==================== button_debounce
button_debounce, signal wires on met3:
Scale: 2 px per um. Cells faint in the background.
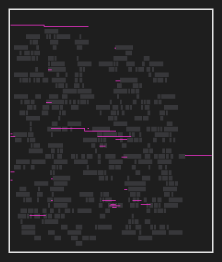
button_debounce, drive-strength map:
Scale: 3 px per um.
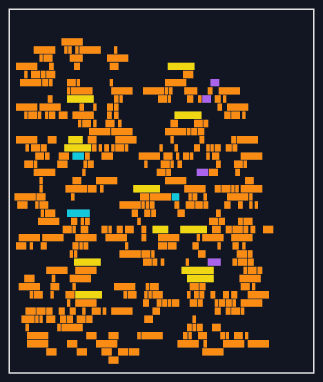
button_debounce, placement view:
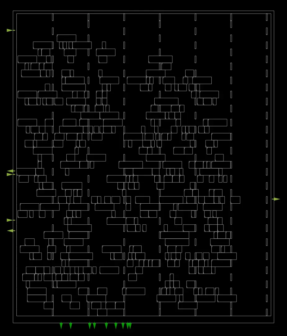
## config.mk

```make
export PLATFORM = sky130hd
export DESIGN_NAME = button_debounce
export DESIGN_NICKNAME = d
export VERILOG_FILES = /design/src/rtl/button_debounce_sync_2ff.sv /design/src/rtl/button_debounce.sv
export SDC_FILE = /design/constraint.sdc
export NUM_CORES = 1
export LEC_CHECK = 0
export CAP_MARGIN = 30
export CORE_ASPECT_RATIO = 1.2
export CORE_UTILIZATION = 25
export DETAILED_ROUTE_END_ITERATION = 10
export HOLD_SLACK_MARGIN = 0.08
export PLACE_DENSITY_LB_ADDON = 0.1
export SLEW_MARGIN = 20
export SYNTH_ARGS = -nofsm -noshare
export SYNTH_HDL_FRONTEND = slang
export SYNTH_SLANG_ARGS = --single-unit
```

## constraint.sdc

```tcl
create_clock -name CLK -period 5.68 [get_ports CLK]
set_clock_uncertainty 0.2 [all_clocks]
set_input_delay 1.136 -clock CLK [delete_from_list [all_inputs] [get_ports CLK]]
set_output_delay 1.136 -clock CLK [all_outputs]
set_load 0.02 [all_outputs]
```

## src/rtl/button_debounce_sync_2ff.sv

```systemverilog
// Two-flop synchroniser for one asynchronous pin into the clk_i domain.
// Latency 2 cycles; no backpressure. Synchronous reset loads RESET_VAL into both stages.
module sync_2ff #(
   parameter logic RESET_VAL = 1'b0
) (
   input  logic clk_i,
   input  logic rst_i,
   input  logic d_i,
   output logic q_o
);

   logic meta_q;
   logic sync_q;

   always_ff @(posedge clk_i) begin
      if (rst_i) begin
         meta_q <= RESET_VAL;
         sync_q <= RESET_VAL;
      end else begin
         meta_q <= d_i;
         sync_q <= meta_q;
      end
   end

   assign q_o = sync_q;

endmodule

```

## src/rtl/button_debounce.sv

```systemverilog
// Push-button conditioner: synchronise, debounce, then press/release/long-press strobes and press count.
// Latency 2 + DB_CNT cycles from a clean pin edge to `pressed`; no backpressure, strobes last one cycle.
module button_debounce #(
   parameter int CLK_FREQ      = 100_000_000,
   parameter int DEBOUNCE_MS   = 10,
   parameter int LONG_PRESS_MS = 1000,
   parameter int ACTIVE_LOW    = 1,
   parameter int COUNT_W       = 8
) (
   input  logic               CLK,
   input  logic               RESET,
   input  logic               BTN_IN,
   output logic               pressed,
   output logic               press_pulse,
   output logic               release_pulse,
   output logic               long_press,
   output logic [COUNT_W-1:0] press_count
);

   localparam logic [63:0] DB_CNT = 64'(CLK_FREQ) / 64'd1000 * 64'(DEBOUNCE_MS);
   localparam logic [63:0] LP_CNT = 64'(CLK_FREQ) / 64'd1000 * 64'(LONG_PRESS_MS);
   localparam int          DB_W   = $clog2(DB_CNT + 64'd1);
   localparam int          LP_W   = $clog2(LP_CNT + 64'd1);
   localparam logic [DB_W-1:0] DB_MAX = DB_W'(DB_CNT - 64'd1);
   localparam logic [LP_W-1:0] LP_MAX = LP_W'(LP_CNT - 64'd1);
   localparam logic        POL      = (ACTIVE_LOW != 0);
   localparam logic        RELEASED = 1'b0;
   localparam logic        PRESSED  = 1'b1;

   logic               btn_norm;
   logic               synced;

   logic               state_q,         state_d;
   logic [DB_W-1:0]    db_cnt_q,        db_cnt_d;
   logic [LP_W-1:0]    lp_cnt_q,        lp_cnt_d;
   logic               press_pulse_q,   press_pulse_d;
   logic               release_pulse_q, release_pulse_d;
   logic               long_press_q,    long_press_d;
   logic [COUNT_W-1:0] press_cnt_q,     press_cnt_d;

   // Normalise polarity before the first flop so synced 1 always means pressed.
   assign btn_norm = BTN_IN ^ POL;

   sync_2ff #(
      .RESET_VAL (1'b0)
   ) u_sync (
      .clk_i (CLK),
      .rst_i (RESET),
      .d_i   (btn_norm),
      .q_o   (synced)
   );

   always_ff @(posedge CLK) begin
      if (RESET) begin
         state_q         <= RELEASED;
         db_cnt_q        <= '0;
         lp_cnt_q        <= '0;
         press_pulse_q   <= 1'b0;
         release_pulse_q <= 1'b0;
         long_press_q    <= 1'b0;
         press_cnt_q     <= '0;
      end else begin
         state_q         <= state_d;
         db_cnt_q        <= db_cnt_d;
         lp_cnt_q        <= lp_cnt_d;
         press_pulse_q   <= press_pulse_d;
         release_pulse_q <= release_pulse_d;
         long_press_q    <= long_press_d;
         press_cnt_q     <= press_cnt_d;
      end
   end

   always_comb begin
      state_d         = state_q;
      db_cnt_d        = '0;
      lp_cnt_d        = '0;
      press_pulse_d   = 1'b0;
      release_pulse_d = 1'b0;
      long_press_d    = 1'b0;
      press_cnt_d     = press_cnt_q;

      // Any agreeing cycle leaves db_cnt_d at zero, so a bounce restarts the window.
      if (synced != state_q) begin
         if (db_cnt_q == DB_MAX) begin
            state_d = ~state_q;
         end else begin
            db_cnt_d = db_cnt_q + DB_W'(1);
         end
      end

      if ((state_q == RELEASED) && (state_d == PRESSED)) begin
         press_pulse_d = 1'b1;
         press_cnt_d   = press_cnt_q + COUNT_W'(1);
      end
      if ((state_q == PRESSED) && (state_d == RELEASED)) begin
         release_pulse_d = 1'b1;
      end

      // lp_cnt is 0 in the first PRESSED cycle and saturates at LP_MAX.
      if ((state_q == PRESSED) && (state_d == PRESSED)) begin
         if (lp_cnt_q != LP_MAX) begin
            lp_cnt_d = lp_cnt_q + LP_W'(1);
         end else begin
            lp_cnt_d = lp_cnt_q;
         end
      end
      if ((state_d == PRESSED) && (lp_cnt_d == LP_MAX) &&
          !((state_q == PRESSED) && (lp_cnt_q == LP_MAX))) begin
         long_press_d = 1'b1;
      end
   end

   assign pressed       = state_q;
   assign press_pulse   = press_pulse_q;
   assign release_pulse = release_pulse_q;
   assign long_press    = long_press_q;
   assign press_count   = press_cnt_q;

endmodule

```

==> flow_metrics.py <==
# Physical implementation metrics
metrics = {
    "synthesis": {
        "top_area_frac": 0.415,
        "synth_chip_area_mm2": 0.00294,
        "postSynthSeqShare": 0.415,
    },
    "final_timing": {
        "worstMarginPinSlew_ps": 895,
        "fin_crit_ps": 3280,
        "tns_ps": 0,
    },
    "clocking": {
        "cts_setup_buffers": 0,
        "clk_pin_slew_ps": 50,
    },
    "routing": {
        "route.met2.wl_um": 3330,
        "route.detailed.drc": 0,
    },
    "power_and_ir_drop": {
        "p_per_area_mw_per_mm2": 277,
    },
    "worst_setup_path": {
        "cp_max_fo": 11,
        "crit_cells": 8,
        "cp.arrival_ps": 3340,
    },
    "grt": {
        "grt_overflow": 0,
    },
    "finish": {
        "fin_cells": 524,
    },
    "status": {
        "status": "completed",
    },
}
Notes on 'signal wires on met3' of button_debounce above:
The wires run mostly horizontal. The layer carries 159 um of wire. The longest straight run is 22.1 um. 15 nets have wire on it.
GR Layer Usage met3: 0.0197
via count: 2425
Total Wirelength: 6850 um

Notes on 'drive-strength map' of button_debounce above:
Orange is _0 and _1 cells, cells 348, share 95%. Yellow is _6 and larger, cells 12, share 3.3%. Purple is _2 cells, cells 4, share 1.1%. Cyan is _3 and _4 cells, cells 3, share 0.82%.
bufs w/o clock: 16
Layout area overhead: 19.8%
setup ws final: 2400 ps
Final Cell Area: 0.00352 mm2

Notes on 'placement view' of button_debounce above:
row count: 43
tap cells: 157
core area: 0.0115 mm2

state kept, by name, summed over array words and instances, names as in the netlist:
register and count:
pressed 1, press_count 8, long_press 1, release_pulse 1, lp_cnt_q 27, u_sync.meta_q 1, u_sync.q_o 1, press_pulse 1
db_cnt_q 20
power by group:
part / switching (mW) / internal [mW]
Clock: 0.186 / 0.352
Sequential: 0.000588 / 0.429
Combinational: 0.00342 / 0.00201
logic make-up after synthesis:
logic type | after synthesis | synth area share
and+or+nand+nor | 185 | 0.328
DFF | 61 | 0.415
xor gates and xnor gates | 49 | 0.146
AOI/OAI and AO/OA | 26 | 0.0545
buffers and inverters | 24 | 0.0328
muxes | 3 | 0.0106
adders and majority gates | 3 | 0.0128
stage by stage:
step	utilization	hold slack (ps)
6_report	0.306	233
5_1_grt	0.306	252
4_1_cts	0.306	241
3_5_place_dp	0.281	229
3_3_place_gp	0.279	217
2_1_floorplan	-	213
cell type report:
| class | instances | share of cell area |
|---|---|---|
| repair buffers | 16 | 0.0462 |
| well taps | 157 | 0.0558 |
| inverters | 8 | 0.00853 |
| multi-input cells | 266 | 0.461 |
| clock inverters | 1 | 0.00853 |
| clock buffers | 15 | 0.0732 |
| flip-flops and latches | 61 | 0.347 |

==================== uart_sys_ctrl
==> config.mk <==
export PLATFORM = sky130hd
export DESIGN_NAME = uart_sys_ctrl
export DESIGN_NICKNAME = d
export VERILOG_FILES = /design/src/rtl/uart_sys_pkg.sv /design/src/rtl/uart_sys_ctrl.sv
export SDC_FILE = /design/constraint.sdc
export NUM_CORES = 1
export LEC_CHECK = 0
export ABC_AREA = 1
export CAP_MARGIN = 10
export CORE_ASPECT_RATIO = 0.7
export CORE_MARGIN = 2
export CORE_UTILIZATION = 41
export CTS_CLUSTER_SIZE = 30
export DETAILED_ROUTE_END_ITERATION = 12
export GPL_TIMING_DRIVEN = 0
export PLACE_DENSITY_LB_ADDON = 0.05
export SKIP_CTS_REPAIR_TIMING = 1
export SYNTH_ARGS = -nofsm -noshare
export SYNTH_HDL_FRONTEND = slang
export SYNTH_SLANG_ARGS = --single-unit
==> constraint.sdc <==
create_clock -name CLK -period 2.2 [get_ports CLK]
set_input_delay 0.44 -clock CLK [delete_from_list [all_inputs] [get_ports CLK]]
set_output_delay 0.44 -clock CLK [all_outputs]
set_load 0.005 [all_outputs]
==> src/rtl/uart_sys_pkg.sv <==
// Shared definitions for the UART system command controller.
//   state_e      : controller FSM states
//   OP_WR, OP_RD : frame opcodes (first byte of a frame)
//   ERR_BYTE_DEF : default byte returned when a register read times out
package uart_sys_pkg;

  typedef enum logic [2:0] {
    IDLE    = 3'd0,
    WR_ADDR = 3'd1,
    WR_DATA = 3'd2,
    RD_ADDR = 3'd3,
    RD_WAIT = 3'd4,
    TX_SEND = 3'd5,
    TX_WAIT = 3'd6
  } state_e;

  localparam logic [7:0] OP_WR        = 8'hAA;
  localparam logic [7:0] OP_RD        = 8'hBB;
  localparam logic [7:0] ERR_BYTE_DEF = 8'hEE;

endpackage

==> src/rtl/uart_sys_ctrl.sv <==
// UART link sequencer: parses write (AA, ADDR, DATA) and read (BB, ADDR)
// frames from the UART receiver, strobes the register file, and returns
// read data (or an error byte on timeout) through the UART transmitter.
// Ports:
//   CLK, RST        : clock, synchronous active-low reset
//   RX_P_DATA/VLD   : received byte and its one-cycle valid pulse
//   TX_BUSY         : transmitter busy (already in CLK domain)
//   TX_P_DATA/D_VLD : byte to transmit and one-cycle request pulse
//   RF_ADDR, RF_WR_DATA, RF_WR_EN, RF_RD_EN : register-file request side
//   RF_RD_DATA, RF_RD_DATA_VLD              : register-file read response
//   CMD_ERR         : sticky error flag, cleared only by reset
// All outputs are registered.
module uart_sys_ctrl
  import uart_sys_pkg::*;
#(
  parameter int                    DATA_WIDTH = 8,
  parameter int                    ADDR_WIDTH = 4,
  parameter int                    RD_TIMEOUT = 16,
  parameter logic [DATA_WIDTH-1:0] ERR_BYTE   = DATA_WIDTH'(ERR_BYTE_DEF)
) (
  input  logic                  CLK,
  input  logic                  RST,
  input  logic [DATA_WIDTH-1:0] RX_P_DATA,
  input  logic                  RX_D_VLD,
  input  logic                  TX_BUSY,
  output logic [DATA_WIDTH-1:0] TX_P_DATA,
  output logic                  TX_D_VLD,
  output logic [ADDR_WIDTH-1:0] RF_ADDR,
  output logic [DATA_WIDTH-1:0] RF_WR_DATA,
  output logic                  RF_WR_EN,
  output logic                  RF_RD_EN,
  input  logic [DATA_WIDTH-1:0] RF_RD_DATA,
  input  logic                  RF_RD_DATA_VLD,
  output logic                  CMD_ERR
);

  localparam int CNT_W = (RD_TIMEOUT > 2) ? $clog2(RD_TIMEOUT) : 1;
  // The counter is 0 in the cycle the read strobe is out. Deciding the
  // timeout when it holds RD_TIMEOUT-2 (about to reach RD_TIMEOUT-1) puts
  // the error byte's TX_D_VLD exactly RD_TIMEOUT cycles after RF_RD_EN.
  localparam logic [CNT_W-1:0] TMO_LAST = CNT_W'(RD_TIMEOUT - 2);

  state_e                  state_q, state_d;
  logic [DATA_WIDTH-1:0]   tx_data_q, tx_data_d;
  logic                    tx_vld_q, tx_vld_d;
  logic [ADDR_WIDTH-1:0]   addr_q, addr_d;
  logic [DATA_WIDTH-1:0]   wr_data_q, wr_data_d;
  logic                    wr_en_q, wr_en_d;
  logic                    rd_en_q, rd_en_d;
  logic                    cmd_err_q, cmd_err_d;
  logic [CNT_W-1:0]        cnt_q, cnt_d;

  always_comb begin
    state_d   = state_q;
    tx_data_d = tx_data_q;
    tx_vld_d  = 1'b0;
    addr_d    = addr_q;
    wr_data_d = wr_data_q;
    wr_en_d   = 1'b0;
    rd_en_d   = 1'b0;
    cmd_err_d = cmd_err_q;
    cnt_d     = cnt_q;

    case (state_q)
      IDLE: begin
        if (RX_D_VLD) begin
          if (RX_P_DATA == DATA_WIDTH'(OP_WR))      state_d = WR_ADDR;
          else if (RX_P_DATA == DATA_WIDTH'(OP_RD)) state_d = RD_ADDR;
          else                                      cmd_err_d = 1'b1;
        end
      end
      WR_ADDR: begin
        if (RX_D_VLD) begin
          addr_d  = RX_P_DATA[ADDR_WIDTH-1:0];
          state_d = WR_DATA;
        end
      end
      WR_DATA: begin
        if (RX_D_VLD) begin
          wr_data_d = RX_P_DATA;
          wr_en_d   = 1'b1;
          state_d   = IDLE;
        end
      end
      RD_ADDR: begin
        if (RX_D_VLD) begin
          addr_d  = RX_P_DATA[ADDR_WIDTH-1:0];
          rd_en_d = 1'b1;
          cnt_d   = '0;
          state_d = RD_WAIT;
        end
      end
      RD_WAIT: begin
        // Read data takes priority over a coincident timeout.
        if (RF_RD_DATA_VLD) begin
          tx_data_d = RF_RD_DATA;
          state_d   = TX_SEND;
        end else if (cnt_q == TMO_LAST) begin
          tx_data_d = ERR_BYTE;
          state_d   = TX_SEND;
        end else begin
          cnt_d = cnt_q + CNT_W'(1);
        end
      end
      TX_SEND: begin
        if (!TX_BUSY) begin
          tx_vld_d = 1'b1;
          state_d  = TX_WAIT;
        end
      end
      TX_WAIT: begin
        // Hold off new frames until the transmitter acknowledges by going busy.
        if (TX_BUSY) state_d = IDLE;
      end
      default: state_d = IDLE;
    endcase

    // A byte arriving while a read is in flight cannot be parsed: drop it.
    if (RX_D_VLD && (state_q == RD_WAIT || state_q == TX_SEND ||
                     state_q == TX_WAIT)) begin
      cmd_err_d = 1'b1;
    end
  end

  always_ff @(posedge CLK) begin
    if (!RST) begin
      state_q   <= IDLE;
      tx_data_q <= '0;
      tx_vld_q  <= 1'b0;
      addr_q    <= '0;
      wr_data_q <= '0;
      wr_en_q   <= 1'b0;
      rd_en_q   <= 1'b0;
      cmd_err_q <= 1'b0;
      cnt_q     <= '0;
    end else begin
      state_q   <= state_d;
      tx_data_q <= tx_data_d;
      tx_vld_q  <= tx_vld_d;
      addr_q    <= addr_d;
      wr_data_q <= wr_data_d;
      wr_en_q   <= wr_en_d;
      rd_en_q   <= rd_en_d;
      cmd_err_q <= cmd_err_d;
      cnt_q     <= cnt_d;
    end
  end

  assign TX_P_DATA  = tx_data_q;
  assign TX_D_VLD   = tx_vld_q;
  assign RF_ADDR    = addr_q;
  assign RF_WR_DATA = wr_data_q;
  assign RF_WR_EN   = wr_en_q;
  assign RF_RD_EN   = rd_en_q;
  assign CMD_ERR    = cmd_err_q;

endmodule

==> flow_metrics.py <==
# Physical implementation metrics
metrics = {
    "routing": {
        "vias": 1331,
        "via_per_inst": 4.82,
        "first_pass_iters": 4,
    },
    "worst_setup_path": {
        "cp_top_family": "buffers and inverters",
        "crit_end": "cnt_q[1]",
        "crit_chain": "clkdlybuf4s50_1 > nand2_4 > nor2_8 > nand2_4 > a21oi_4 > inv_1 > o21ai_1 > nor2_1",
        "cp-end-kind": "flop",
        "critPathRequiredTime_ps": 2380,
    },
    "worst_hold_path": {
        "hold_path_class": "reg2reg",
    },
    "synthesis": {
        "fp_nets": 209,
        "synthTopCellsByArea": "dfxtp_1 (46%), nor2_1 (11%), nand2_1 (10%), o21ai_0 (7.8%), a21oi_1 (6.0%)",
        "netlist_area_mm2": 0.00134,
        "netlist-cell-type-count": 23,
        "ys_cells": 186,
        "top_area_frac": 0.462,
    },
    "clocking": {
        "cts_tree": "built",
        "numCtsBuffers": 5,
        "clock_sinks": 31,
    },
    "finish": {
        "nets": 260,
        "seq_area_um2": 621,
        "antennaDiodeCount": 0,
        "comb_area_frac": 0.328,
        "layout.nonclk_buf_frac": 0.234,
    },
    "status": {
        "status": "completed",
    },
    "grt": {
        "first_global_vias": 1278,
        "grt_util_met3": 0.0678,
    },
    "placed_design": {
        "place_ws_ps": 250,
        "io_buffer_count": 44,
    },
    "floorplanning": {
        "core_mm2": 0.00315,
    },
    "power_and_ir_drop": {
        "power.total_mw": 2.06,
    },
}
## power groups by stage
stage	logic [mW]	clock network, mW	registers, mW
floorplan	0.443	0	0.771
global placement	0.690	0	0.777
detailed placement	0.709	0	0.786
CTS	0.714	0.576	0.776
global route	0.805	0.601	0.792
finish	0.713	0.571	0.778
## through the flow
step | utilization | hold WS [ps]
after floorplan | - | 456
after global placement | 0.582 | 448
after detailed placement | 0.582 | 462
after CTS | 0.618 | 475
after global routing | 0.618 | 499
final | 0.618 | 471
## placed cells by master (no fill, tap or decap), drive strengths merged
cell type	netlist	layout
inv	17	17
nand2	40	40
clkinv	1	3
a21oi	17	17
clkbuf	1	6
o21ai	22	22
nand4	1	1
nor4	1	1
ha	2	2
nor2	43	43
clkdlybuf4s50	0	44
buf	2	2
nand3	6	6
dfxtp	31	31
bufinv	0	1
nor3	2	2
## cell families after synthesis
kind of cell / count (synthesis) / synth area share
simple gates: 93 / 0.302
fa+ha+maj: 2 / 0.0186
flops: 31 / 0.462
compound gates: 39 / 0.154
buf+inv: 21 / 0.0642
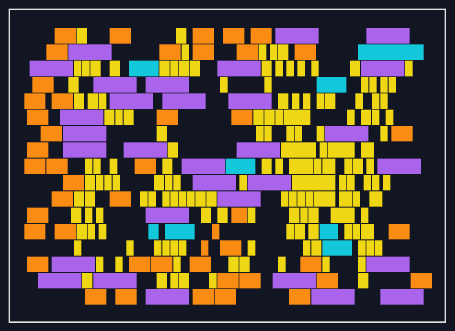
uart_sys_ctrl: placement by cell class
Scale: 6 px per um.
Purple is flops, cells 31, share of their area 33%. Cyan is clock drivers and dummy loads, cells 8, share of their area 5.9%. Yellow is combinational and other logic, cells 152, share of their area 37%. Orange is other buffers and delay cells, cells 47, share of their area 24%.

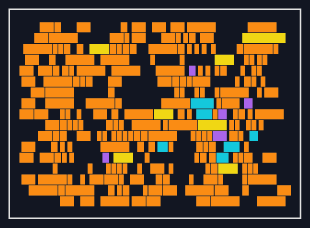
uart_sys_ctrl: drive-strength map
Scale: 4 px per um.
Purple is _2 cells, cells 5, share 2.1%. Yellow is _6 and larger, cells 7, share 2.9%. Cyan is _3 and _4 cells, cells 6, share 2.5%. Orange is _0 and _1 cells, cells 220, share 92%.
Layout area overhead: 44.7%
Final Cell Area: 0.00194 mm2
setup ws final: 552 ps
bufs w/o clock: 47


==================== apu_length_counter_bank
[src/rtl/apu_pkg.sv]
// Shared NES APU length-counter definitions: load table, lookup, channel ids.
package apu_pkg;

  typedef enum logic [1:0] {
    PULSE1 = 2'd0,
    PULSE2 = 2'd1,
    TRI    = 2'd2,
    NOISE  = 2'd3
  } apu_ch_e;

  localparam logic [7:0] LC_TABLE [32] = '{
    8'd10,  8'd254, 8'd20, 8'd2,  8'd40, 8'd4,  8'd80, 8'd6,
    8'd160, 8'd8,   8'd60, 8'd10, 8'd14, 8'd12, 8'd26, 8'd14,
    8'd12,  8'd16,  8'd24, 8'd18, 8'd48, 8'd20, 8'd96, 8'd22,
    8'd192, 8'd24,  8'd72, 8'd26, 8'd16, 8'd28, 8'd32, 8'd30
  };

  function automatic logic [7:0] lc_lookup(input logic [4:0] idx);
    return LC_TABLE[idx];
  endfunction

endpackage

[src/rtl/apu_lc_channel.sv]
// One APU length counter with load/disable/tick priority.
// APU_LC_QUIRKS_EN selects 2A03 collision and registered-halt behaviour.
module apu_lc_channel
  import apu_pkg::*;
#(
  parameter int COUNT_W = 8
) (
  input  logic               cpu_clk,
  input  logic               reset_n,
  input  logic               en,
  input  logic               ld,
  input  logic               tick,
  input  logic               halt,
  input  logic [4:0]         idx,
  output logic [COUNT_W-1:0] count
);

  logic               halt_eff;
  logic               dec_ok;
  logic [COUNT_W-1:0] ld_val;
  logic [COUNT_W-1:0] count_nxt;

  assign ld_val = COUNT_W'(lc_lookup(idx));
  assign dec_ok = tick & ~halt_eff & (count != '0);

`ifdef APU_LC_QUIRKS_EN
  logic halt_q;

  always_ff @(posedge cpu_clk or negedge reset_n) begin
    if (!reset_n) halt_q <= 1'b0;
    else          halt_q <= halt;
  end

  assign halt_eff = halt_q;
`else
  assign halt_eff = halt;
`endif

  always_comb begin
    count_nxt = count;
    if (!en) begin
      count_nxt = '0;
    end else if (ld & tick) begin
`ifdef APU_LC_QUIRKS_EN
      // A running counter drops the load and takes the tick
      if (count != '0) begin
        if (dec_ok) count_nxt = count - COUNT_W'(1);
      end else begin
        count_nxt = ld_val;
      end
`else
      count_nxt = ld_val;
`endif
    end else if (ld) begin
      count_nxt = ld_val;
    end else if (dec_ok) begin
      count_nxt = count - COUNT_W'(1);
    end
  end

  always_ff @(posedge cpu_clk or negedge reset_n) begin
    if (!reset_n) count <= '0;
    else          count <= count_nxt;
  end

endmodule

[src/rtl/apu_length_counter_bank.sv]
// Bank of NES APU length counters with shared write port and tick detect.
// Optional 2A03 collision/halt quirks via APU_LC_QUIRKS_EN.
module apu_length_counter_bank
  import apu_pkg::*;
#(
  parameter  int NUM_CH  = 4,
  parameter  int COUNT_W = 8,
  localparam int CH_W    = (NUM_CH > 1) ? $clog2(NUM_CH) : 1
) (
  input  logic                      cpu_clk,
  input  logic                      reset_n,
  input  logic                      half_clk,
  input  logic                      wr_en,
  input  logic [CH_W-1:0]           wr_ch,
  input  logic [4:0]                wr_idx,
  input  logic [NUM_CH-1:0]         enable,
  input  logic [NUM_CH-1:0]         halt,
  output logic [NUM_CH*COUNT_W-1:0] count,
  output logic [NUM_CH-1:0]         active
);

  logic half_clk_q;
  logic tick;

  always_ff @(posedge cpu_clk or negedge reset_n) begin
    if (!reset_n) half_clk_q <= 1'b0;
    else          half_clk_q <= half_clk;
  end

  assign tick = half_clk & ~half_clk_q;

  for (genvar i = 0; i < NUM_CH; i++) begin : g_ch
    logic ld;

    // Out-of-range channel numbers match no instance
    assign ld = wr_en & (wr_ch == CH_W'(i));

    apu_lc_channel #(
      .COUNT_W (COUNT_W)
    ) u_ch (
      .cpu_clk (cpu_clk),
      .reset_n (reset_n),
      .en      (enable[i]),
      .ld      (ld),
      .tick    (tick),
      .halt    (halt[i]),
      .idx     (wr_idx),
      .count   (count[i*COUNT_W +: COUNT_W])
    );

    assign active[i] = |count[i*COUNT_W +: COUNT_W];
  end

endmodule

[config.mk]
export PLATFORM = sky130hd
export DESIGN_NAME = apu_length_counter_bank
export DESIGN_NICKNAME = d
export VERILOG_FILES = /design/src/rtl/apu_pkg.sv /design/src/rtl/apu_lc_channel.sv /design/src/rtl/apu_length_counter_bank.sv
export SDC_FILE = /design/constraint.sdc
export NUM_CORES = 1
export LEC_CHECK = 0
export CAP_MARGIN = 20
export CORE_UTILIZATION = 45
export DETAILED_ROUTE_END_ITERATION = 10
export PLACE_DENSITY = 0.73
export RECOVER_POWER = 25
export SLEW_MARGIN = 20
export SYNTH_ARGS = -nofsm -noshare
export SYNTH_HDL_FRONTEND = slang
export SYNTH_SLANG_ARGS = --single-unit
[constraint.sdc]
create_clock -name cpu_clk -period 5.9 [get_ports cpu_clk]
set_clock_uncertainty 0.2 [all_clocks]
set_input_delay 1.475 -clock cpu_clk [delete_from_list [all_inputs] [get_ports cpu_clk]]
set_output_delay 1.475 -clock cpu_clk [all_outputs]
set_load 0.05 [all_outputs]
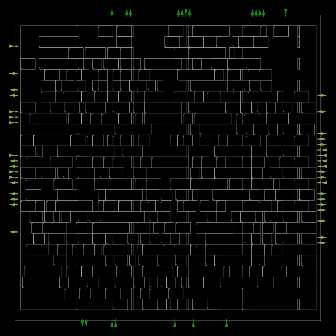
apu_length_counter_bank: placement view
core area: 0.00520 mm2
Fill cells: 464
Finished Layout Cells: 397
sequential cells: 33

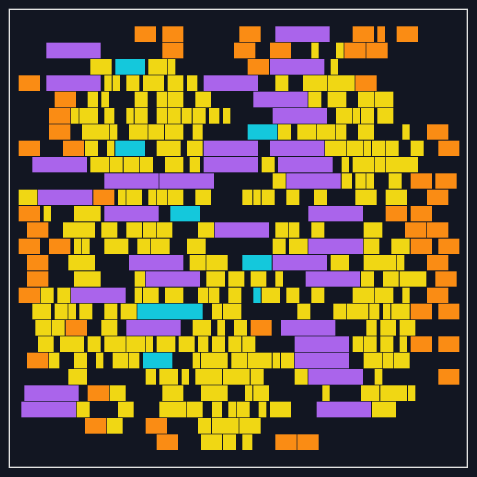
apu_length_counter_bank: placement by cell class
Scale: 6 px per um.
Orange is other buffers and delay cells, cells 55, share of their area 18%. Cyan is clock drivers and dummy loads, cells 8, share of their area 3.7%. Purple is flops, cells 33, share of their area 27%. Yellow is combinational and other logic, cells 231, share of their area 52%.
row count: 26
Util after Layout: 0.613
Seq area share: 0.259
Final Cell Area: 0.00319 mm2

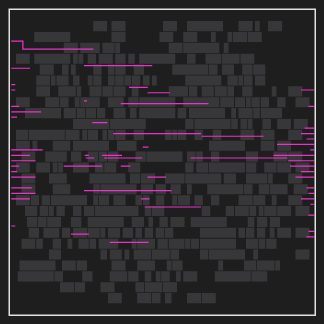
apu_length_counter_bank: signal wires on met3
Scale: 4 px per um. Cells faint in the background.
The wires run mostly horizontal. 49 nets have wire on it. The layer holds 5.2% of the routed length. The layer carries 336 um of wire. The longest straight run is 23.9 um.

==> flow_metrics.py <==
# Physical implementation metrics
metrics = {
    "status": {
        "status": "finished, violations left",
        "violations": "max-capacitance violations, max-slew violations",
    },
    "grt": {
        "antenna_found_initial": 0,
        "grt_pass1_wl_um": 10600,
    },
    "power_and_ir_drop": {
        "power.total_uw": 779,
        "p_comb_uw": 293,
    },
    "synthesis": {
        "synthAdderAreaFrac": 0.0557,
        "synthTopCellsByArea": "dfrtp_1 (33%), ha_1 (5.6%), o22ai_1 (4.6%), xnor2_1 (3.9%), a211oi_1 (3.6%)",
        "xor_share": 0.0461,
        "yosys.area_share.simple": 0.285,
        "yosys-mux-area-fraction": 0.0522,
        "ys_cells": 271,
        "top_cell": "dfrtp_1",
    },
    "placed_design": {
        "place_inst": 389,
        "place_ws_ps": 2030,
        "dp_hpwl_um": 4630,
    },
    "final_timing": {
        "slew_headroom": -0.181,
        "maxSlewViolCount": 34,
        "worstMarginPinSlew_ps": 1770,
    },
    "routing": {
        "route.detailed.drc": 0,
        "vias": 2353,
    },
    "floorplanning": {
        "dieWidth_um": 76.1,
    },
    "worst_setup_path": {
        "r2r_start": "g_ch[2].u_ch.count[0]",
        "cp_max_fo": 8,
        "cp-startpoint": "g_ch[2].u_ch.count[3]",
        "reg2reg_to": "g_ch[2].u_ch.count[4]",
    },
    "finish": {
        "clk_share": 0.0364,
        "logic_area_mm2": 0.00157,
    },
    "clocking": {
        "clk_pin_slew_ps": 70,
        "cts_resized": 0,
        "htreeDepth": 2,
    },
    "run": {
        "drv_cap": 1,
    },
}
==> layout by cell type, fill, tap and decap left out, types with 2 or more instances in the layout <==
master	n
clkdlybuf4s50_1	53
dfrtp_1	33
o22ai_1	18
nand2_1	15
inv_1	14
nor2_1	13
nor3_1	12
a211oi_1	12
xnor2_1	11
ha_1	11
a21oi_1	10
nor2b_1	8
mux2i_1	8
nor4_1	7
nor3b_1	6
or3_1	6
o211ai_1	6
clkbuf_8	6
nand4_1	5
nand3_1	5
nand2b_1	4
or3b_2	4
or4_1	4
mux2_2	3
a21o_1	3
nand3b_1	3
nor4b_1	2
nor4bb_1	2
nand4bb_1	2
and3b_1	2
and3_1	2
o21ai_0	2
xor2_1	2
o221ai_1	2
or2_2	2
clkbuf_1	2
==> metal layers <==
metal	global-route usage	wire length, um	share of wire
met4	0.0654	96	0.015
met2	0.369	2950	0.46
met1	0.317	3030	0.47
met3	0.0371	336	0.052
met5	0	0	0
==> flip-flops by register name, indices dropped and copies added, names as in the netlist <==
register and cells:
g_ch.u_ch.count 32, half_clk_q 1

==================== clk_div_bank
clk_div_bank, drive-strength map:
Scale: 2 px per um.
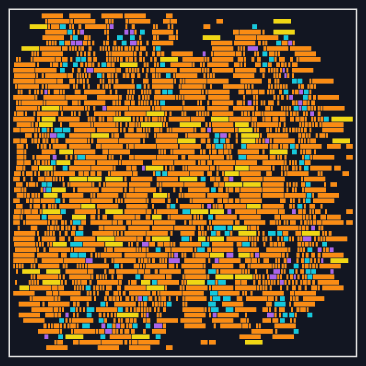
clk_div_bank, placement view:
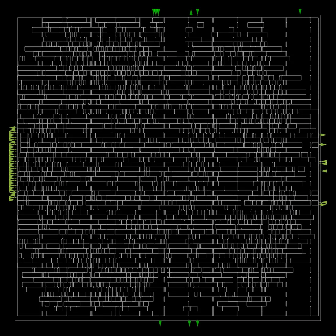
===== src/rtl/clk_div_bank.sv =====
// Multi-channel programmable clock divider / tick generator.
// Divisor and mode writes are double-buffered and applied only at a terminal count.
module clk_div_bank #(
    parameter int unsigned CH          = 4,
    parameter int unsigned W           = 26,
    parameter int unsigned DEFAULT_DIV = 25000000,
    localparam int unsigned CHW        = (CH > 1) ? $clog2(CH) : 1
) (
    input  logic           clk,
    input  logic           rst,
    input  logic [CH-1:0]  en,
    input  logic           cfg_we,
    input  logic [CHW-1:0] cfg_ch,
    input  logic [W-1:0]   cfg_div,
    input  logic           cfg_mode,
    output logic [CH-1:0]  clk_div,
    output logic [CH-1:0]  tick,
    output logic [CH-1:0]  cfg_pend
);

    localparam logic [W-1:0] DIV_RST = W'(DEFAULT_DIV);

    logic [W-1:0]  r_cnt      [CH];
    logic [W-1:0]  r_div_act  [CH];
    logic [W-1:0]  r_div_pend [CH];
    logic [CH-1:0] r_mode_act;
    logic [CH-1:0] r_mode_pend;
    logic [CH-1:0] r_pend;
    logic [CH-1:0] r_clk_div;
    logic [CH-1:0] r_tick;

    logic [CH-1:0] w_tc;
    logic [CH-1:0] w_wr;

    // Out-of-range cfg_ch values never match any channel index, so they are dropped here.
    always_comb begin
        w_tc = '0;
        w_wr = '0;
        for (int unsigned i = 0; i < CH; i++) begin
            w_tc[i] = en[i] && (r_cnt[i] == r_div_act[i]);
            w_wr[i] = cfg_we && (cfg_ch == CHW'(i));
        end
    end

    always_ff @(posedge clk) begin
        if (rst) begin
            for (int unsigned i = 0; i < CH; i++) begin
                r_cnt[i]      <= '0;
                r_div_act[i]  <= DIV_RST;
                r_div_pend[i] <= DIV_RST;
            end
            r_mode_act  <= '0;
            r_mode_pend <= '0;
            r_pend      <= '0;
            r_clk_div   <= '0;
            r_tick      <= '0;
        end else begin
            for (int unsigned i = 0; i < CH; i++) begin
                if (en[i]) begin
                    if (w_tc[i]) begin
                        r_cnt[i]     <= '0;
                        r_tick[i]    <= 1'b1;
                        r_clk_div[i] <= r_mode_act[i] ? 1'b1 : ~r_clk_div[i];
                    end else begin
                        r_cnt[i]  <= r_cnt[i] + 1'b1;
                        r_tick[i] <= 1'b0;
                        if (r_mode_act[i]) begin
                            r_clk_div[i] <= 1'b0;
                        end
                    end
                end else begin
                    r_tick[i] <= 1'b0;
                end

                // Apply uses the old mode for this edge's output, except a toggle->pulse
                // switch, which parks the output low so the first pulse starts clean.
                if (w_tc[i] && r_pend[i]) begin
                    if (!r_mode_act[i] && r_mode_pend[i]) begin
                        r_clk_div[i] <= 1'b0;
                    end
                    r_div_act[i]  <= r_div_pend[i];
                    r_mode_act[i] <= r_mode_pend[i];
                    r_pend[i]     <= 1'b0;
                end

                // A write landing on the applying edge stays pending for the next period.
                if (w_wr[i]) begin
                    r_div_pend[i]  <= cfg_div;
                    r_mode_pend[i] <= cfg_mode;
                    r_pend[i]      <= 1'b1;
                end
            end
        end
    end

    assign clk_div  = r_clk_div;
    assign tick     = r_tick;
    assign cfg_pend = r_pend;

endmodule


===== config.mk =====
export PLATFORM = sky130hd
export DESIGN_NAME = clk_div_bank
export DESIGN_NICKNAME = d
export VERILOG_FILES = /design/src/rtl/clk_div_bank.sv
export SDC_FILE = /design/constraint.sdc
export NUM_CORES = 1
export LEC_CHECK = 0
export ABC_AREA = 1
export CORE_UTILIZATION = 56
export DETAILED_ROUTE_END_ITERATION = 10
export PLACE_DENSITY = 0.76
export SYNTH_ARGS = -nofsm -noshare
export SYNTH_HDL_FRONTEND = slang
export SYNTH_SLANG_ARGS = --single-unit
export TNS_END_PERCENT = 50

===== constraint.sdc =====
create_clock -name clk -period 2.04 [get_ports clk]
set_input_delay 0.408 -clock clk [delete_from_list [all_inputs] [get_ports clk]]
set_output_delay 0.408 -clock clk [all_outputs]
set_load 0.005 [all_outputs]

==> flow_metrics.py <==
# Physical implementation metrics
metrics = {
    "status": {
        "status": "completed",
    },
    "worst_hold_path": {
        "min_from": "r_mode_pend[3]",
    },
    "placed_design": {
        "globalplace.congestion": 0.918,
    },
    "worst_setup_path": {
        "cp-end-kind": "flop",
        "r2r_start": "r_cnt[0][11]",
        "critPathSlowestCell": "edfxtp_1",
        "crit_top_cell": "nand2_1",
        "crit_type": "reg2reg",
    },
    "final_timing": {
        "hold_ws_ps": 482,
        "setup_viol": 0,
        "final.setup_skew_ps": 18.3,
    },
    "grt": {
        "grt_overflow": 0,
        "grt_util_met1": 0.333,
    },
    "run": {
        "drv_cap": 0,
    },
    "synthesis": {
        "synthTopCellsByArea": "edfxtp_1 (57%), nand2_1 (8.3%), nor2_1 (5.8%), inv_1 (5.7%), xnor2_1 (3.0%)",
        "netlist_area_mm2": 0.0164,
        "xor_share": 0.0584,
        "ys_cells": 1689,
        "aoi_share": 0.0187,
        "yosys.area_share.simple": 0.252,
        "synth_chip_area_mm2": 0.0164,
        "syn-instance-count": 1689,
        "fp_nets": 1729,
    },
    "clocking": {
        "ctsHoldBuffers": 0,
        "htreeDepth": 2,
        "clock_sinks": 332,
    },
    "finish": {
        "final_area_mm2": 0.0197,
    },
    "power_and_ir_drop": {
        "maxPowerGroup": "sequential cells",
        "p_seq_frac": 0.498,
        "p_per_area_mw_per_mm2": 817,
        "netSwitchingFraction": 0.226,
    },
}
About 'drive-strength map' of clk_div_bank:
Yellow is _6 and larger, cells 72, share 3.8%. Orange is _0 and _1 cells, cells 1622, share 86%. Cyan is _3 and _4 cells, cells 132, share 7.0%. Purple is _2 cells, cells 60, share 3.2%.

About 'placement view' of clk_div_bank:
row count: 62
core area: 0.0287 mm2
tap cells: 384
sequential cells: 332

## state kept, by name, indices dropped and copies added (netlist names)
name,flops
r_div_pend,104
clk_div,4
r_mode_pend,4
r_div_act,104
cfg_pend,4
r_mode_act,4
r_cnt,104
tick,4
## cells in the final DEF, fill, tap and decap left out, types with 6 or more instances in the layout
cell             count
nand2_1            359
edfxtp_1           312
nor2_1             248
inv_1              245
buf_4               98
xnor2_1             55
xor2_1              53
nand3_1             53
nor3_1              51
nand3b_1            51
clkdlybuf4s50_1     47
a21oi_1             41
clkbuf_16           39
nand4_1             36
nor2_4              24
buf_12              21
dfxtp_1             20
o21ai_0             15
or2_2               14
nor2_2              11
nand3_2              8
inv_2                7
nand2_2              7
nor4_1               7
clkinv_1             6
## final cells by class
type	instances	area [um2]
repair buffers	168	1660
inverters	252	946
multi-input cells	1067	5570
flip-flops and latches	332	9770
fillers	2113	9000
well taps	384	480
clock inverters	22	267
clock buffers	45	1010
## worst max-delay path: cells and delay by family, from the launching register on
family                 cells  cell delay [ps]
and+or+nand+nor            8              940
buffers and inverters      2              240
DFF                        1              500

==================== fetch_stage
fetch_stage, sequential cells colored by netlist name:
Scale: 4 px per um. Other sequential cells in the stronger gray, the rest of the logic in the fainter gray.
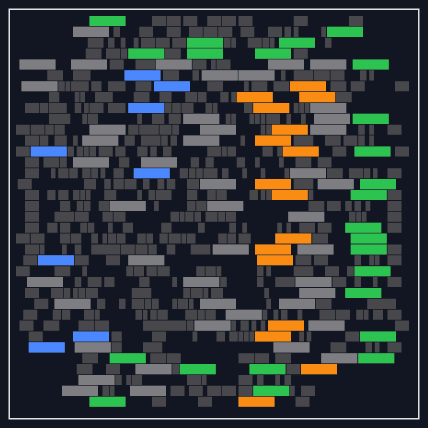
fetch_stage, placement by cell class:
Scale: 4 px per um.
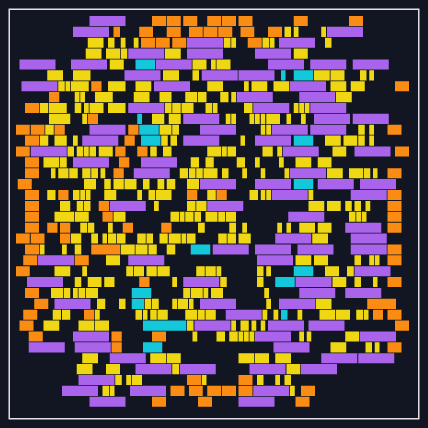
File: config.mk
export PLATFORM = sky130hd
export DESIGN_NAME = fetch_stage
export DESIGN_NICKNAME = d
export VERILOG_FILES = /design/src/rtl/fetch_stage.sv
export SDC_FILE = /design/constraint.sdc
export NUM_CORES = 1
export LEC_CHECK = 0
export CAP_MARGIN = 20
export CORE_UTILIZATION = 45
export CTS_BUF_LIST = sky130_fd_sc_hd__clkbuf_8
export CTS_CLUSTER_DIAMETER = 80
export DETAILED_ROUTE_END_ITERATION = 12
export PLACE_DENSITY = 0.69
export SETUP_SLACK_MARGIN = 0.05
export SYNTH_ARGS = -nofsm -noshare
export SYNTH_HDL_FRONTEND = slang
export SYNTH_SLANG_ARGS = --single-unit
File: constraint.sdc
create_clock -name clk -period 2.2 [get_ports clk]
set_clock_uncertainty 0.1 [all_clocks]
set_input_delay 0.22 -clock clk [delete_from_list [all_inputs] [get_ports clk]]
set_output_delay 0.22 -clock clk [all_outputs]
set_load 0.005 [all_outputs]
File: src/rtl/fetch_stage.sv
// Instruction fetch for the 6502 pipeline: boots from the reset vector, then streams one
// address-tagged byte per cycle to decode with a 1-entry skid buffer and redirect flush.
module fetch_stage #(
  parameter logic [15:0] RESET_VECTOR     = 16'hFFFC,
  parameter bit          BOOT_FROM_VECTOR = 1'b1,
  parameter logic [15:0] RESET_PC         = 16'h8000
) (
  input  logic        clk,
  input  logic        rst_n,
  output logic [15:0] mem_addr,
  output logic        mem_rd_en,
  input  logic [7:0]  mem_rdata,
  input  logic        stall,
  input  logic        redirect_valid,
  input  logic [15:0] redirect_pc,
  output logic [23:0] f_to_d_reg,
  output logic        f_to_d_valid
);

  typedef enum logic [1:0] {StVecLo, StVecHi, StVecWait, StRun} state_e;

  localparam state_e      StBoot = BOOT_FROM_VECTOR ? StVecLo : StRun;
  localparam logic [15:0] PcBoot = BOOT_FROM_VECTOR ? 16'h0000 : RESET_PC;

  state_e      state_q, state_d;
  logic [15:0] pc_q, pc_d;
  logic [7:0]  vec_lo_q, vec_lo_d;
  logic        inflight_q, inflight_d;
  logic [15:0] inflight_pc_q, inflight_pc_d;
  logic [23:0] skid_q, skid_d;
  logic        skid_valid_q, skid_valid_d;
  logic [23:0] f_reg_q, f_reg_d;
  logic        f_valid_q, f_valid_d;
  logic        rd_en;

  always_comb begin
    state_d       = state_q;
    pc_d          = pc_q;
    vec_lo_d      = vec_lo_q;
    inflight_d    = 1'b0;
    inflight_pc_d = inflight_pc_q;
    skid_d        = skid_q;
    skid_valid_d  = skid_valid_q;
    f_reg_d       = f_reg_q;
    f_valid_d     = f_valid_q;
    mem_addr      = pc_q;
    rd_en         = 1'b0;
    unique case (state_q)
      StVecLo: begin
        mem_addr = RESET_VECTOR;
        rd_en    = 1'b1;
        state_d  = StVecHi;
      end
      StVecHi: begin
        mem_addr = RESET_VECTOR + 16'd1;
        rd_en    = 1'b1;
        vec_lo_d = mem_rdata;
        state_d  = StVecWait;
      end
      StVecWait: begin
        pc_d    = {mem_rdata, vec_lo_q};
        state_d = StRun;
      end
      StRun: begin
        if (redirect_valid) begin
          // Flush everything in flight; the returning byte is simply not captured.
          pc_d         = redirect_pc;
          skid_valid_d = 1'b0;
          f_valid_d    = 1'b0;
        end else begin
          rd_en = !stall && !skid_valid_q;
          if (rd_en) begin
            pc_d          = pc_q + 16'd1;
            inflight_d    = 1'b1;
            inflight_pc_d = pc_q;
          end
          if (inflight_q) begin
            if (!stall) begin
              f_reg_d   = {inflight_pc_q, mem_rdata};
              f_valid_d = 1'b1;
            end else begin
              skid_d       = {inflight_pc_q, mem_rdata};
              skid_valid_d = 1'b1;
            end
          end else if (!stall) begin
            if (skid_valid_q) begin
              f_reg_d      = skid_q;
              f_valid_d    = 1'b1;
              skid_valid_d = 1'b0;
            end else begin
              f_valid_d = 1'b0;
            end
          end
        end
      end
      default: state_d = StVecLo;
    endcase
  end

  // No read strobe may escape while reset is held, even though VEC_LO wants one.
  assign mem_rd_en    = rd_en && rst_n;
  assign f_to_d_reg   = f_reg_q;
  assign f_to_d_valid = f_valid_q;

  always_ff @(posedge clk or negedge rst_n) begin
    if (!rst_n) begin
      state_q       <= StBoot;
      pc_q          <= PcBoot;
      vec_lo_q      <= 8'h00;
      inflight_q    <= 1'b0;
      inflight_pc_q <= 16'h0000;
      skid_q        <= 24'h000000;
      skid_valid_q  <= 1'b0;
      f_reg_q       <= 24'h000000;
      f_valid_q     <= 1'b0;
    end else begin
      state_q       <= state_d;
      pc_q          <= pc_d;
      vec_lo_q      <= vec_lo_d;
      inflight_q    <= inflight_d;
      inflight_pc_q <= inflight_pc_d;
      skid_q        <= skid_d;
      skid_valid_q  <= skid_valid_d;
      f_reg_q       <= f_reg_d;
      f_valid_q     <= f_valid_d;
    end
  end

endmodule
==> flow_metrics.py <==
# Physical implementation metrics
metrics = {
    "synthesis": {
        "syn_area_per_cell_um2": 10.3,
        "netlist_logic_family_top": "simple AND/OR/NAND/NOR gates",
        "ys_warn_count": 0,
        "postSynthSeqShare": 0.517,
        "yosys.area_share.simple": 0.153,
        "aoi_share": 0.127,
    },
    "clocking": {
        "clock_latency_ps": 360,
    },
    "run": {
        "drv_cap": 0,
        "tool_warnings": 32,
    },
    "worst_setup_path": {
        "reg2reg_to": "pc_q[9]",
        "slowest_delay_ps": 480,
        "cp_max_fo": 2,
        "rrSetupSlack_ps": 170,
        "reg2reg_depth": 6,
    },
    "routing": {
        "postRouteAntennaNets": 0,
        "route.met3.wl_um": 602,
        "first_pass_iters": 5,
        "drt-initial-drc-count": 196,
    },
    "finish": {
        "layout_top_cell": "dfrtp_1",
        "antennaDiodeCount": 0,
        "fin_cells": 653,
        "nets": 549,
        "final_area_mm2": 0.00566,
        "buffers": 96,
        "clock_buffers": 11,
    },
    "power_and_ir_drop": {
        "p_seq_frac": 0.496,
        "netSwitchingFraction": 0.278,
        "intPower_mw": 3.36,
    },
    "status": {
        "status": "completed",
    },
    "floorplanning": {
        "dieWidth_um": 102,
        "die-area_mm2": 0.0104,
        "core_mm2": 0.00973,
        "rows": 36,
    },
    "placed_design": {
        "place_area_mm2": 0.00544,
    },
    "grt": {
        "grt_util_met1": 0.307,
        "grt_util_met3": 0.0356,
    },
    "final_timing": {
        "slew_headroom": 0.669,
    },
}
## Picture notes: 'sequential cells colored by netlist name' of fetch_stage
Blue is `vec_lo_q`, sequential cells 8. Green is `f_to_d_reg`, sequential cells 24. Orange is `inflight_pc_q`, sequential cells 16.

## Picture notes: 'placement by cell class' of fetch_stage
Yellow is combinational and other logic, cells 315, share of their area 37%. Purple is flops, cells 93, share of their area 42%. Orange is other buffers and delay cells, cells 96, share of their area 17%. Cyan is clock drivers and dummy loads, cells 16, share of their area 3.7%.

[worst register-to-register path: cells and delay by family (launching register included)]
kind	cells	cell delay [ps]
buf+inv	2	460
fa+ha+maj	1	340
flops	1	370
simple gates	1	360
compound gates	2	310
[Yosys cell counts (5+ instances only)]
cell type | number | share of area
nand2b_1 | 16 | 0.022
a32oi_1 | 8 | 0.016
mux2i_1 | 27 | 0.060
nand2_1 | 57 | 0.048
o211ai_1 | 5 | 0.0083
o21ai_0 | 22 | 0.024
ha_1 | 6 | 0.017
mux2_2 | 33 | 0.083
a21oi_1 | 34 | 0.038
clkbuf_1 | 9 | 0.0075
buf_2 | 16 | 0.018
nor2_1 | 33 | 0.028
dfrtp_1 | 93 | 0.52
nand3_1 | 14 | 0.016
a31oi_1 | 5 | 0.0069
inv_1 | 5 | 0.0042
a21o_1 | 6 | 0.010
[how the worst max path moves through the flow]
stage               slack, ps  depth (start not counted)            from         to
floorplan                 160                          6      state_q[1]  mem_rd_en
global placement         -250                          6  redirect_valid  mem_rd_en
detailed placement       -230                          6  redirect_valid  mem_rd_en
CTS                        20                          6      state_q[1]  mem_rd_en
global route               -6                          6      state_q[0]  mem_rd_en
finish                     80                          6      state_q[1]  mem_rd_en

==================== eq_coe_scheduler
eq_coe_scheduler, sequential cells colored by netlist name:
Scale: 4 px per um. Other sequential cells in the stronger gray, the rest of the logic in the fainter gray.
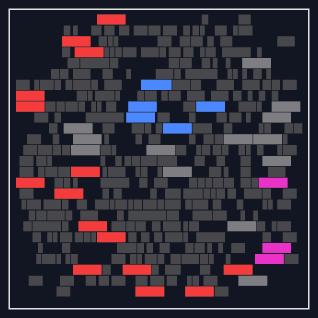
$ cat config.mk
export PLATFORM = sky130hd
export DESIGN_NAME = eq_coe_scheduler
export DESIGN_NICKNAME = d
export VERILOG_FILES = /design/src/rtl/eq_coe_scheduler.sv
export SDC_FILE = /design/constraint.sdc
export NUM_CORES = 1
export LEC_CHECK = 0
export CORE_UTILIZATION = 49
export DETAILED_ROUTE_END_ITERATION = 16
export HOLD_SLACK_MARGIN = 0.02
export PLACE_DENSITY_LB_ADDON = 0.1
export SLEW_MARGIN = 10
export SYNTH_ARGS = -nofsm -noshare
export SYNTH_HDL_FRONTEND = slang
export SYNTH_SLANG_ARGS = --single-unit
$ cat constraint.sdc
create_clock -name ws -period 2.6 [get_ports ws]
set_input_delay 0.26 -clock ws [delete_from_list [all_inputs] [get_ports ws]]
set_output_delay 0.26 -clock ws [all_outputs]
set_load 0.03 [all_outputs]
$ cat src/rtl/eq_coe_scheduler.sv
// Coefficient-load controller for the 3-band IIR equalizer.
// Key decode, per-band dirty flags, round-robin ROM streaming.
module eq_coe_scheduler #(
  parameter int NUM_BANDS = 3,
  parameter int NUM_COE   = 6,
  parameter int COE_W     = 17,
  parameter int LVL_MAX   = 20,
  parameter int LVL_DEF   = 10
) (
  input  logic                          ws,
  input  logic                          sys_rst,
  input  logic [2:0]                    coe_ctrl,
  output logic [8:0]                    rom_addr,
  input  logic signed [COE_W-1:0]       rom_q,
  output logic signed [COE_W-1:0]       coe_data,
  output logic [NUM_BANDS-1:0]          coe_en,
  output logic [5*NUM_BANDS-1:0]        band_lvl,
  output logic                          busy
);

  localparam logic [4:0] LMAX = 5'(LVL_MAX);
  localparam logic [4:0] LDEF = 5'(LVL_DEF);
  localparam logic [2:0] KMAX = 3'(NUM_COE - 1);

  typedef enum logic [1:0] {
    IDLE,
    LOAD,
    DONE
  } state_t;

  state_t                       state_q, state_d;
  logic [2:0]                   k_q, k_d;
  logic [4:0]                   snap_q, snap_d;
  logic [1:0]                   grant_q, grant_d;
  logic [1:0]                   pick;
  logic                         found;
  logic [NUM_BANDS-1:0]         dirty_q;
  logic [NUM_BANDS-1:0]         clr_dirty;
  logic [NUM_BANDS-1:0]         set_dirty;
  logic [NUM_BANDS-1:0][4:0]    lvl_q, lvl_n;
  logic [2:0]                   cmd_hold;
  logic                         exec;

  always_comb begin
    lvl_n     = lvl_q;
    set_dirty = '0;
    exec      = (coe_ctrl == 3'b000) && (cmd_hold != 3'b000);
    if (exec) begin
      if (cmd_hold == 3'b111) begin
        for (int b = 0; b < NUM_BANDS; b++) begin
          lvl_n[b] = LDEF;
        end
        set_dirty = '1;
      end else begin
        for (int b = 0; b < NUM_BANDS; b++) begin
          if (cmd_hold == 3'(2*b + 1) && lvl_q[b] != LMAX) begin
            lvl_n[b]     = lvl_q[b] + 5'd1;
            set_dirty[b] = 1'b1;
          end
          if (cmd_hold == 3'(2*b + 2) && lvl_q[b] != 5'd0) begin
            lvl_n[b]     = lvl_q[b] - 5'd1;
            set_dirty[b] = 1'b1;
          end
        end
      end
    end
  end

  // Descending scan so the nearest dirty band after grant_q wins.
  always_comb begin
    pick  = grant_q;
    found = 1'b0;
    for (int j = NUM_BANDS; j >= 1; j--) begin
      for (int b = 0; b < NUM_BANDS; b++) begin
        if (dirty_q[b] && ((int'(grant_q) + j) % NUM_BANDS == b)) begin
          pick  = 2'(b);
          found = 1'b1;
        end
      end
    end
  end

  always_comb begin
    state_d   = state_q;
    k_d       = k_q;
    snap_d    = snap_q;
    grant_d   = grant_q;
    clr_dirty = '0;
    unique case (state_q)
      IDLE: begin
        if (found) begin
          state_d = LOAD;
          k_d     = 3'd0;
          snap_d  = lvl_q[pick];
          grant_d = pick;
          for (int b = 0; b < NUM_BANDS; b++) begin
            clr_dirty[b] = (pick == 2'(b));
          end
        end
      end
      LOAD: begin
        k_d = k_q + 3'd1;
        if (k_q == KMAX) begin
          state_d = DONE;
        end
      end
      DONE: state_d = IDLE;
      default: state_d = IDLE;
    endcase
  end

  always_ff @(posedge ws) begin
    if (sys_rst) begin
      state_q  <= IDLE;
      k_q      <= 3'd0;
      snap_q   <= 5'd0;
      grant_q  <= 2'(NUM_BANDS - 1);
      dirty_q  <= '1;
      lvl_q    <= {NUM_BANDS{LDEF}};
      cmd_hold <= 3'b000;
      coe_en   <= '0;
    end else begin
      state_q  <= state_d;
      k_q      <= k_d;
      snap_q   <= snap_d;
      grant_q  <= grant_d;
      dirty_q  <= (dirty_q & ~clr_dirty) | set_dirty;
      lvl_q    <= lvl_n;
      // Zero input both executes and clears the held code.
      cmd_hold <= coe_ctrl;
      coe_en   <= (state_q == LOAD) ? (NUM_BANDS'(1) << grant_q) : '0;
    end
  end

  assign rom_addr = (state_q == LOAD)
                  ? {grant_q, 7'(snap_q) * 7'd6 + 7'(k_q)}
                  : 9'd0;
  assign coe_data = rom_q;
  assign band_lvl = lvl_q;
  assign busy     = (state_q != IDLE);

endmodule

==> flow_metrics.py <==
# Physical implementation metrics
metrics = {
    "synthesis": {
        "ys_warn_count": 0,
        "syn_area_per_cell_um2": 8.41,
        "synth_flops": 36,
    },
    "final_timing": {
        "period_used_share": 0.948,
        "tns_ps": 0,
    },
    "finish": {
        "flops": 36,
        "comb_cells": 223,
        "fill_cells": 499,
    },
    "power_and_ir_drop": {
        "clkPwrFrac": 0.192,
        "intPower_mw": 1.27,
        "p_clk_uw": 419,
        "p_leak_nw": 1.25,
    },
    "routing": {
        "wl_um": 5610,
    },
    "clocking": {
        "cts_setup_buffers": 0,
    },
    "grt": {
        "antenna_found_initial": 0,
        "grt_overflow": 0,
    },
    "status": {
        "status": "completed",
    },
    "placed_design": {
        "dp_hpwl_um": 4100,
        "place_ws_ps": 88.7,
    },
    "floorplanning": {
        "core_mm2": 0.00507,
    },
    "run": {
        "drv_cap": 0,
    },
}
## Picture notes: 'sequential cells colored by netlist name' of eq_coe_scheduler
Magenta is `coe_en`, sequential cells 3. Red is `band_lvl`, sequential cells 15. Blue is `snap_q`, sequential cells 5.
Seq area share: 0.239
Util after Layout: 0.594
Flop area: 722 um2

placed cells by master (no fill, tap or decap), types with 9 or more instances in the layout:
master,count
a21oi_1,15
and3_1,9
buf_4,13
clkdlybuf4s50_1,27
dfxtp_1,35
ha_1,19
inv_1,21
nand2_1,19
nand3_1,10
nor2_1,21
nor2b_1,12
nor3_1,9
o21ai_0,13
per-layer routing:
metal | share of wire | global-route usage | up-vias
met3 | 0.036 | 0.0488 | 8
met1 | 0.49 | 0.294 | 1033
li1 | - | - | 1125
met2 | 0.46 | 0.335 | 39
met4 | 0.010 | 0.0650 | 0
met5 | 0 | 0 | -
repair_timing:
action	in CTS	in global routing
endpoints found under the hold margin	0	0
pin swaps	0	1
gates resized	3	8
setup endpoints to repair	3	5
stage by stage:
stage	cell area (um2)	utilization	power [mW]	cells
after global placement	2910	0.573	1.77	395
after CTS	3000	0.590	2.20	403
after global routing	3020	0.594	2.35	403
after detailed placement	2910	0.573	1.78	395
final	3020	0.594	2.19	403
after floorplan	2570	-	1.55	306
flip-flops by register name (all words and copies together) (netlist names):
register,flops
band_lvl,15
snap_q,5
cmd_hold,3
coe_en,3
dirty_q,3
k_q,3
grant_q,2
state_q,2

==================== fetch_unit
`src/rtl/fetch_unit.sv`:
```
// Instruction-fetch stage: PC, fixed one-cycle-latency imem requests, and a small
// {pc, instr} FIFO toward decode. Optional macro FETCH_MISALIGN_TRAP_EN adds a HALT trap.
module fetch_unit #(
    parameter int              XLEN      = 32,
    parameter logic [XLEN-1:0] RESET_PC  = '0,
    parameter int              BUF_DEPTH = 2
) (
    input  logic            clock,
    input  logic            reset,
    output logic            imem_re,
    output logic [XLEN-1:0] imem_addr,
    input  logic [XLEN-1:0] imem_rdata,
    output logic            f_valid,
    output logic [XLEN-1:0] f_instr,
    output logic [XLEN-1:0] f_pc,
    input  logic            d_ready,
    input  logic            redirect,
    input  logic [XLEN-1:0] redirect_pc,
    output logic            fetch_fault
);

    localparam int PW = $clog2(BUF_DEPTH);
    localparam int CW = $clog2(BUF_DEPTH + 1);
    localparam logic [CW:0] DEPTH_C = (CW + 1)'(BUF_DEPTH);

`ifdef FETCH_MISALIGN_TRAP_EN
    typedef enum logic [1:0] {FETCH, STALL, HALT} state_t;
`else
    typedef enum logic [1:0] {FETCH, STALL} state_t;
`endif

    state_t          state, state_next;
    logic [XLEN-1:0] pc;
    logic            pending;
    logic [XLEN-1:0] pending_pc;
    logic [PW-1:0]   wptr, rptr;
    logic [CW-1:0]   count;
    logic [XLEN-1:0] pc_mem    [BUF_DEPTH];
    logic [XLEN-1:0] instr_mem [BUF_DEPTH];

    logic            pop, push, credit;
    logic [CW:0]     occupancy;
    logic [XLEN-1:0] target_pc;

    assign pop       = f_valid & d_ready;
    assign push      = pending & ~redirect;
    assign occupancy = {1'b0, count} + {{CW{1'b0}}, pending} - {{CW{1'b0}}, pop};
    assign credit    = occupancy < DEPTH_C;
    assign target_pc = redirect_pc & ~(XLEN'(3));

    assign imem_re   = (state == FETCH) & credit & ~redirect & ~reset;
    assign imem_addr = pc;

    // Outputs are gated so the storage itself never needs a reset.
    assign f_valid = (count != '0);
    assign f_pc    = f_valid ? pc_mem[rptr]    : '0;
    assign f_instr = f_valid ? instr_mem[rptr] : '0;

`ifdef FETCH_MISALIGN_TRAP_EN
    logic misaligned;
    logic fault;
    assign misaligned  = redirect & (redirect_pc[1:0] != 2'b00);
    assign fetch_fault = fault;

    always_ff @(posedge clock or posedge reset) begin
        if (reset) begin
            fault <= 1'b0;
        end else if (misaligned) begin
            fault <= 1'b1;
        end
    end
`else
    assign fetch_fault = 1'b0;
`endif

    // NOTE: every signal gets its default first so no path leaves it unassigned (no latch).
    always_comb begin
        state_next = state;
        case (state)
            FETCH:   if (!credit) state_next = STALL;
            STALL:   if (credit)  state_next = FETCH;
            default: state_next = state;
        endcase
`ifdef FETCH_MISALIGN_TRAP_EN
        if (state == HALT) begin
            state_next = HALT;
        end else if (redirect) begin
            state_next = misaligned ? HALT : FETCH;
        end
`else
        if (redirect) begin
            state_next = FETCH;
        end
`endif
    end

    // NOTE: sequential state uses non-blocking assignments so all registers update together.
    always_ff @(posedge clock or posedge reset) begin
        if (reset) begin
            state      <= FETCH;
            pc         <= RESET_PC;
            pending    <= 1'b0;
            pending_pc <= '0;
            wptr       <= '0;
            rptr       <= '0;
            count      <= '0;
        end else begin
            state <= state_next;
            if (redirect) begin
                // Flush wins over everything: the in-flight response and any pop are dropped.
                pc      <= target_pc;
                pending <= 1'b0;
                wptr    <= '0;
                rptr    <= '0;
                count   <= '0;
            end else begin
                pending <= imem_re;
                if (imem_re) begin
                    pending_pc <= pc;
                    pc         <= pc + XLEN'(4);
                end
                if (push) wptr <= wptr + 1'b1;
                if (pop)  rptr <= rptr + 1'b1;
                case ({push, pop})
                    2'b10:   count <= count + 1'b1;
                    2'b01:   count <= count - 1'b1;
                    default: count <= count;
                endcase
            end
        end
    end

    // NOTE: FIFO storage has no reset; validity is tracked by count alone.
    always_ff @(posedge clock) begin
        if (push) begin
            pc_mem[wptr]    <= pending_pc;
            instr_mem[wptr] <= imem_rdata;
        end
    end

endmodule
```
`config.mk`:
```
export PLATFORM = sky130hd
export DESIGN_NAME = fetch_unit
export DESIGN_NICKNAME = d
export VERILOG_FILES = /design/src/rtl/fetch_unit.sv
export SDC_FILE = /design/constraint.sdc
export NUM_CORES = 1
export LEC_CHECK = 0
export CAP_MARGIN = 20
export CELL_PAD_IN_SITES_DETAIL_PLACEMENT = 0
export CELL_PAD_IN_SITES_GLOBAL_PLACEMENT = 2
export CORE_UTILIZATION = 36
export DETAILED_ROUTE_END_ITERATION = 6
export MAX_ROUTING_LAYER = met4
export PLACE_DENSITY_LB_ADDON = 0.05
export SLEW_MARGIN = 40
export SYNTH_ARGS = -nofsm -noshare
export SYNTH_HDL_FRONTEND = slang
export SYNTH_SLANG_ARGS = --single-unit
```
`constraint.sdc`:
```
create_clock -name clock -period 15.53 [get_ports clock]
set_input_delay 3.106 -clock clock [delete_from_list [all_inputs] [get_ports clock]]
set_output_delay 3.106 -clock clock [all_outputs]
set_load 0.02 [all_outputs]
```
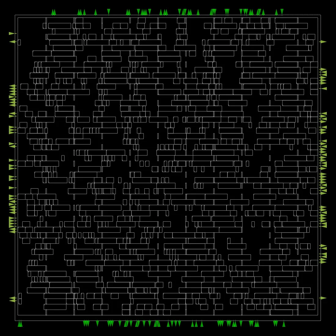
fetch_unit: placement view
Seq area share: 0.515
Fill cells: 1948
Finished Layout Cells: 1087

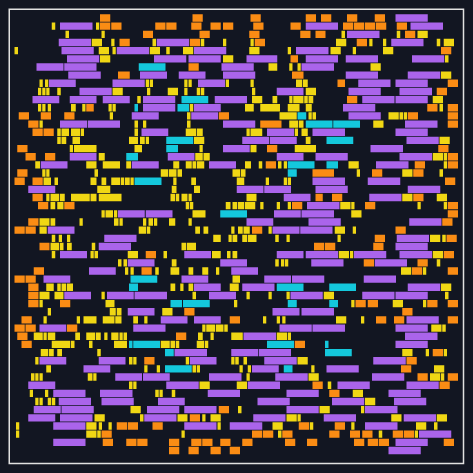
fetch_unit: placement by cell class
Scale: 3 px per um.
Yellow is combinational and other logic, cells 418, share of their area 25%. Cyan is clock drivers and dummy loads, cells 32, share of their area 5.5%. Orange is other buffers and delay cells, cells 167, share of their area 17%. Purple is flops, cells 190, share of their area 53%.
core area: 0.0218 mm2
row count: 54
Util after Layout: 0.480
Final Cell Area: 0.0105 mm2

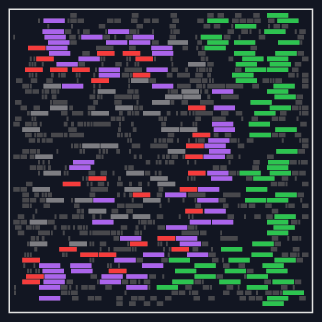
fetch_unit: sequential cells colored by netlist name
Scale: 2 px per um. Other sequential cells in the stronger gray, the rest of the logic in the fainter gray.
Purple is `pc_mem`, sequential cells 60. Red is `pending_pc`, sequential cells 30. Green is `instr_mem`, sequential cells 64, where a column on the right.

==> flow_metrics.py <==
# Physical implementation metrics
metrics = {
    "final_timing": {
        "finalHoldViolations": 0,
        "worst_slack_ps": 6750,
        "period_used_share": 0.565,
        "final.setup_skew_ps": 11.2,
        "maxSlewViolCount": 0,
    },
    "clocking": {
        "clk_pin_slew_ps": 70,
        "clock_latency_ps": 430,
        "numCtsBuffers": 17,
    },
    "finish": {
        "nets": 864,
        "drive_gt1_frac": 0.0719,
        "inv_count": 12,
        "clk_share": 0.0530,
        "top_area_cell_class": "registers",
        "areaGrowthSynthToFinish_pct": 30.9,
    },
    "synthesis": {
        "syn-instance-count": 640,
        "yosysTopAreaCell": "edfxtp_1",
        "netlist_logic_family_top": "simple AND/OR/NAND/NOR gates",
        "synth_flops": 190,
        "netlist-cell-type-count": 54,
    },
    "worst_setup_path": {
        "slowest_delay_ps": 610,
        "crit_buf_inv": 3,
        "cp_max_fo": 3,
        "crit_type": "in2out",
        "crit_cells": 10,
    },
    "routing": {
        "vias": 5332,
        "wl_per_cell_um": 17.6,
    },
    "floorplanning": {
        "boundaryPins": 167,
        "dieWidth_um": 151,
        "tap_cells": 280,
        "fp_util": 0.367,
    },
    "worst_hold_path": {
        "hold_path_class": "reg2reg",
        "hold_path_depth": 0,
    },
    "power_and_ir_drop": {
        "maxPowerGroup": "sequential cells",
        "peakVddDrop_mv": 0.0709,
        "p_clk_uw": 414,
    },
    "status": {
        "status": "completed",
    },
    "grt": {
        "grt_pass1_wl_um": 29700,
    },
}
layer usage:
layer  vias to the layer above  global-route usage  part of all wire
met5                         -                   -                 0
met4                         0              0.0560            0.0082
met3                        10              0.0461             0.058
met1                      2595               0.226              0.45
met2                       139               0.284              0.48
li1                       2588                   -                 -
Yosys cell counts, types with 2 or more instances:
cell type and number:
a21oi_1 7, a221o_1 4, a22oi_1 5, a31oi_1 2
a32oi_1 3, and2_0 2, and3_1 2, buf_1 5
buf_2 14, buf_4 5, clkbuf_1 12, dfrtp_1 66
edfxtp_1 124, inv_1 11, mux2i_1 65, nand2_1 121
nand2b_1 4, nand3_1 19, nand3_4 2, nand4_1 8
nand4_2 2, nor2_1 86, nor3_1 5, nor4_4 2
o211ai_1 10, o21ai_0 8, o21ai_1 8, o21bai_1 2
o311ai_1 8, or4_1 2, xnor2_1 3
per-stage QoR:
stage	instances	hold WS, ps	util	power [mW]
floorplan	644	442	-	0.702
global placement	1053	451	0.452	0.778
detailed placement	1055	451	0.455	0.783
CTS	1087	468	0.480	1.20
global route	1087	479	0.480	1.24
finish	1087	471	0.480	1.18

==================== auto_range_ctrl
auto_range_ctrl, signal wires on met3:
Scale: 6 px per um. Cells faint in the background.
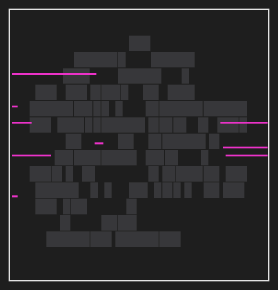
auto_range_ctrl, placement view:
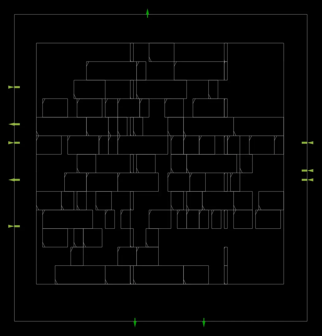
**config.mk**
```make
export PLATFORM = sky130hd
export DESIGN_NAME = auto_range_ctrl
export DESIGN_NICKNAME = d
export VERILOG_FILES = /design/src/rtl/auto_range_pkg.sv /design/src/rtl/range_settle_timer.sv /design/src/rtl/auto_range_ctrl.sv
export SDC_FILE = /design/constraint.sdc
export NUM_CORES = 1
export LEC_CHECK = 0
export CORE_AREA = 3 3 40 42
export CTS_CLUSTER_SIZE = 12
export DETAILED_ROUTE_END_ITERATION = 6
export DIE_AREA = 0 0 43 45
export PLACE_DENSITY = 0.67
export RECOVER_POWER = 50
export SYNTH_ARGS = -nofsm -noshare
export SYNTH_HDL_FRONTEND = slang
export SYNTH_SLANG_ARGS = --single-unit
```
**constraint.sdc**
```tcl
create_clock -name clk -period 2.97 [get_ports clk]
set_clock_uncertainty 0.05 [all_clocks]
set_input_delay 0.891 -clock clk [delete_from_list [all_inputs] [get_ports clk]]
set_output_delay 0.891 -clock clk [all_outputs]
set_load 0.01 [all_outputs]
```
**src/rtl/auto_range_pkg.sv**
```systemverilog
// Shared encodings and width helpers for the auto-ranging controller.
// AUTO_RANGE_HOLD_EN (optional macro) adds a hold input to auto_range_ctrl.
package auto_range_pkg;

   localparam logic ST_IDLE   = 1'b0;
   localparam logic ST_SETTLE = 1'b1;

   typedef enum logic {
      IDLE   = ST_IDLE,
      SETTLE = ST_SETTLE
   } state_t;

   // Hysteresis counter must hold values 0..hyst
   function automatic int hyst_w(input int hyst);
      return (hyst < 1) ? 1 : $clog2(hyst + 1);
   endfunction

   // A zero-length settle window still needs a 1-bit counter
   function automatic int settle_w(input int settle_cyc);
      return (settle_cyc < 1) ? 1 : $clog2(settle_cyc + 1);
   endfunction

endpackage

```
**src/rtl/range_settle_timer.sv**
```systemverilog
// Loadable down-counter; done is high while the final count cycle (or idle zero) is present,
// so the owner leaves its settle state exactly load_val cycles after loading.
module range_settle_timer #(
   parameter int W = 2
) (
   input  logic         clk,
   input  logic         reset,
   input  logic         load,
   input  logic [W-1:0] load_val,
   output logic         done
);

   logic [W-1:0] count_reg;

   always_ff @(posedge clk) begin
      if (reset || load)
         count_reg <= load_val;
      else if (count_reg != '0)
         count_reg <= count_reg - W'(1);
   end

   assign done = (count_reg <= W'(1));

endmodule

```
**src/rtl/auto_range_ctrl.sv**
```systemverilog
// Auto-ranging controller: hysteresis-qualified range stepping, settle window, end saturation flag.
// Optional macro AUTO_RANGE_HOLD_EN adds a hold input that freezes switching and counters.
module auto_range_ctrl
   import auto_range_pkg::*;
#(
   parameter int NUM_RANGES = 4,
   parameter int RANGE_W    = 2,
   parameter int INIT_RANGE = 0,
   parameter int HYST       = 2,
   parameter int SETTLE_CYC = 3
) (
   input  logic               clk,
   input  logic               reset,
   input  logic               clr,
   input  logic               meas_valid,
   input  logic               cnt_over,
   input  logic               cnt_low,
`ifdef AUTO_RANGE_HOLD_EN
   input  logic               hold,
`endif
   output logic [RANGE_W-1:0] out,
   output logic               c_out,
   output logic               range_valid,
   output logic               switching
);

   localparam int HW = hyst_w(HYST);
   localparam int SW = settle_w(SETTLE_CYC);
   localparam logic [HW-1:0]      HYST_V = HW'(HYST);
   localparam logic [RANGE_W-1:0] TOP_V  = RANGE_W'(NUM_RANGES - 1);
   localparam logic [RANGE_W-1:0] INIT_V = RANGE_W'(INIT_RANGE);

   state_t        state_reg;
   logic [HW-1:0] up_cnt_reg, dn_cnt_reg;
   logic [HW-1:0] up_next, dn_next;
   logic          hold_act, up_hit, dn_hit, at_top, at_bot;
   logic          meas_ok, is_up, is_dn, go_up, go_dn, sat_hit, hold_sat, settle_done;

`ifdef AUTO_RANGE_HOLD_EN
   assign hold_act = hold;
`else
   assign hold_act = 1'b0;
`endif

   // Counters saturate at HYST so a held end-range condition keeps re-qualifying
   assign up_next = (up_cnt_reg == HYST_V) ? HYST_V : up_cnt_reg + HW'(1);
   assign dn_next = (dn_cnt_reg == HYST_V) ? HYST_V : dn_cnt_reg + HW'(1);
   assign up_hit  = (up_next == HYST_V);
   assign dn_hit  = (dn_next == HYST_V);
   assign at_top  = (out == TOP_V);
   assign at_bot  = (out == '0);

   assign meas_ok  = (state_reg == IDLE) && meas_valid && !clr && !hold_act;
   assign is_up    = meas_ok && cnt_over;
   assign is_dn    = meas_ok && !cnt_over && cnt_low;
   assign go_up    = is_up && up_hit && !at_top;
   assign go_dn    = is_dn && dn_hit && !at_bot;
   assign hold_sat = (state_reg == IDLE) && meas_valid && !clr && hold_act &&
                     ((cnt_over && at_top) || (!cnt_over && cnt_low && at_bot));
   assign sat_hit  = (is_up && up_hit && at_top) || (is_dn && dn_hit && at_bot) || hold_sat;

   assign range_valid = (state_reg != SETTLE);

   range_settle_timer #(.W(SW)) u_settle (
      .clk      (clk),
      .reset    (reset),
      .load     (go_up || go_dn),
      .load_val (SW'(SETTLE_CYC)),
      .done     (settle_done)
   );

   always_ff @(posedge clk) begin
      if (reset) begin
         out        <= INIT_V;
         c_out      <= 1'b0;
         switching  <= 1'b0;
         up_cnt_reg <= '0;
         dn_cnt_reg <= '0;
         state_reg  <= (SETTLE_CYC == 0) ? IDLE : SETTLE;
      end else begin
         switching <= go_up || go_dn;

         if (go_up)
            out <= out + RANGE_W'(1);
         else if (go_dn)
            out <= out - RANGE_W'(1);

         if (clr)
            c_out <= 1'b0;
         else if (sat_hit)
            c_out <= 1'b1;

         if (state_reg == SETTLE) begin
            if (settle_done)
               state_reg <= IDLE;
         end else if ((go_up || go_dn) && SETTLE_CYC != 0) begin
            state_reg <= SETTLE;
         end

         if (clr || state_reg == SETTLE || go_up || go_dn) begin
            up_cnt_reg <= '0;
            dn_cnt_reg <= '0;
         end else if (is_up) begin
            up_cnt_reg <= up_next;
            dn_cnt_reg <= '0;
         end else if (is_dn) begin
            dn_cnt_reg <= dn_next;
            up_cnt_reg <= '0;
         end else if (meas_ok) begin
            up_cnt_reg <= '0;
            dn_cnt_reg <= '0;
         end
      end
   end

endmodule

```
==> flow_metrics.py <==
# Physical implementation metrics
metrics = {
    "status": {
        "status": "completed",
    },
    "final_timing": {
        "worst_slack_ps": 363,
    },
    "clocking": {
        "ctsHoldBuffers": 0,
        "clk_pin_slew_ps": 70,
    },
    "finish": {
        "fill_cells": 121,
        "flops": 11,
        "comb_area_frac": 0.423,
        "clk_share": 0.0383,
        "buffers": 10,
    },
    "power_and_ir_drop": {
        "p_comb_uw": 53.4,
        "p_leak_nw": 0.294,
        "maxPowerGroup": "sequential cells",
    },
    "routing": {
        "highest_layer": "met4",
    },
    "synthesis": {
        "flop_cell": "dfxtp_1",
    },
    "grt": {
        "gr-usage-met2": 0.183,
    },
    "worst_setup_path": {
        "cp-startpoint": "meas_valid",
    },
}
Notes on 'signal wires on met3' of auto_range_ctrl above:
The layer holds 4.4% of the routed length. The layer carries 46.9 um of wire. The wires run mostly horizontal.
GR Layer Usage met3: 0.0478
Total Wirelength: 1080 um
via count: 475

Notes on 'placement view' of auto_range_ctrl above:
Util after Layout: 0.534
Seq area share: 0.321
Finished Layout Cells: 89
tap cells: 15
core area: 0.00128 mm2

==> critical path, cell delays in order <==
cell	delay [ps]
dlygate4sd3_1	600
or3b_1	510
nor2_1	330
o32ai_2	180
and3_1	180
==> cell usage after synthesis, types with 2 or more instances <==
cell	instances
a21oi_1	3
nand2_1	4
nand3_1	2
ha_1	4
nor3_1	2
nor2_1	3
o21ai_0	2
o22ai_1	2
dfxtp_1	11
inv_1	8
nand3b_1	2
and3_1	4
==> cell families after synthesis <==
logic type,count (synthesis),share of synthesized area
mux,1,0.0180
flops,11,0.396
xor+xnor,1,0.0158
compound gates,14,0.196
buf+inv,11,0.0766
fa+ha+maj,4,0.0901
simple gates,21,0.207
==> placed cells by master (no fill, tap or decap) <==
master           count
a2111oi_0            1
a211oi_2             1
a21oi_1              3
a311oi_1             1
and3_1               4
clkbuf_1             1
clkbuf_4             3
clkdlybuf4s50_1      5
dfxtp_1             11
dlygate4sd3_1        5
ha_1                 4
inv_1                8
mux2i_1              1
nand2_1              4
nand3_1              2
nand3b_1             2
nor2_1               4
nor3_1               2
nor3b_1              1
nor4_1               1
o21ai_0              2
o22a_1               1
o22ai_1              2
o311ai_0             1
o31ai_1              1
o32ai_2              1
or3b_1               1
xor2_1               1

==================== decrypt_run_controller
decrypt_run_controller, placement view:
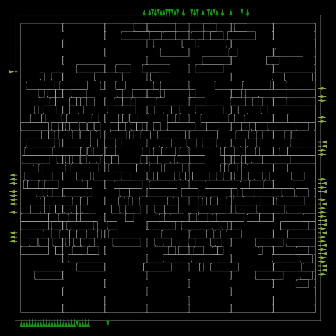
decrypt_run_controller, placement by cell class:
Scale: 4 px per um.
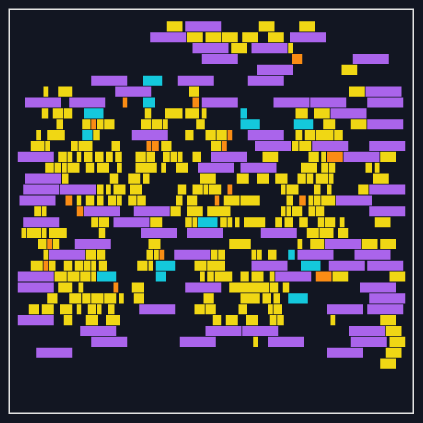
### config.mk
export PLATFORM = sky130hd
export DESIGN_NAME = decrypt_run_controller
export DESIGN_NICKNAME = d
export VERILOG_FILES = /design/src/rtl/decrypt_run_controller.sv
export SDC_FILE = /design/constraint.sdc
export NUM_CORES = 1
export LEC_CHECK = 0
export CORE_MARGIN = 1.5
export CORE_UTILIZATION = 39
export DETAILED_ROUTE_END_ITERATION = 10
export DONT_BUFFER_PORTS = 1
export GPL_TIMING_DRIVEN = 0
export PLACE_DENSITY = 0.64
export SYNTH_ARGS = -nofsm -noshare
export SYNTH_HDL_FRONTEND = slang
export SYNTH_SLANG_ARGS = --single-unit
### constraint.sdc
create_clock -name clock -period 3 [get_ports clock]
set_input_delay 0.9 -clock clock [delete_from_list [all_inputs] [get_ports clock]]
set_output_delay 0.9 -clock clock [all_outputs]
set_load 0.01 [all_outputs]
### src/rtl/decrypt_run_controller.sv
// decrypt_run_controller: streams a ciphertext buffer into RAM, resets and runs the processor, then reads results back.
// Define WATCHDOG_EN to add an EXEC timeout that forces ERR after TIMEOUT_CYCLES without done_flag.
module decrypt_run_controller #(
  parameter int          BUF_LEN        = 108,
  parameter logic [11:0] RESULT_BASE    = 12'd1500,
  parameter int          RESULT_LEN     = 108,
  parameter int          CPU_RST_CYCLES = 4,
  parameter int          TIMEOUT_CYCLES = 2**24
) (
  input  logic        clock,
  input  logic        reset,
  input  logic        start,
  input  logic [1:0]  mode_sel,
  input  logic        in_valid,
  input  logic [7:0]  in_data,
  output logic        in_ready,
  output logic [1:0]  cpu_en,
  output logic        cpu_reset,
  output logic [1:0]  program_sel,
  output logic [7:0]  char_buffer_data,
  output logic [7:0]  curr_index,
  output logic [1:0]  wrstate,
  output logic [11:0] read_addr,
  input  logic [31:0] read_data,
  input  logic        done_flag,
  output logic        out_valid,
  output logic [7:0]  out_data,
  input  logic        out_ready,
  output logic        busy,
  output logic        error
);

  typedef enum logic [3:0] {
    S_IDLE, S_LOAD, S_CPURST, S_EXEC, S_RD_ADDR, S_RD_CAP, S_RD_OUT, S_DONE, S_ERR
  } state_t;

  state_t      state_q, state_d;
  logic [7:0]  idx_q, idx_d;
  logic        full_q, full_d;
  logic [7:0]  rst_cnt_q, rst_cnt_d;
  logic [11:0] k_q, k_d;
  logic [1:0]  program_sel_q, program_sel_d;
  logic [7:0]  char_q, char_d;
  logic [7:0]  curr_index_q, curr_index_d;
  logic [1:0]  wrstate_q, wrstate_d;
  logic [11:0] read_addr_q, read_addr_d;
  logic [7:0]  out_data_q, out_data_d;
  logic        out_valid_q, out_valid_d;
  logic        error_q, error_d;
`ifdef WATCHDOG_EN
  localparam int WD_W = $clog2(TIMEOUT_CYCLES + 1);
  logic [WD_W-1:0] wd_q, wd_d;
`endif

  logic mode_ok;
  logic unused_read_data;
  assign mode_ok          = (mode_sel == 2'b01) || (mode_sel == 2'b10);
  assign unused_read_data = ^read_data[31:8];

  always_comb begin
    state_d       = state_q;
    idx_d         = idx_q;
    full_d        = full_q;
    rst_cnt_d     = rst_cnt_q;
    k_d           = k_q;
    program_sel_d = program_sel_q;
    char_d        = char_q;
    curr_index_d  = curr_index_q;
    wrstate_d     = 2'b00;
    read_addr_d   = read_addr_q;
    out_data_d    = out_data_q;
    out_valid_d   = out_valid_q;
    error_d       = error_q;
`ifdef WATCHDOG_EN
    wd_d          = wd_q;
`endif
    case (state_q)
      S_IDLE, S_ERR: begin
        if (start && mode_ok) begin
          state_d       = S_LOAD;
          program_sel_d = mode_sel;
          idx_d         = 8'd0;
          full_d        = 1'b0;
          error_d       = 1'b0;
        end else if (start) begin
          state_d = S_ERR;
          error_d = 1'b1;
        end
      end
      S_LOAD: begin
        // full_q holds LOAD one extra cycle so the last commit pulse still sees cpu_en=01
        if (full_q) begin
          state_d   = S_CPURST;
          rst_cnt_d = 8'd0;
        end else if (in_valid) begin
          char_d       = in_data;
          curr_index_d = idx_q;
          wrstate_d    = 2'b10;
          if (idx_q == 8'(BUF_LEN - 1)) full_d = 1'b1;
          else                          idx_d  = idx_q + 8'd1;
        end
      end
      S_CPURST: begin
        if (rst_cnt_q == 8'(CPU_RST_CYCLES - 1)) begin
          state_d = S_EXEC;
`ifdef WATCHDOG_EN
          wd_d    = '0;
`endif
        end else begin
          rst_cnt_d = rst_cnt_q + 8'd1;
        end
      end
      S_EXEC: begin
        if (done_flag) begin
          state_d     = S_RD_ADDR;
          read_addr_d = RESULT_BASE;
          k_d         = 12'd0;
        end
`ifdef WATCHDOG_EN
        else if (wd_q == WD_W'(TIMEOUT_CYCLES - 1)) begin
          state_d = S_ERR;
          error_d = 1'b1;
        end else begin
          wd_d = wd_q + 1'b1;
        end
`endif
      end
      S_RD_ADDR: state_d = S_RD_CAP;
      S_RD_CAP: begin
        out_data_d  = read_data[7:0];
        out_valid_d = 1'b1;
        state_d     = S_RD_OUT;
      end
      S_RD_OUT: begin
        if (out_ready) begin
          out_valid_d = 1'b0;
          if (k_q == 12'(RESULT_LEN - 1)) begin
            state_d = S_DONE;
          end else begin
            k_d         = k_q + 12'd1;
            read_addr_d = read_addr_q + 12'd1;
            state_d     = S_RD_ADDR;
          end
        end
      end
      S_DONE:  state_d = S_IDLE;
      default: state_d = S_IDLE;
    endcase
  end

  always_ff @(posedge clock or negedge reset) begin
    if (!reset) begin
      state_q       <= S_IDLE;
      idx_q         <= 8'd0;
      full_q        <= 1'b0;
      rst_cnt_q     <= 8'd0;
      k_q           <= 12'd0;
      program_sel_q <= 2'b00;
      char_q        <= 8'd0;
      curr_index_q  <= 8'd0;
      wrstate_q     <= 2'b00;
      read_addr_q   <= 12'd0;
      out_data_q    <= 8'd0;
      out_valid_q   <= 1'b0;
      error_q       <= 1'b0;
`ifdef WATCHDOG_EN
      wd_q          <= '0;
`endif
    end else begin
      state_q       <= state_d;
      idx_q         <= idx_d;
      full_q        <= full_d;
      rst_cnt_q     <= rst_cnt_d;
      k_q           <= k_d;
      program_sel_q <= program_sel_d;
      char_q        <= char_d;
      curr_index_q  <= curr_index_d;
      wrstate_q     <= wrstate_d;
      read_addr_q   <= read_addr_d;
      out_data_q    <= out_data_d;
      out_valid_q   <= out_valid_d;
      error_q       <= error_d;
`ifdef WATCHDOG_EN
      wd_q          <= wd_d;
`endif
    end
  end

  assign in_ready         = (state_q == S_LOAD) && !full_q;
  assign cpu_en           = (state_q == S_LOAD) ? 2'b01 :
                            ((state_q == S_CPURST) || (state_q == S_EXEC)) ? 2'b10 : 2'b00;
  assign cpu_reset        = !((state_q == S_EXEC) || (state_q == S_RD_ADDR) ||
                              (state_q == S_RD_CAP) || (state_q == S_RD_OUT));
  assign busy             = (state_q != S_IDLE) && (state_q != S_DONE);
  assign program_sel      = program_sel_q;
  assign char_buffer_data = char_q;
  assign curr_index       = curr_index_q;
  assign wrstate          = wrstate_q;
  assign read_addr        = read_addr_q;
  assign out_valid        = out_valid_q;
  assign out_data         = out_data_q;
  assign error            = error_q;

endmodule
==> flow_metrics.py <==
# Physical implementation metrics
metrics = {
    "worst_setup_path": {
        "cp-end-kind": "primary output",
        "crit_type": "reg2out",
        "critPathLaunchType": "flop",
        "reg2reg_depth": 5,
        "critPathRequiredTime_ps": 2100,
    },
    "synthesis": {
        "flop_cell": "dfrtp_1",
        "edf_count": 0,
        "postSynthSeqShare": 0.498,
        "netlist-cell-type-count": 64,
        "async_flop_share": 1.00,
    },
    "power_and_ir_drop": {
        "netSwitchingPower_mw": 1.16,
        "clkPwrFrac": 0.208,
        "peakVddDrop_mv": 0.335,
        "p_comb_uw": 906,
    },
    "finish": {
        "clk_share": 0.0390,
        "seq_area_frac": 0.459,
        "nets": 401,
        "flops": 74,
        "top_area_cell_class": "registers",
        "drive_gt1_frac": 0.173,
        "seq_area_mm2": 0.00185,
    },
    "grt": {
        "gr-usage-met2": 0.267,
        "gr-usage-all-layers": 0.165,
        "antenna_found_initial": 0,
    },
    "status": {
        "status": "completed",
    },
    "run": {
        "drv_cap": 0,
    },
    "final_timing": {
        "slew_headroom": 0.423,
        "max_freq_mhz": 386,
        "rsz0062_at_grt": "no",
    },
    "placed_design": {
        "place_inst": 467,
        "dp_hpwl_um": 5510,
    },
    "floorplanning": {
        "die_h_um": 101,
        "fp_util": 0.402,
    },
    "clocking": {
        "htreeDepth": 3,
        "clk_pin_slew_ps": 80,
        "clock_latency_ps": 340,
    },
}
About 'placement view' of decrypt_run_controller:
row count: 35
tap cells: 129
Util after Layout: 0.437
Fill cells: 875

About 'placement by cell class' of decrypt_run_controller:
Cyan is clock drivers and dummy loads, cells 14, share of their area 4.1%. Orange is other buffers and delay cells, cells 19, share of their area 2.5%. Yellow is combinational and other logic, cells 245, share of their area 46%. Purple is flops, cells 74, share of their area 48%.

[critical path, stage by stage (launching register included)]
cell and delay (ps):
dfrtp_1 450, clkbuf_1 240, or3_1 410, a21o_1 240
[registers in the layout, summed over array words and instances, names as in the netlist, 2 cells and up]
signal and flops:
curr_index 8, state_q 4, k_q 12, rst_cnt_q 8, program_sel 2, read_addr 12, char_buffer_data 8, out_data 8
idx_q 8
[per-stage QoR]
step	total power, mW	setup WS [ps]	utilization	instance area [um2]
floorplan	2.28	783	-	3720
global placement	2.48	477	0.420	3880
detailed placement	2.51	495	0.420	3880
CTS	3.19	388	0.437	4040
global route	3.37	290	0.437	4040
finish	3.13	409	0.437	4040
[logic make-up (layout without fill, tap and decap cells)]
kind of cell / Yosys count / in the layout / share of synthesized area
adder cells (fa/ha/maj): 4 / 4 / 0.0135
other: 1 / 1 / 0.00101
AND/OR/NAND/NOR: 104 / 104 / 0.168
buffers and inverters: 28 / 42 / 0.0350
AND-OR/OR-AND: 91 / 91 / 0.180
multiplexers: 30 / 30 / 0.0902
XOR/XNOR: 6 / 6 / 0.0141
flip-flops: 74 / 74 / 0.498

==================== comp_tally_display_flat
comp_tally_display_flat, placement by cell class:
Scale: 4 px per um.
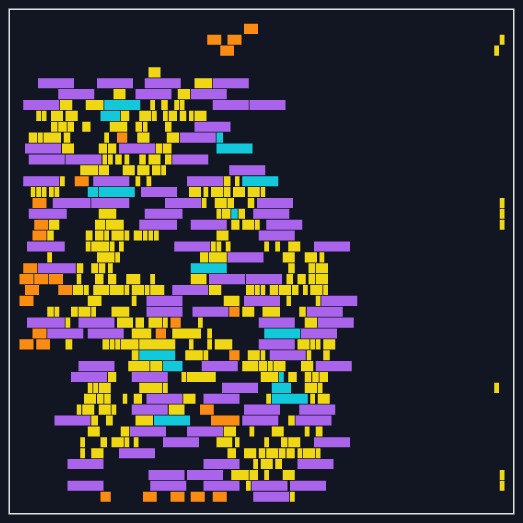
### config.mk
export PLATFORM = sky130hd
export DESIGN_NAME = comp_tally_display_flat
export DESIGN_NICKNAME = d
export VERILOG_FILES = /design/src/rtl/comp_tally_display_if.sv /design/src/rtl/comp_tally_display.sv /design/src/flat_wrapper.sv
export SDC_FILE = /design/constraint.sdc
export NUM_CORES = 1
export LEC_CHECK = 0
export CORE_MARGIN = 2
export CORE_UTILIZATION = 27
export CTS_CLUSTER_SIZE = 40
export DETAILED_ROUTE_END_ITERATION = 12
export HOLD_SLACK_MARGIN = 0.03
export SETUP_SLACK_MARGIN = 0.15
export SLEW_MARGIN = 10
export SYNTH_ARGS = -nofsm -noshare
export SYNTH_HDL_FRONTEND = slang
export SYNTH_SLANG_ARGS = --single-unit
### constraint.sdc
create_clock -name clk -period 3.1 [get_ports clk]
set_input_delay 0.62 -clock clk [delete_from_list [all_inputs] [get_ports clk]]
set_output_delay 0.62 -clock clk [all_outputs]
set_load 0.01 [all_outputs]
### src/rtl/comp_tally_display_if.sv
// comp_tally_display_if: comparator inputs, tally controls and display outputs of comp_tally_display.
interface comp_tally_display_if #(
    parameter int N_IN = 5
);
    logic [N_IN-1:0] comps;
    logic            hold;
    logic            clear_peak;
    logic            show_peak;
    logic [6:0]      count;
    logic [6:0]      peak;
    logic [6:0]      segs;
    logic [1:0]      digit_en;

    modport master (output comps, hold, clear_peak, show_peak, input count, peak, segs, digit_en);
    modport slave  (input comps, hold, clear_peak, show_peak, output count, peak, segs, digit_en);
endinterface

### src/rtl/comp_tally_display.sv
// comp_tally_display: debounced comparator tally with peak hold, shown on a 2-digit multiplexed 7-segment display.
module comp_tally_display #(
    parameter int N_IN           = 5,
    parameter int DEB_CYCLES     = 4,
    parameter int SCAN_DIV       = 1000,
    parameter int SEG_ACTIVE_LOW = 1
) (
    input logic                 clk,
    input logic                 rst_n,
    comp_tally_display_if.slave bus
);
    localparam logic [6:0] SEG_OFF = SEG_ACTIVE_LOW != 0 ? 7'h7F : 7'h00;

    logic [N_IN-1:0] r_s1, r_s2, r_d;
    logic [7:0]      r_deb [N_IN];
    logic [6:0]      r_count, r_peak, r_segs;
    logic [1:0]      r_dig;
    logic [15:0]     r_scan;
    logic [6:0]      w_pop, w_val, w_lit, w_hi;
    logic [3:0]      w_tens, w_units, w_digit;
    logic            w_show_tens;

    always_ff @(posedge clk or negedge rst_n) begin
        if (!rst_n) begin
            r_s1 <= '0;
            r_s2 <= '0;
            r_d  <= '0;
            for (int i = 0; i < N_IN; i++) r_deb[i] <= '0;
        end else begin
            r_s1 <= bus.comps;
            r_s2 <= r_s1;
            for (int i = 0; i < N_IN; i++) begin
                r_deb[i] <= (r_s2[i] == r_d[i] || r_deb[i] == 8'(DEB_CYCLES - 1)) ? '0 : r_deb[i] + 8'd1;
                r_d[i]   <= (r_s2[i] != r_d[i] && r_deb[i] == 8'(DEB_CYCLES - 1)) ? r_s2[i] : r_d[i];
            end
        end
    end

    always_comb begin
        w_pop = '0;
        for (int i = 0; i < N_IN; i++) w_pop = w_pop + 7'(r_d[i]);
    end

    always_ff @(posedge clk or negedge rst_n) begin
        if (!rst_n) begin
            r_count <= '0;
            r_peak  <= '0;
        end else if (!bus.hold) begin
            r_count <= w_pop;
            r_peak  <= (bus.clear_peak || w_pop > r_peak) ? w_pop : r_peak;
        end
    end

    // segs is loaded for the digit that digit_en is about to select, so both flip together
    always_comb begin
        w_val       = bus.show_peak ? r_peak : r_count;
        w_tens      = 4'(w_val / 7'd10);
        w_units     = 4'(w_val % 7'd10);
        w_show_tens = r_dig[0];
        w_digit     = w_show_tens ? w_tens : w_units;
        case (w_digit)
            4'd0:    w_hi = 7'h7E;
            4'd1:    w_hi = 7'h30;
            4'd2:    w_hi = 7'h6D;
            4'd3:    w_hi = 7'h79;
            4'd4:    w_hi = 7'h33;
            4'd5:    w_hi = 7'h5B;
            4'd6:    w_hi = 7'h5F;
            4'd7:    w_hi = 7'h70;
            4'd8:    w_hi = 7'h7F;
            default: w_hi = 7'h7B;
        endcase
        w_lit = (w_show_tens && w_tens == 4'd0) ? 7'h00 : w_hi;
    end

    always_ff @(posedge clk or negedge rst_n) begin
        if (!rst_n) begin
            r_scan <= '0;
            r_dig  <= 2'b01;
            r_segs <= SEG_OFF;
        end else if (r_scan == 16'(SCAN_DIV - 1)) begin
            r_scan <= '0;
            r_dig  <= {r_dig[0], r_dig[1]};
            r_segs <= SEG_ACTIVE_LOW != 0 ? ~w_lit : w_lit;
        end else begin
            r_scan <= r_scan + 16'd1;
        end
    end

    assign bus.count    = r_count;
    assign bus.peak     = r_peak;
    assign bus.segs     = r_segs;
    assign bus.digit_en = r_dig;
endmodule

### src/flat_wrapper.sv
// flat-port wrapper written by rule: the top's interface ports become plain ports
module comp_tally_display_flat 
#(
    parameter int N_IN           = 5,
    parameter int DEB_CYCLES     = 4,
    parameter int SCAN_DIV       = 1000,
    parameter int SEG_ACTIVE_LOW = 1
)
  (clk, rst_n, bus_comps, bus_hold, bus_clear_peak, bus_show_peak, bus_count, bus_peak, bus_segs, bus_digit_en);
  comp_tally_display_if #(.N_IN(N_IN)) bus_i ();
  input logic clk;
  input logic rst_n;
  input wire logic [$bits(bus_i.comps)-1:0] bus_comps;
  input wire logic [$bits(bus_i.hold)-1:0] bus_hold;
  input wire logic [$bits(bus_i.clear_peak)-1:0] bus_clear_peak;
  input wire logic [$bits(bus_i.show_peak)-1:0] bus_show_peak;
  output wire logic [$bits(bus_i.count)-1:0] bus_count;
  output wire logic [$bits(bus_i.peak)-1:0] bus_peak;
  output wire logic [$bits(bus_i.segs)-1:0] bus_segs;
  output wire logic [$bits(bus_i.digit_en)-1:0] bus_digit_en;
  assign bus_i.comps = bus_comps;
  assign bus_i.hold = bus_hold;
  assign bus_i.clear_peak = bus_clear_peak;
  assign bus_i.show_peak = bus_show_peak;
  assign bus_count = bus_i.count;
  assign bus_peak = bus_i.peak;
  assign bus_segs = bus_i.segs;
  assign bus_digit_en = bus_i.digit_en;
  comp_tally_display #(.N_IN(N_IN), .DEB_CYCLES(DEB_CYCLES), .SCAN_DIV(SCAN_DIV), .SEG_ACTIVE_LOW(SEG_ACTIVE_LOW)) u_core (.clk(clk), .rst_n(rst_n), .bus(bus_i));
endmodule
==> flow_metrics.py <==
# Physical implementation metrics
metrics = {
    "finish": {
        "fin_cells": 595,
        "nets": 434,
    },
    "routing": {
        "route.met3.wl_um": 231,
        "route.detailed.drc": 0,
        "via_per_inst": 4.39,
    },
    "final_timing": {
        "max_freq_mhz": 330,
        "fin_crit_ps": 3030,
        "slew_headroom": 0.661,
    },
    "worst_setup_path": {
        "reg2reg_depth": 13,
        "cp-startpoint": "u_core.r_d[0]",
        "critPathRequiredTime_ps": 3320,
        "reg2reg_to": "u_core.bus.peak[0]",
        "slowest_delay_ps": 470,
    },
    "floorplanning": {
        "die_h_um": 126,
        "boundaryPins": 33,
        "rows": 44,
    },
    "grt": {
        "first_global_vias": 2709,
        "gr-usage-all-layers": 0.0993,
        "grt_pass1_wl_um": 12800,
    },
    "synthesis": {
        "yosys.area_share.simple": 0.187,
        "netlist-cell-type-count": 41,
        "synthTopCellsByArea": "dfrtp_1 (49%), xor2_1 (7.7%), dfstp_2 (5.3%), ha_1 (5.0%), nor2_1 (4.9%)",
        "top_cell": "dfrtp_1",
        "xor_share": 0.103,
    },
    "status": {
        "status": "completed",
    },
    "clocking": {
        "clock_latency_ps": 330,
    },
    "power_and_ir_drop": {
        "p_leak_nw": 2.21,
    },
    "worst_hold_path": {
        "hold_path_class": "in2async",
    },
}
## Picture notes: 'placement by cell class' of comp_tally_display_flat
Cyan is clock drivers and dummy loads, cells 16, share of their area 6.3%. Yellow is combinational and other logic, cells 279, share of their area 40%. Purple is flops, cells 86, share of their area 47%. Orange is other buffers and delay cells, cells 30, share of their area 6.5%.

## sequential cells by signal, summed over array words and instances, names as in the netlist
signal and count:
u_core.r_d 5, u_core.bus.peak 3, u_core.bus.segs 7, u_core.r_scan 16, u_core.bus.digit_en 2, u_core.r_deb 40, u_core.r_s1 5, u_core.r_s2 5
u_core.bus.count 3
## where the power goes
group	total, mW	switching (mW)	internal, mW
combinational	1.37	0.679	0.689
sequential	1.41	0.137	1.27
clock	1.01	0.406	0.606
total	3.79	1.22	2.57
## worst max-delay path, delay by kind of cell, from the launching register on
kind	cells	cell delay (ps)
buffers and inverters	4	220
AOI/OAI and AO/OA	2	340
muxes	1	300
adders and majority gates	5	1550
DFF	1	380
and+or+nand+nor	1	120
## cell type report
class,count,share of cell area
multi-input cells,262,0.365
clock buffers,13,0.0565
clock inverters,3,0.00366
well taps,184,0.0481
flip-flops and latches,86,0.452
inverters,17,0.0133
repair buffers,30,0.0617
## timing repair
item / CTS / global route
setup buffers: 0 / 0
setup endpoints to repair: 3 / 3
pin swaps: 3 / 2
resized: 6 / 1
cloned: 0 / 0

==================== excess3_to_bcd_packer
excess3_to_bcd_packer, drive-strength map:
Scale: 6 px per um.
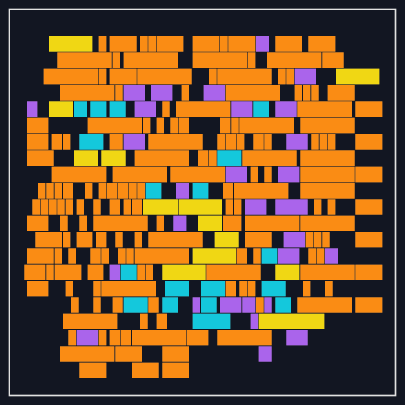
excess3_to_bcd_packer, sequential cells colored by netlist name:
Scale: 6 px per um. Other sequential cells in the stronger gray, the rest of the logic in the fainter gray.
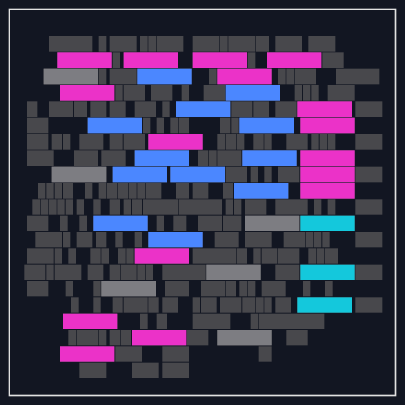
`src/rtl/excess3_to_bcd_packer.sv`:
```
// Receive-side excess-3 decoder: collects one digit per handshake, MSD first,
// and presents a right-justified packed BCD frame with digit count and error flag.
module excess3_to_bcd_packer #(
  parameter  int DIGITS = 4,
  localparam int CW     = $clog2(DIGITS + 1)
) (
  input  logic                  clk,
  input  logic                  rst_n,
  input  logic                  in_valid,
  output logic                  in_ready,
  input  logic [3:0]            e,
  input  logic                  in_last,
  output logic                  out_valid,
  input  logic                  out_ready,
  output logic [4*DIGITS-1:0]   bcd,
  output logic [CW-1:0]         ndig,
  output logic                  err
);

  localparam int W = 4 * DIGITS;

  typedef enum logic {COLLECT, HOLD} state_t;

  state_t        state, state_next;
  logic [W-1:0]  acc;
  logic [CW-1:0] cnt;
  logic          err_acc;

  logic          accept;
  logic [3:0]    digit;
  logic          illegal;
  logic [W-1:0]  acc_shift;
  logic [CW-1:0] cnt_inc;
  logic          close;

  // Illegal codes decode to 4'hF so the bad position stays visible in the frame.
  function automatic logic [4:0] decode_e3(input logic [3:0] code);
    if (code >= 4'd3 && code <= 4'd12) return {1'b0, code - 4'd3};
    else                               return {1'b1, 4'hF};
  endfunction

  assign {illegal, digit} = decode_e3(e);
  assign accept    = in_valid && in_ready;
  assign acc_shift = (acc << 4) | W'(digit);
  assign cnt_inc   = cnt + CW'(1);
  assign close     = accept && (in_last || cnt_inc == CW'(DIGITS));

  always_ff @(posedge clk or negedge rst_n) begin
    if (!rst_n) state <= COLLECT;
    else        state <= state_next;
  end

  always_comb begin
    state_next = state;
    case (state)
      COLLECT: if (close)     state_next = HOLD;
      HOLD:    if (out_ready) state_next = COLLECT;
      default:                state_next = COLLECT;
    endcase
  end

  // Handshake outputs depend on state only, never on in_valid/out_ready.
  always_comb begin
    in_ready  = (state == COLLECT);
    out_valid = (state == HOLD);
  end

  always_ff @(posedge clk or negedge rst_n) begin
    if (!rst_n) begin
      acc     <= '0;
      cnt     <= '0;
      err_acc <= 1'b0;
      bcd     <= '0;
      ndig    <= '0;
      err     <= 1'b0;
    end else if (accept) begin
      acc     <= acc_shift;
      cnt     <= cnt_inc;
      err_acc <= err_acc | illegal;
      if (close) begin
        bcd  <= acc_shift;
        ndig <= cnt_inc;
        err  <= err_acc | illegal;
      end
    end else if (state == HOLD && out_ready) begin
      acc     <= '0;
      cnt     <= '0;
      err_acc <= 1'b0;
    end
  end

endmodule

```
`config.mk`:
```
export PLATFORM = sky130hd
export DESIGN_NAME = excess3_to_bcd_packer
export DESIGN_NICKNAME = d
export VERILOG_FILES = /design/src/rtl/excess3_to_bcd_packer.sv
export SDC_FILE = /design/constraint.sdc
export NUM_CORES = 1
export LEC_CHECK = 0
export ABC_AREA = 1
export CAP_MARGIN = 0
export CORE_MARGIN = 2
export CORE_UTILIZATION = 46
export DETAILED_ROUTE_END_ITERATION = 8
export PLACE_DENSITY = 0.75
export SKIP_CTS_REPAIR_TIMING = 1
export SYNTH_ARGS = -nofsm -noshare
export SYNTH_HDL_FRONTEND = slang
export SYNTH_SLANG_ARGS = --single-unit
```
`constraint.sdc`:
```
create_clock -name clk -period 1.43 [get_ports clk]
set_clock_uncertainty 0.15 [all_clocks]
set_input_delay 0.286 -clock clk [delete_from_list [all_inputs] [get_ports clk]]
set_output_delay 0.286 -clock clk [all_outputs]
set_load 0.01 [all_outputs]
```
==> flow_metrics.py <==
# Physical implementation metrics
metrics = {
    "status": {
        "status": "finished, violations left",
        "violations": "negative setup slack",
    },
    "finish": {
        "nets": 248,
        "antennaDiodeCount": 0,
    },
    "placed_design": {
        "place_inst": 271,
    },
    "synthesis": {
        "synth_flops": 37,
        "netlist-cell-type-count": 18,
        "postSynthSeqShare": 0.557,
        "ys_warn_count": 0,
    },
    "floorplanning": {
        "fp_util": 0.487,
        "die_h_um": 64.1,
        "boundaryPins": 31,
    },
    "final_timing": {
        "hold_ws_ps": 162,
        "worst_slack_ps": -84.2,
        "setup_viol": 24,
    },
    "clocking": {
        "htreeDepth": 2,
        "cts_root_buf": "clkbuf_4",
    },
    "worst_setup_path": {
        "cp_top_family": "buffers and inverters",
        "crit_chain": "buf_6 > inv_4 > buf_6 > nand2_8 > nand2_4 > clkinvlp_4 > nand2_1 > o21ai_0",
        "crit_buf_inv": 4,
        "crit_top_cell": "buf_6",
    },
    "routing": {
        "postRouteAntennaNets": 0,
        "via_per_inst": 4.96,
    },
    "run": {
        "tool_warnings": 29,
    },
    "worst_hold_path": {
        "hold_path_class": "in2async",
    },
    "power_and_ir_drop": {
        "p_clk_uw": 680,
        "p_seq_mw": 1.59,
    },
    "grt": {
        "gr-usage-all-layers": 0.174,
    },
}
Notes on 'drive-strength map' of excess3_to_bcd_packer above:
Cyan is _3 and _4 cells, cells 18, share 7.7%. Purple is _2 cells, cells 29, share 12%. Orange is _0 and _1 cells, cells 175, share 74%. Yellow is _6 and larger, cells 13, share 5.5%.
bufs w/o clock: 43
setup ws final: -84.2 ps
Layout area overhead: 46.1%
Final Cell Area: 0.00243 mm2

Notes on 'sequential cells colored by netlist name' of excess3_to_bcd_packer above:
Cyan is `ndig`, sequential cells 3. Blue is `acc`, sequential cells 12. Magenta is `bcd`, sequential cells 16, where spread over the die.
Another 6 sequential cells are not colored.

[worst paths after layout]
kind,startpoint,to,slack (ps),cells past startpoint
max,out_valid,acc[10],-80,8
min,rst_n,acc[7],160,2
max reg2reg,out_valid,acc[10],-80,8
min reg2reg,ndig[2],ndig[2],320,2
max in group asynchronous,rst_n,cnt[0],790,2
min in group clk,e[0],bcd[0],210,4
[final cells by class]
class,instances,area [um2]
Clock buffer,5,37.5
Inverter,20,93.8
Timing Repair Buffer,43,508
Fill cell,255,986
Sequential cell,37,926
Clock inverter,2,35.0
Multi-Input combinational cell,128,772
Tap cell,46,57.6
[Yosys cell counts, drive strengths merged]
cell type | count | share of area
nand2 | 76 | 0.19
dfrtp | 37 | 0.56
nand3 | 26 | 0.089
inv | 20 | 0.047
o21ai | 13 | 0.039
buf | 4 | 0.020
ha | 4 | 0.030
nor2 | 4 | 0.0090
nand3b | 2 | 0.0090
a22o | 1 | 0.0053
o22ai | 1 | 0.0038
[state kept, by name (all words and copies together) (netlist names)]
| name | flops |
|---|---|
| bcd | 16 |
| acc | 12 |
| cnt | 3 |
| ndig | 3 |
| err | 1 |
| err_acc | 1 |
| out_valid | 1 |

==================== pipelined_ripple_adder
$ cat config.mk
export PLATFORM = sky130hd
export DESIGN_NAME = pipelined_ripple_adder
export DESIGN_NICKNAME = d
export VERILOG_FILES = /design/src/rtl/pipelined_adder_pkg.sv /design/src/rtl/adder_chunk.sv /design/src/rtl/pipelined_ripple_adder.sv
export SDC_FILE = /design/constraint.sdc
export NUM_CORES = 1
export LEC_CHECK = 0
export CORE_AREA = 2 2 101 78
export CTS_CLUSTER_DIAMETER = 120
export DETAILED_ROUTE_END_ITERATION = 7
export DIE_AREA = 0 0 103 80
export PLACE_DENSITY_LB_ADDON = 0.05
export SLEW_MARGIN = 10
export SYNTH_ARGS = -nofsm -noshare
export SYNTH_HDL_FRONTEND = slang
export SYNTH_SLANG_ARGS = --single-unit
$ cat constraint.sdc
create_clock -name clk -period 4.7 [get_ports clk]
set_input_delay 1.175 -clock clk [delete_from_list [all_inputs] [get_ports clk]]
set_output_delay 1.175 -clock clk [all_outputs]
set_load 0.1 [all_outputs]
$ cat src/rtl/pipelined_adder_pkg.sv
// Shared types and helpers for pipelined_ripple_adder.
// PIPELINED_RIPPLE_ADDER_OVF_EN adds the registered overflow bit to each stage record.
package pipelined_adder_pkg;

  // Upper bound on DATA_WIDTH so the stage record can be a fixed packed type.
  localparam int MAX_DW = 64;

  typedef struct packed {
    logic [MAX_DW-1:0] opa;
    logic [MAX_DW-1:0] opb;
    logic [MAX_DW-1:0] sum;
    logic              carry;
`ifdef PIPELINED_RIPPLE_ADDER_OVF_EN
    logic              ovf;
`endif
    logic              vld;
  } stage_t;

  function automatic int chunk_width(input int data_width, input int stages);
    return (stages > 0) ? data_width / stages : 1;
  endfunction

endpackage

$ cat src/rtl/adder_chunk.sv
// Combinational CW-bit ripple-carry adder built from full-adder cells.
// PIPELINED_RIPPLE_ADDER_OVF_EN exposes the carry into the chunk MSB.
module adder_chunk #(
  parameter int CW = 2
) (
  input  logic [CW-1:0] a_i,
  input  logic [CW-1:0] b_i,
  input  logic          c_i,
  output logic [CW-1:0] s_o,
  output logic          c_o
`ifdef PIPELINED_RIPPLE_ADDER_OVF_EN
  ,
  output logic          c_msb_o
`endif
);

  function automatic logic [1:0] full_add(input logic x, input logic y, input logic z);
    return {(x & y) | (z & (x ^ y)), x ^ y ^ z};
  endfunction

  always_comb begin
    logic       c;
    logic [1:0] fa;
    c   = c_i;
    fa  = '0;
    s_o = '0;
`ifdef PIPELINED_RIPPLE_ADDER_OVF_EN
    c_msb_o = 1'b0;
`endif
    for (int i = 0; i < CW; i++) begin
`ifdef PIPELINED_RIPPLE_ADDER_OVF_EN
      if (i == CW - 1) c_msb_o = c;
`endif
      fa     = full_add(a_i[i], b_i[i], c);
      s_o[i] = fa[0];
      c      = fa[1];
    end
    c_o = c;
  end

endmodule

$ cat src/rtl/pipelined_ripple_adder.sv
// Valid/ready pipelined adder: stage k adds operand chunk k and hands its carry to stage k+1.
// Optional PIPELINED_RIPPLE_ADDER_OVF_EN adds a registered two's-complement overflow output.
module pipelined_ripple_adder
  import pipelined_adder_pkg::*;
#(
  parameter int DATA_WIDTH = 8,
  parameter int STAGES     = 4
) (
  input  logic                  clk,
  input  logic                  rst,
  input  logic [DATA_WIDTH-1:0] a,
  input  logic [DATA_WIDTH-1:0] b,
  input  logic                  ci,
  input  logic                  din_vld,
  output logic                  din_rd,
  output logic [DATA_WIDTH-1:0] s,
  output logic                  co,
  output logic                  dout_vld,
  input  logic                  dout_rd
`ifdef PIPELINED_RIPPLE_ADDER_OVF_EN
  ,
  output logic                  ovf
`endif
);

  localparam int CW = chunk_width(DATA_WIDTH, STAGES);

  if (STAGES < 1 || (DATA_WIDTH % STAGES) != 0 || DATA_WIDTH > MAX_DW) begin : g_bad_cfg
    $error("pipelined_ripple_adder: need STAGES >= 1, DATA_WIDTH %% STAGES == 0, DATA_WIDTH <= %0d",
           MAX_DW);
  end

  stage_t            stage_q [STAGES];
  stage_t            stage_d [STAGES];
  logic [STAGES-1:0] adv_d;

  // A stage loads when it is empty or its contents move on; evaluated from the output back.
  always_comb begin
    adv_d = '0;
    adv_d[STAGES-1] = !stage_q[STAGES-1].vld || dout_rd;
    for (int k = STAGES - 2; k >= 0; k--) begin
      adv_d[k] = !stage_q[k].vld || adv_d[k+1];
    end
  end

  for (genvar k = 0; k < STAGES; k++) begin : g_stage
    stage_t        up;
    stage_t        nxt;
    logic [CW-1:0] sum_chunk;
    logic          carry_chunk;
`ifdef PIPELINED_RIPPLE_ADDER_OVF_EN
    logic          c_msb;
`endif

    if (k == 0) begin : g_in
      always_comb begin
        up       = '0;
        up.opa   = MAX_DW'(a);
        up.opb   = MAX_DW'(b);
        up.carry = ci;
        up.vld   = din_vld;
      end
    end else begin : g_link
      assign up = stage_q[k-1];
    end

    adder_chunk #(
      .CW(CW)
    ) u_chunk (
      .a_i     (up.opa[k*CW +: CW]),
      .b_i     (up.opb[k*CW +: CW]),
      .c_i     (up.carry),
      .s_o     (sum_chunk),
      .c_o     (carry_chunk)
`ifdef PIPELINED_RIPPLE_ADDER_OVF_EN
      ,
      .c_msb_o (c_msb)
`endif
    );

    always_comb begin
      nxt                  = up;
      nxt.sum[k*CW +: CW]  = sum_chunk;
      nxt.carry            = carry_chunk;
`ifdef PIPELINED_RIPPLE_ADDER_OVF_EN
      nxt.ovf              = c_msb ^ carry_chunk;
`endif
    end

    assign stage_d[k] = nxt;
  end

  always_ff @(posedge clk or posedge rst) begin
    if (rst) begin
      for (int k = 0; k < STAGES; k++) stage_q[k] <= '0;
    end else begin
      for (int k = 0; k < STAGES; k++) begin
        if (adv_d[k]) stage_q[k] <= stage_d[k];
      end
    end
  end

  assign din_rd   = adv_d[0];
  assign s        = stage_q[STAGES-1].sum[DATA_WIDTH-1:0];
  assign co       = stage_q[STAGES-1].carry;
  assign dout_vld = stage_q[STAGES-1].vld;
`ifdef PIPELINED_RIPPLE_ADDER_OVF_EN
  assign ovf      = stage_q[STAGES-1].ovf;
`endif

  // Operand copies and unused sum bits end at the last stage.
  logic unused_tail;
  assign unused_tail = ^stage_q[STAGES-1];

endmodule
==> flow_metrics.py <==
# Physical implementation metrics
metrics = {
    "final_timing": {
        "setup_viol": 0,
        "max_freq_mhz": 258,
    },
    "worst_setup_path": {
        "critPathSlowestCell": "or2_1",
        "slowest_delay_ps": 640,
    },
    "status": {
        "status": "completed",
    },
    "finish": {
        "flops": 52,
    },
    "power_and_ir_drop": {
        "netSwitchingFraction": 0.416,
        "netSwitchingPower_uw": 611,
    },
    "floorplanning": {
        "boundaryPins": 32,
    },
    "synthesis": {
        "aoi_share": 0.0658,
        "ys_cells": 169,
    },
    "routing": {
        "wl_per_cell_um": 12.5,
    },
    "placed_design": {
        "place_ws_ps": 804,
        "dp_hpwl_um": 2490,
    },
    "clocking": {
        "cts_resized": 0,
        "cts_setup_buffers": 0,
    },
    "worst_hold_path": {
        "hold_path_depth": 2,
    },
}
==> state kept, by name (all words and copies together), names as in the netlist <==
| signal | cells |
|---|---|
| s | 8 |
| g_stage.up | 3 |
| g_stage.nxt | 39 |
| dout_vld | 1 |
| co | 1 |
==> cell usage in the layout (no fill, tap or decap) <==
| cell | count |
|---|---|
| o21ai_0 | 16 |
| nand3b_1 | 1 |
| or2_1 | 1 |
| a21oi_1 | 12 |
| nand4b_1 | 1 |
| clkbuf_8 | 6 |
| mux2_2 | 23 |
| clkinv_2 | 2 |
| nor2_1 | 9 |
| nand2_1 | 9 |
| buf_4 | 1 |
| nand2b_1 | 4 |
| clkdlybuf4s50_1 | 30 |
| buf_12 | 1 |
| inv_6 | 1 |
| dfrtp_1 | 52 |
| fa_1 | 8 |
| nor3_1 | 3 |
| inv_1 | 21 |
| mux2_4 | 1 |
==> cell usage after synthesis <==
cell      instances
nand3b_1          1
nand2_1           9
nor2_1            9
clkbuf_1          3
mux2_2           23
buf_6             1
fa_1              8
o21ai_0          16
a21oi_1          12
mux2_4            1
buf_4             1
buf_2             2
or2_1             1
inv_1            22
nand2b_1          4
nand4b_1          1
dfrtp_1          52
nor3_1            3
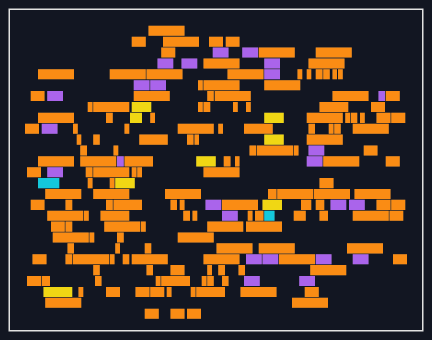
pipelined_ripple_adder: drive-strength map
Scale: 4 px per um.
Orange is _0 and _1 cells, cells 167, share 83%. Cyan is _3 and _4 cells, cells 2, share 0.99%. Yellow is _6 and larger, cells 8, share 4.0%. Purple is _2 cells, cells 25, share 12%.
Layout area overhead: 24.0%
bufs w/o clock: 32
setup ws final: 825 ps
Final Cell Area: 0.00264 mm2

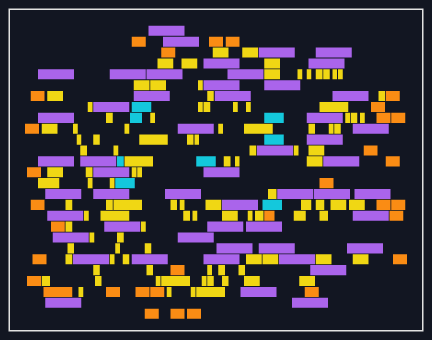
pipelined_ripple_adder: placement by cell class
Scale: 4 px per um.
Purple is flops, cells 52, share of their area 52%. Cyan is clock drivers and dummy loads, cells 8, share of their area 3.8%. Yellow is combinational and other logic, cells 110, share of their area 31%. Orange is other buffers and delay cells, cells 32, share of their area 13%.


==================== tower_bit_deser_flat
tower_bit_deser_flat, placement view:
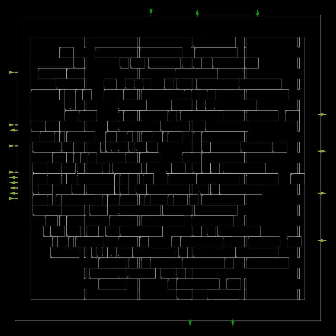
tower_bit_deser_flat, drive-strength map:
Scale: 4 px per um.
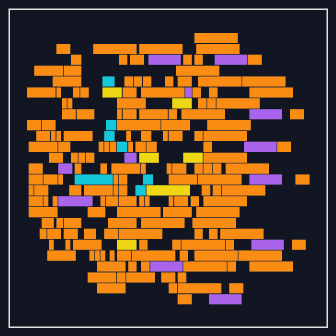
--- config.mk ---
export PLATFORM = sky130hd
export DESIGN_NAME = tower_bit_deser_flat
export DESIGN_NICKNAME = d
export VERILOG_FILES = /design/src/rtl/tower_bit_deser_if.sv /design/src/rtl/tower_bit_deser.sv /design/src/flat_wrapper.sv
export SDC_FILE = /design/constraint.sdc
export NUM_CORES = 1
export LEC_CHECK = 0
export CAP_MARGIN = 20
export CORE_MARGIN = 4
export CORE_UTILIZATION = 45
export CTS_BUF_LIST = sky130_fd_sc_hd__clkbuf_8 sky130_fd_sc_hd__clkbuf_16
export CTS_CLUSTER_DIAMETER = 50
export CTS_CLUSTER_SIZE = 25
export DETAILED_ROUTE_END_ITERATION = 7
export PLACE_DENSITY = 0.67
export SYNTH_ARGS = -nofsm -noshare
export SYNTH_HDL_FRONTEND = slang
export SYNTH_SLANG_ARGS = --single-unit
export TNS_END_PERCENT = 30
--- constraint.sdc ---
create_clock -name clk -period 3.6 [get_ports clk]
set_input_delay 0.9 -clock clk [delete_from_list [all_inputs] [get_ports clk]]
set_output_delay 0.9 -clock clk [all_outputs]
set_load 0.01 [all_outputs]
--- src/rtl/tower_bit_deser_if.sv ---
// Bus-side bundle for tower_bit_deser: serial bit input, FIFO head word, status and clear.
// drop_cnt is present only when TOWER_BIT_DESER_DROP_CNT_EN is defined.
interface tower_bit_deser_if #(
  parameter int WIDTH = 8,
  parameter int DEPTH = 4
);
  localparam int LW = $clog2(DEPTH) + 1;

  logic             bit_in;
  logic             bit_en;
  logic [WIDTH-1:0] word_data;
  logic             word_valid;
  logic             word_ready;
  logic [LW-1:0]    fifo_level;
  logic             overflow;
  logic             ovf_clr;
`ifdef TOWER_BIT_DESER_DROP_CNT_EN
  logic [7:0]       drop_cnt;
`endif

  modport slave (
    input  bit_in, bit_en, word_ready, ovf_clr,
    output word_data, word_valid, fifo_level, overflow
`ifdef TOWER_BIT_DESER_DROP_CNT_EN
    , output drop_cnt
`endif
  );

  modport master (
    output bit_in, bit_en, word_ready, ovf_clr,
    input  word_data, word_valid, fifo_level, overflow
`ifdef TOWER_BIT_DESER_DROP_CNT_EN
    , input drop_cnt
`endif
  );
endinterface

--- src/rtl/tower_bit_deser.sv ---
// MSB-first serial-to-word deserializer feeding a first-word-fall-through FIFO with sticky overflow.
// Optional saturating dropped-word counter enabled by TOWER_BIT_DESER_DROP_CNT_EN.
module tower_bit_deser #(
  parameter int WIDTH = 8,
  parameter int DEPTH = 4
) (
  input  logic               clk,
  input  logic               rst,
  tower_bit_deser_if.slave   bus
);
  localparam int CNT_W = $clog2(WIDTH);
  localparam int AW    = $clog2(DEPTH);
  localparam int PW    = AW + 1;

  logic [WIDTH-1:0] r_shr;
  logic [CNT_W-1:0] r_cnt;
  logic [WIDTH-1:0] r_mem [DEPTH];
  logic [PW-1:0]    r_wr_ptr;
  logic [PW-1:0]    r_rd_ptr;
  logic             r_overflow;

  logic [WIDTH-1:0] w_word;
  logic [PW-1:0]    w_level;
  logic             w_full;
  logic             w_empty;
  logic             w_push;
  logic             w_pop;
  logic             w_push_ok;
  logic             w_drop;

  assign w_word    = {r_shr[WIDTH-2:0], bus.bit_in};
  assign w_push    = bus.bit_en && (r_cnt == CNT_W'(WIDTH - 1));
  assign w_level   = r_wr_ptr - r_rd_ptr;
  assign w_full    = (w_level == PW'(DEPTH));
  assign w_empty   = (w_level == '0);
  assign w_pop     = !w_empty && bus.word_ready;
  // A pop in the same cycle frees the head slot, so a full FIFO can still take the word.
  assign w_push_ok = w_push && (!w_full || w_pop);
  assign w_drop    = w_push && w_full && !w_pop;

  always_ff @(posedge clk) begin
    if (rst) begin
      r_shr <= '0;
      r_cnt <= '0;
    end else if (bus.bit_en) begin
      r_shr <= w_word;
      r_cnt <= w_push ? '0 : r_cnt + CNT_W'(1);
    end
  end

  always_ff @(posedge clk) begin
    if (rst) begin
      r_wr_ptr <= '0;
      r_rd_ptr <= '0;
      for (int i = 0; i < DEPTH; i++) r_mem[i] <= '0;
    end else begin
      if (w_push_ok) begin
        r_mem[r_wr_ptr[AW-1:0]] <= w_word;
        r_wr_ptr <= r_wr_ptr + PW'(1);
      end
      if (w_pop) r_rd_ptr <= r_rd_ptr + PW'(1);
    end
  end

  always_ff @(posedge clk) begin
    if (rst)               r_overflow <= 1'b0;
    else if (w_drop)       r_overflow <= 1'b1;
    else if (bus.ovf_clr)  r_overflow <= 1'b0;
  end

`ifdef TOWER_BIT_DESER_DROP_CNT_EN
  logic [7:0] r_drop_cnt;

  always_ff @(posedge clk) begin
    if (rst)                                r_drop_cnt <= '0;
    else if (bus.ovf_clr)                   r_drop_cnt <= w_drop ? 8'd1 : 8'd0;
    else if (w_drop && r_drop_cnt != 8'hFF) r_drop_cnt <= r_drop_cnt + 8'd1;
  end

  assign bus.drop_cnt = r_drop_cnt;
`endif

  assign bus.word_data  = r_mem[r_rd_ptr[AW-1:0]];
  assign bus.word_valid = !w_empty;
  assign bus.fifo_level = w_level;
  assign bus.overflow   = r_overflow;
endmodule

--- src/flat_wrapper.sv ---
// flat-port wrapper written by rule: the top's interface ports become plain ports
module tower_bit_deser_flat 
#(
  parameter int WIDTH = 8,
  parameter int DEPTH = 4
)
  (clk, rst, bus_bit_in, bus_bit_en, bus_word_ready, bus_ovf_clr, bus_word_data, bus_word_valid, bus_fifo_level, bus_overflow);
  tower_bit_deser_if #(.WIDTH(WIDTH), .DEPTH(DEPTH)) bus_i ();
  input  logic clk;
  input  logic rst;
  input wire logic [$bits(bus_i.bit_in)-1:0] bus_bit_in;
  input wire logic [$bits(bus_i.bit_en)-1:0] bus_bit_en;
  input wire logic [$bits(bus_i.word_ready)-1:0] bus_word_ready;
  input wire logic [$bits(bus_i.ovf_clr)-1:0] bus_ovf_clr;
  output wire logic [$bits(bus_i.word_data)-1:0] bus_word_data;
  output wire logic [$bits(bus_i.word_valid)-1:0] bus_word_valid;
  output wire logic [$bits(bus_i.fifo_level)-1:0] bus_fifo_level;
  output wire logic [$bits(bus_i.overflow)-1:0] bus_overflow;
  assign bus_i.bit_in = bus_bit_in;
  assign bus_i.bit_en = bus_bit_en;
  assign bus_i.word_ready = bus_word_ready;
  assign bus_i.ovf_clr = bus_ovf_clr;
  assign bus_word_data = bus_i.word_data;
  assign bus_word_valid = bus_i.word_valid;
  assign bus_fifo_level = bus_i.fifo_level;
  assign bus_overflow = bus_i.overflow;
  tower_bit_deser #(.WIDTH(WIDTH), .DEPTH(DEPTH)) u_core (.clk(clk), .rst(rst), .bus(bus_i));
endmodule
==> flow_metrics.py <==
# Physical implementation metrics
metrics = {
    "finish": {
        "comb_cells": 106,
        "drive_gt1_frac": 0.129,
        "logic_area_um2": 877,
        "largest_reg_flops": 32,
    },
    "worst_setup_path": {
        "cp_top_family": "buffers and inverters",
        "cp-end-kind": "primary output",
        "crit_chain": "inv_1 > ha_1 > fa_1 > xnor3_2 > inv_1 > clkdlybuf4s50_1",
    },
    "power_and_ir_drop": {
        "p_per_area_mw_per_mm2": 502,
    },
    "clocking": {
        "clockBufferDepth": 2,
        "htreeDepth": 2,
        "cts_setup_buffers": 0,
    },
    "final_timing": {
        "rsz0062_at_grt": "no",
    },
    "status": {
        "status": "completed",
    },
    "placed_design": {
        "place_area_mm2": 0.00254,
        "io_buffer_count": 18,
    },
    "grt": {
        "grt_max_degree": 23,
        "gr-usage-all-layers": 0.141,
    },
    "synthesis": {
        "async_flop_share": 0,
        "netlist_area_mm2": 0.00227,
    },
    "routing": {
        "wl_um": 4000,
    },
    "floorplanning": {
        "die-area_mm2": 0.00626,
        "core_mm2": 0.00482,
    },
    "run": {
        "tool_warnings": 26,
    },
}
Notes on 'placement view' of tower_bit_deser_flat above:
Util after Layout: 0.551
Seq area share: 0.505
sequential cells: 51
row count: 25
tap cells: 67

Notes on 'drive-strength map' of tower_bit_deser_flat above:
Cyan is _3 and _4 cells, cells 7, share 3.6%. Orange is _0 and _1 cells, cells 169, share 87%. Yellow is _6 and larger, cells 6, share 3.1%. Purple is _2 cells, cells 12, share 6.2%.

## synthesized netlist by cell type, types with 2 or more instances
master and count:
ha_1 5, xor2_1 2, nand2_1 2, dfxtp_1 19
o21ai_0 2, nor3_1 2, a21oi_1 2, nand3_1 2
a21o_1 3, mux2i_1 11, nor2_1 21, and3_1 14
nor4_1 2, mux4_2 8, clkbuf_1 8, xnor2_1 2
edfxtp_1 32, and2_1 18, inv_1 6
## final timing paths
check	cells after the start	slack, ps	startpoint	to
worst max register to register	7	1000	u_core.r_wr_ptr[0]	u_core.r_mem[0][0]
worst max-delay path	6	270	u_core.r_wr_ptr[0]	bus_fifo_level[2]
worst min register to register	2	490	u_core.r_cnt[2]	u_core.r_cnt[2]
worst min-delay path	2	490	u_core.r_cnt[2]	u_core.r_cnt[2]
## per-layer routing
metal | track usage | up-vias | part of all wire
met3 | 0.0329 | 2 | 0.036
met2 | 0.240 | 25 | 0.52
li1 | - | 667 | -
met4 | 0.0567 | 0 | 0.0060
met1 | 0.172 | 654 | 0.43
met5 | 0 | - | 0
## cell families after synthesis
group           count (synthesis)
buf+inv                        15
xor+xnor                        5
flops                          51
simple gates                   65
mux                            19
compound gates                 11
fa+ha+maj                       6


==> notes/layouts.md <==
Pictures saved along the way, in no particular order.

Placement by cell class.
shot_01.png
Scale: 8 px per um.
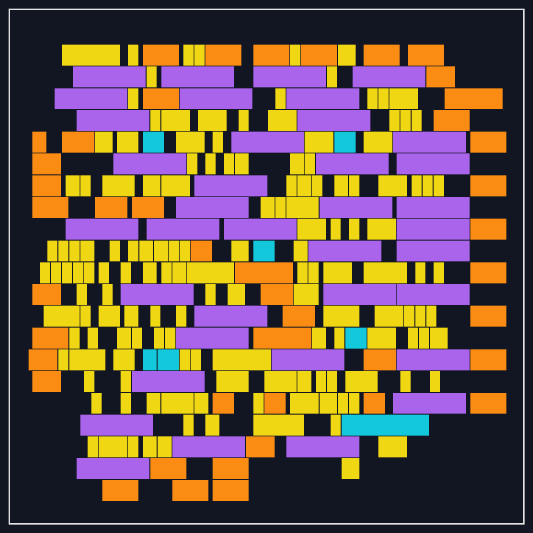
shot_02.png
Scale: 12 px per um.
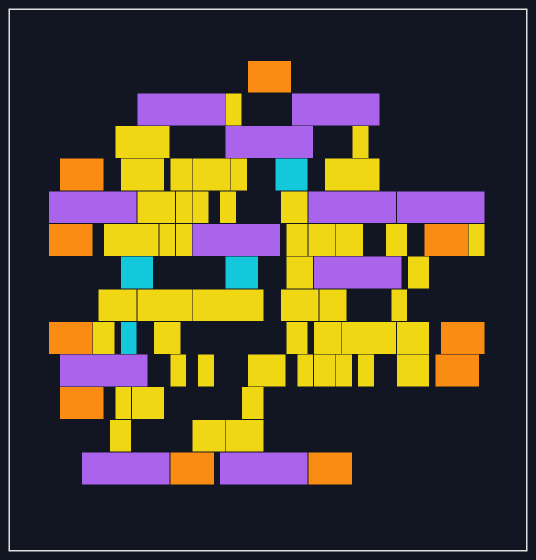
shot_03.png
Scale: 6 px per um.
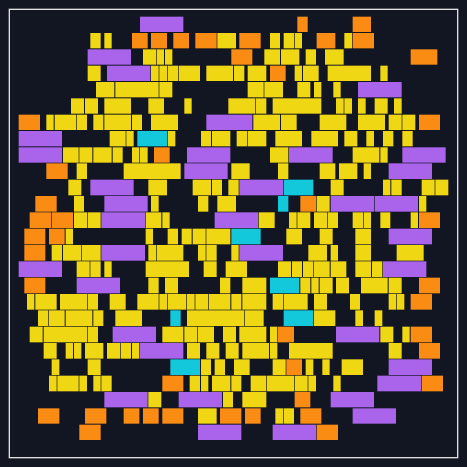
shot_04.png
Scale: 6 px per um.
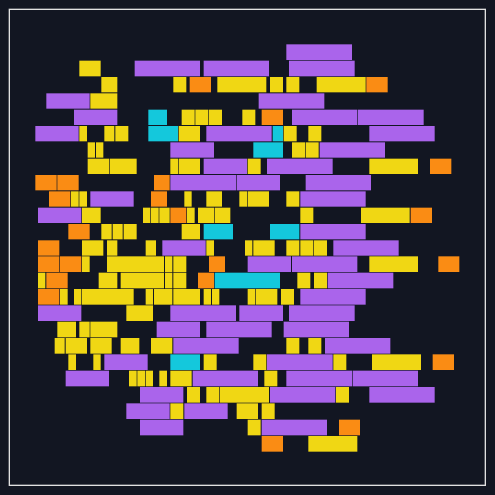
shot_05.png
Scale: 3 px per um.
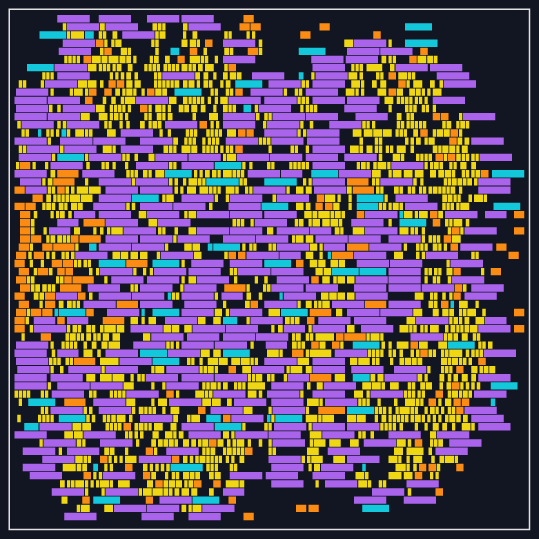
shot_06.png
Scale: 4 px per um.
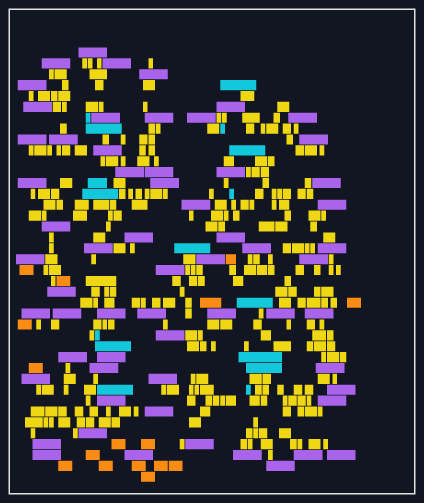
- most cells: shot_05.png
- fewest sequential cells: shot_02.png
For excess3_to_bcd_packer, see shot_01.png.
For button_debounce, see shot_06.png.
For eq_coe_scheduler, see shot_03.png.
For clk_div_bank, see shot_05.png.
For auto_range_ctrl, see shot_02.png.
For tower_bit_deser_flat, see shot_04.png.

Key to shot_01.png:
Cyan is clock drivers and dummy loads, cells 7, share of their area 3.1%. Yellow is combinational and other logic, cells 148, share of their area 36%. Purple is flops, cells 37, share of their area 39%. Orange is other buffers and delay cells, cells 43, share of their area 21%.


==> screenshots <==
Placement view.
image #1
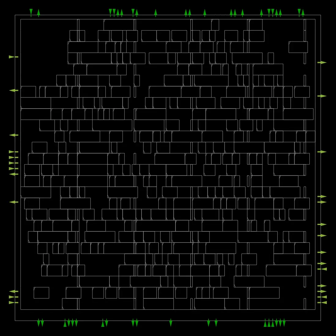
image #2
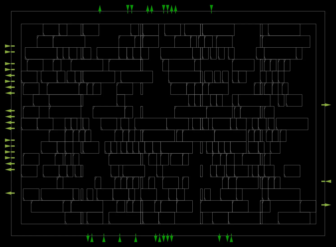
image #3
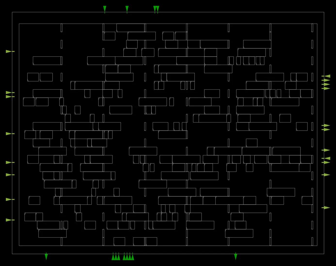
image #4
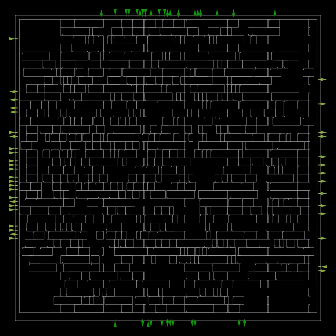
image #5
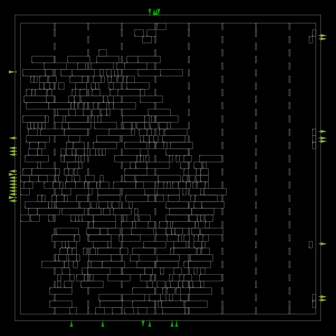
image #6
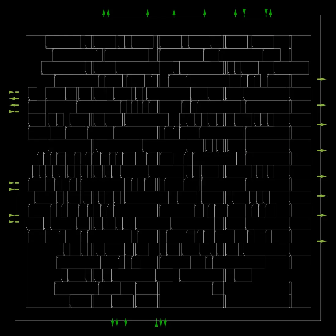
uart_sys_ctrl -> image #2
pipelined_ripple_adder -> image #3
fetch_stage -> image #4
excess3_to_bcd_packer -> image #6
comp_tally_display_flat -> image #5
eq_coe_scheduler -> image #1
Of these, highest utilization: image #6

Power is estimated from default activity; no workload was simulated.
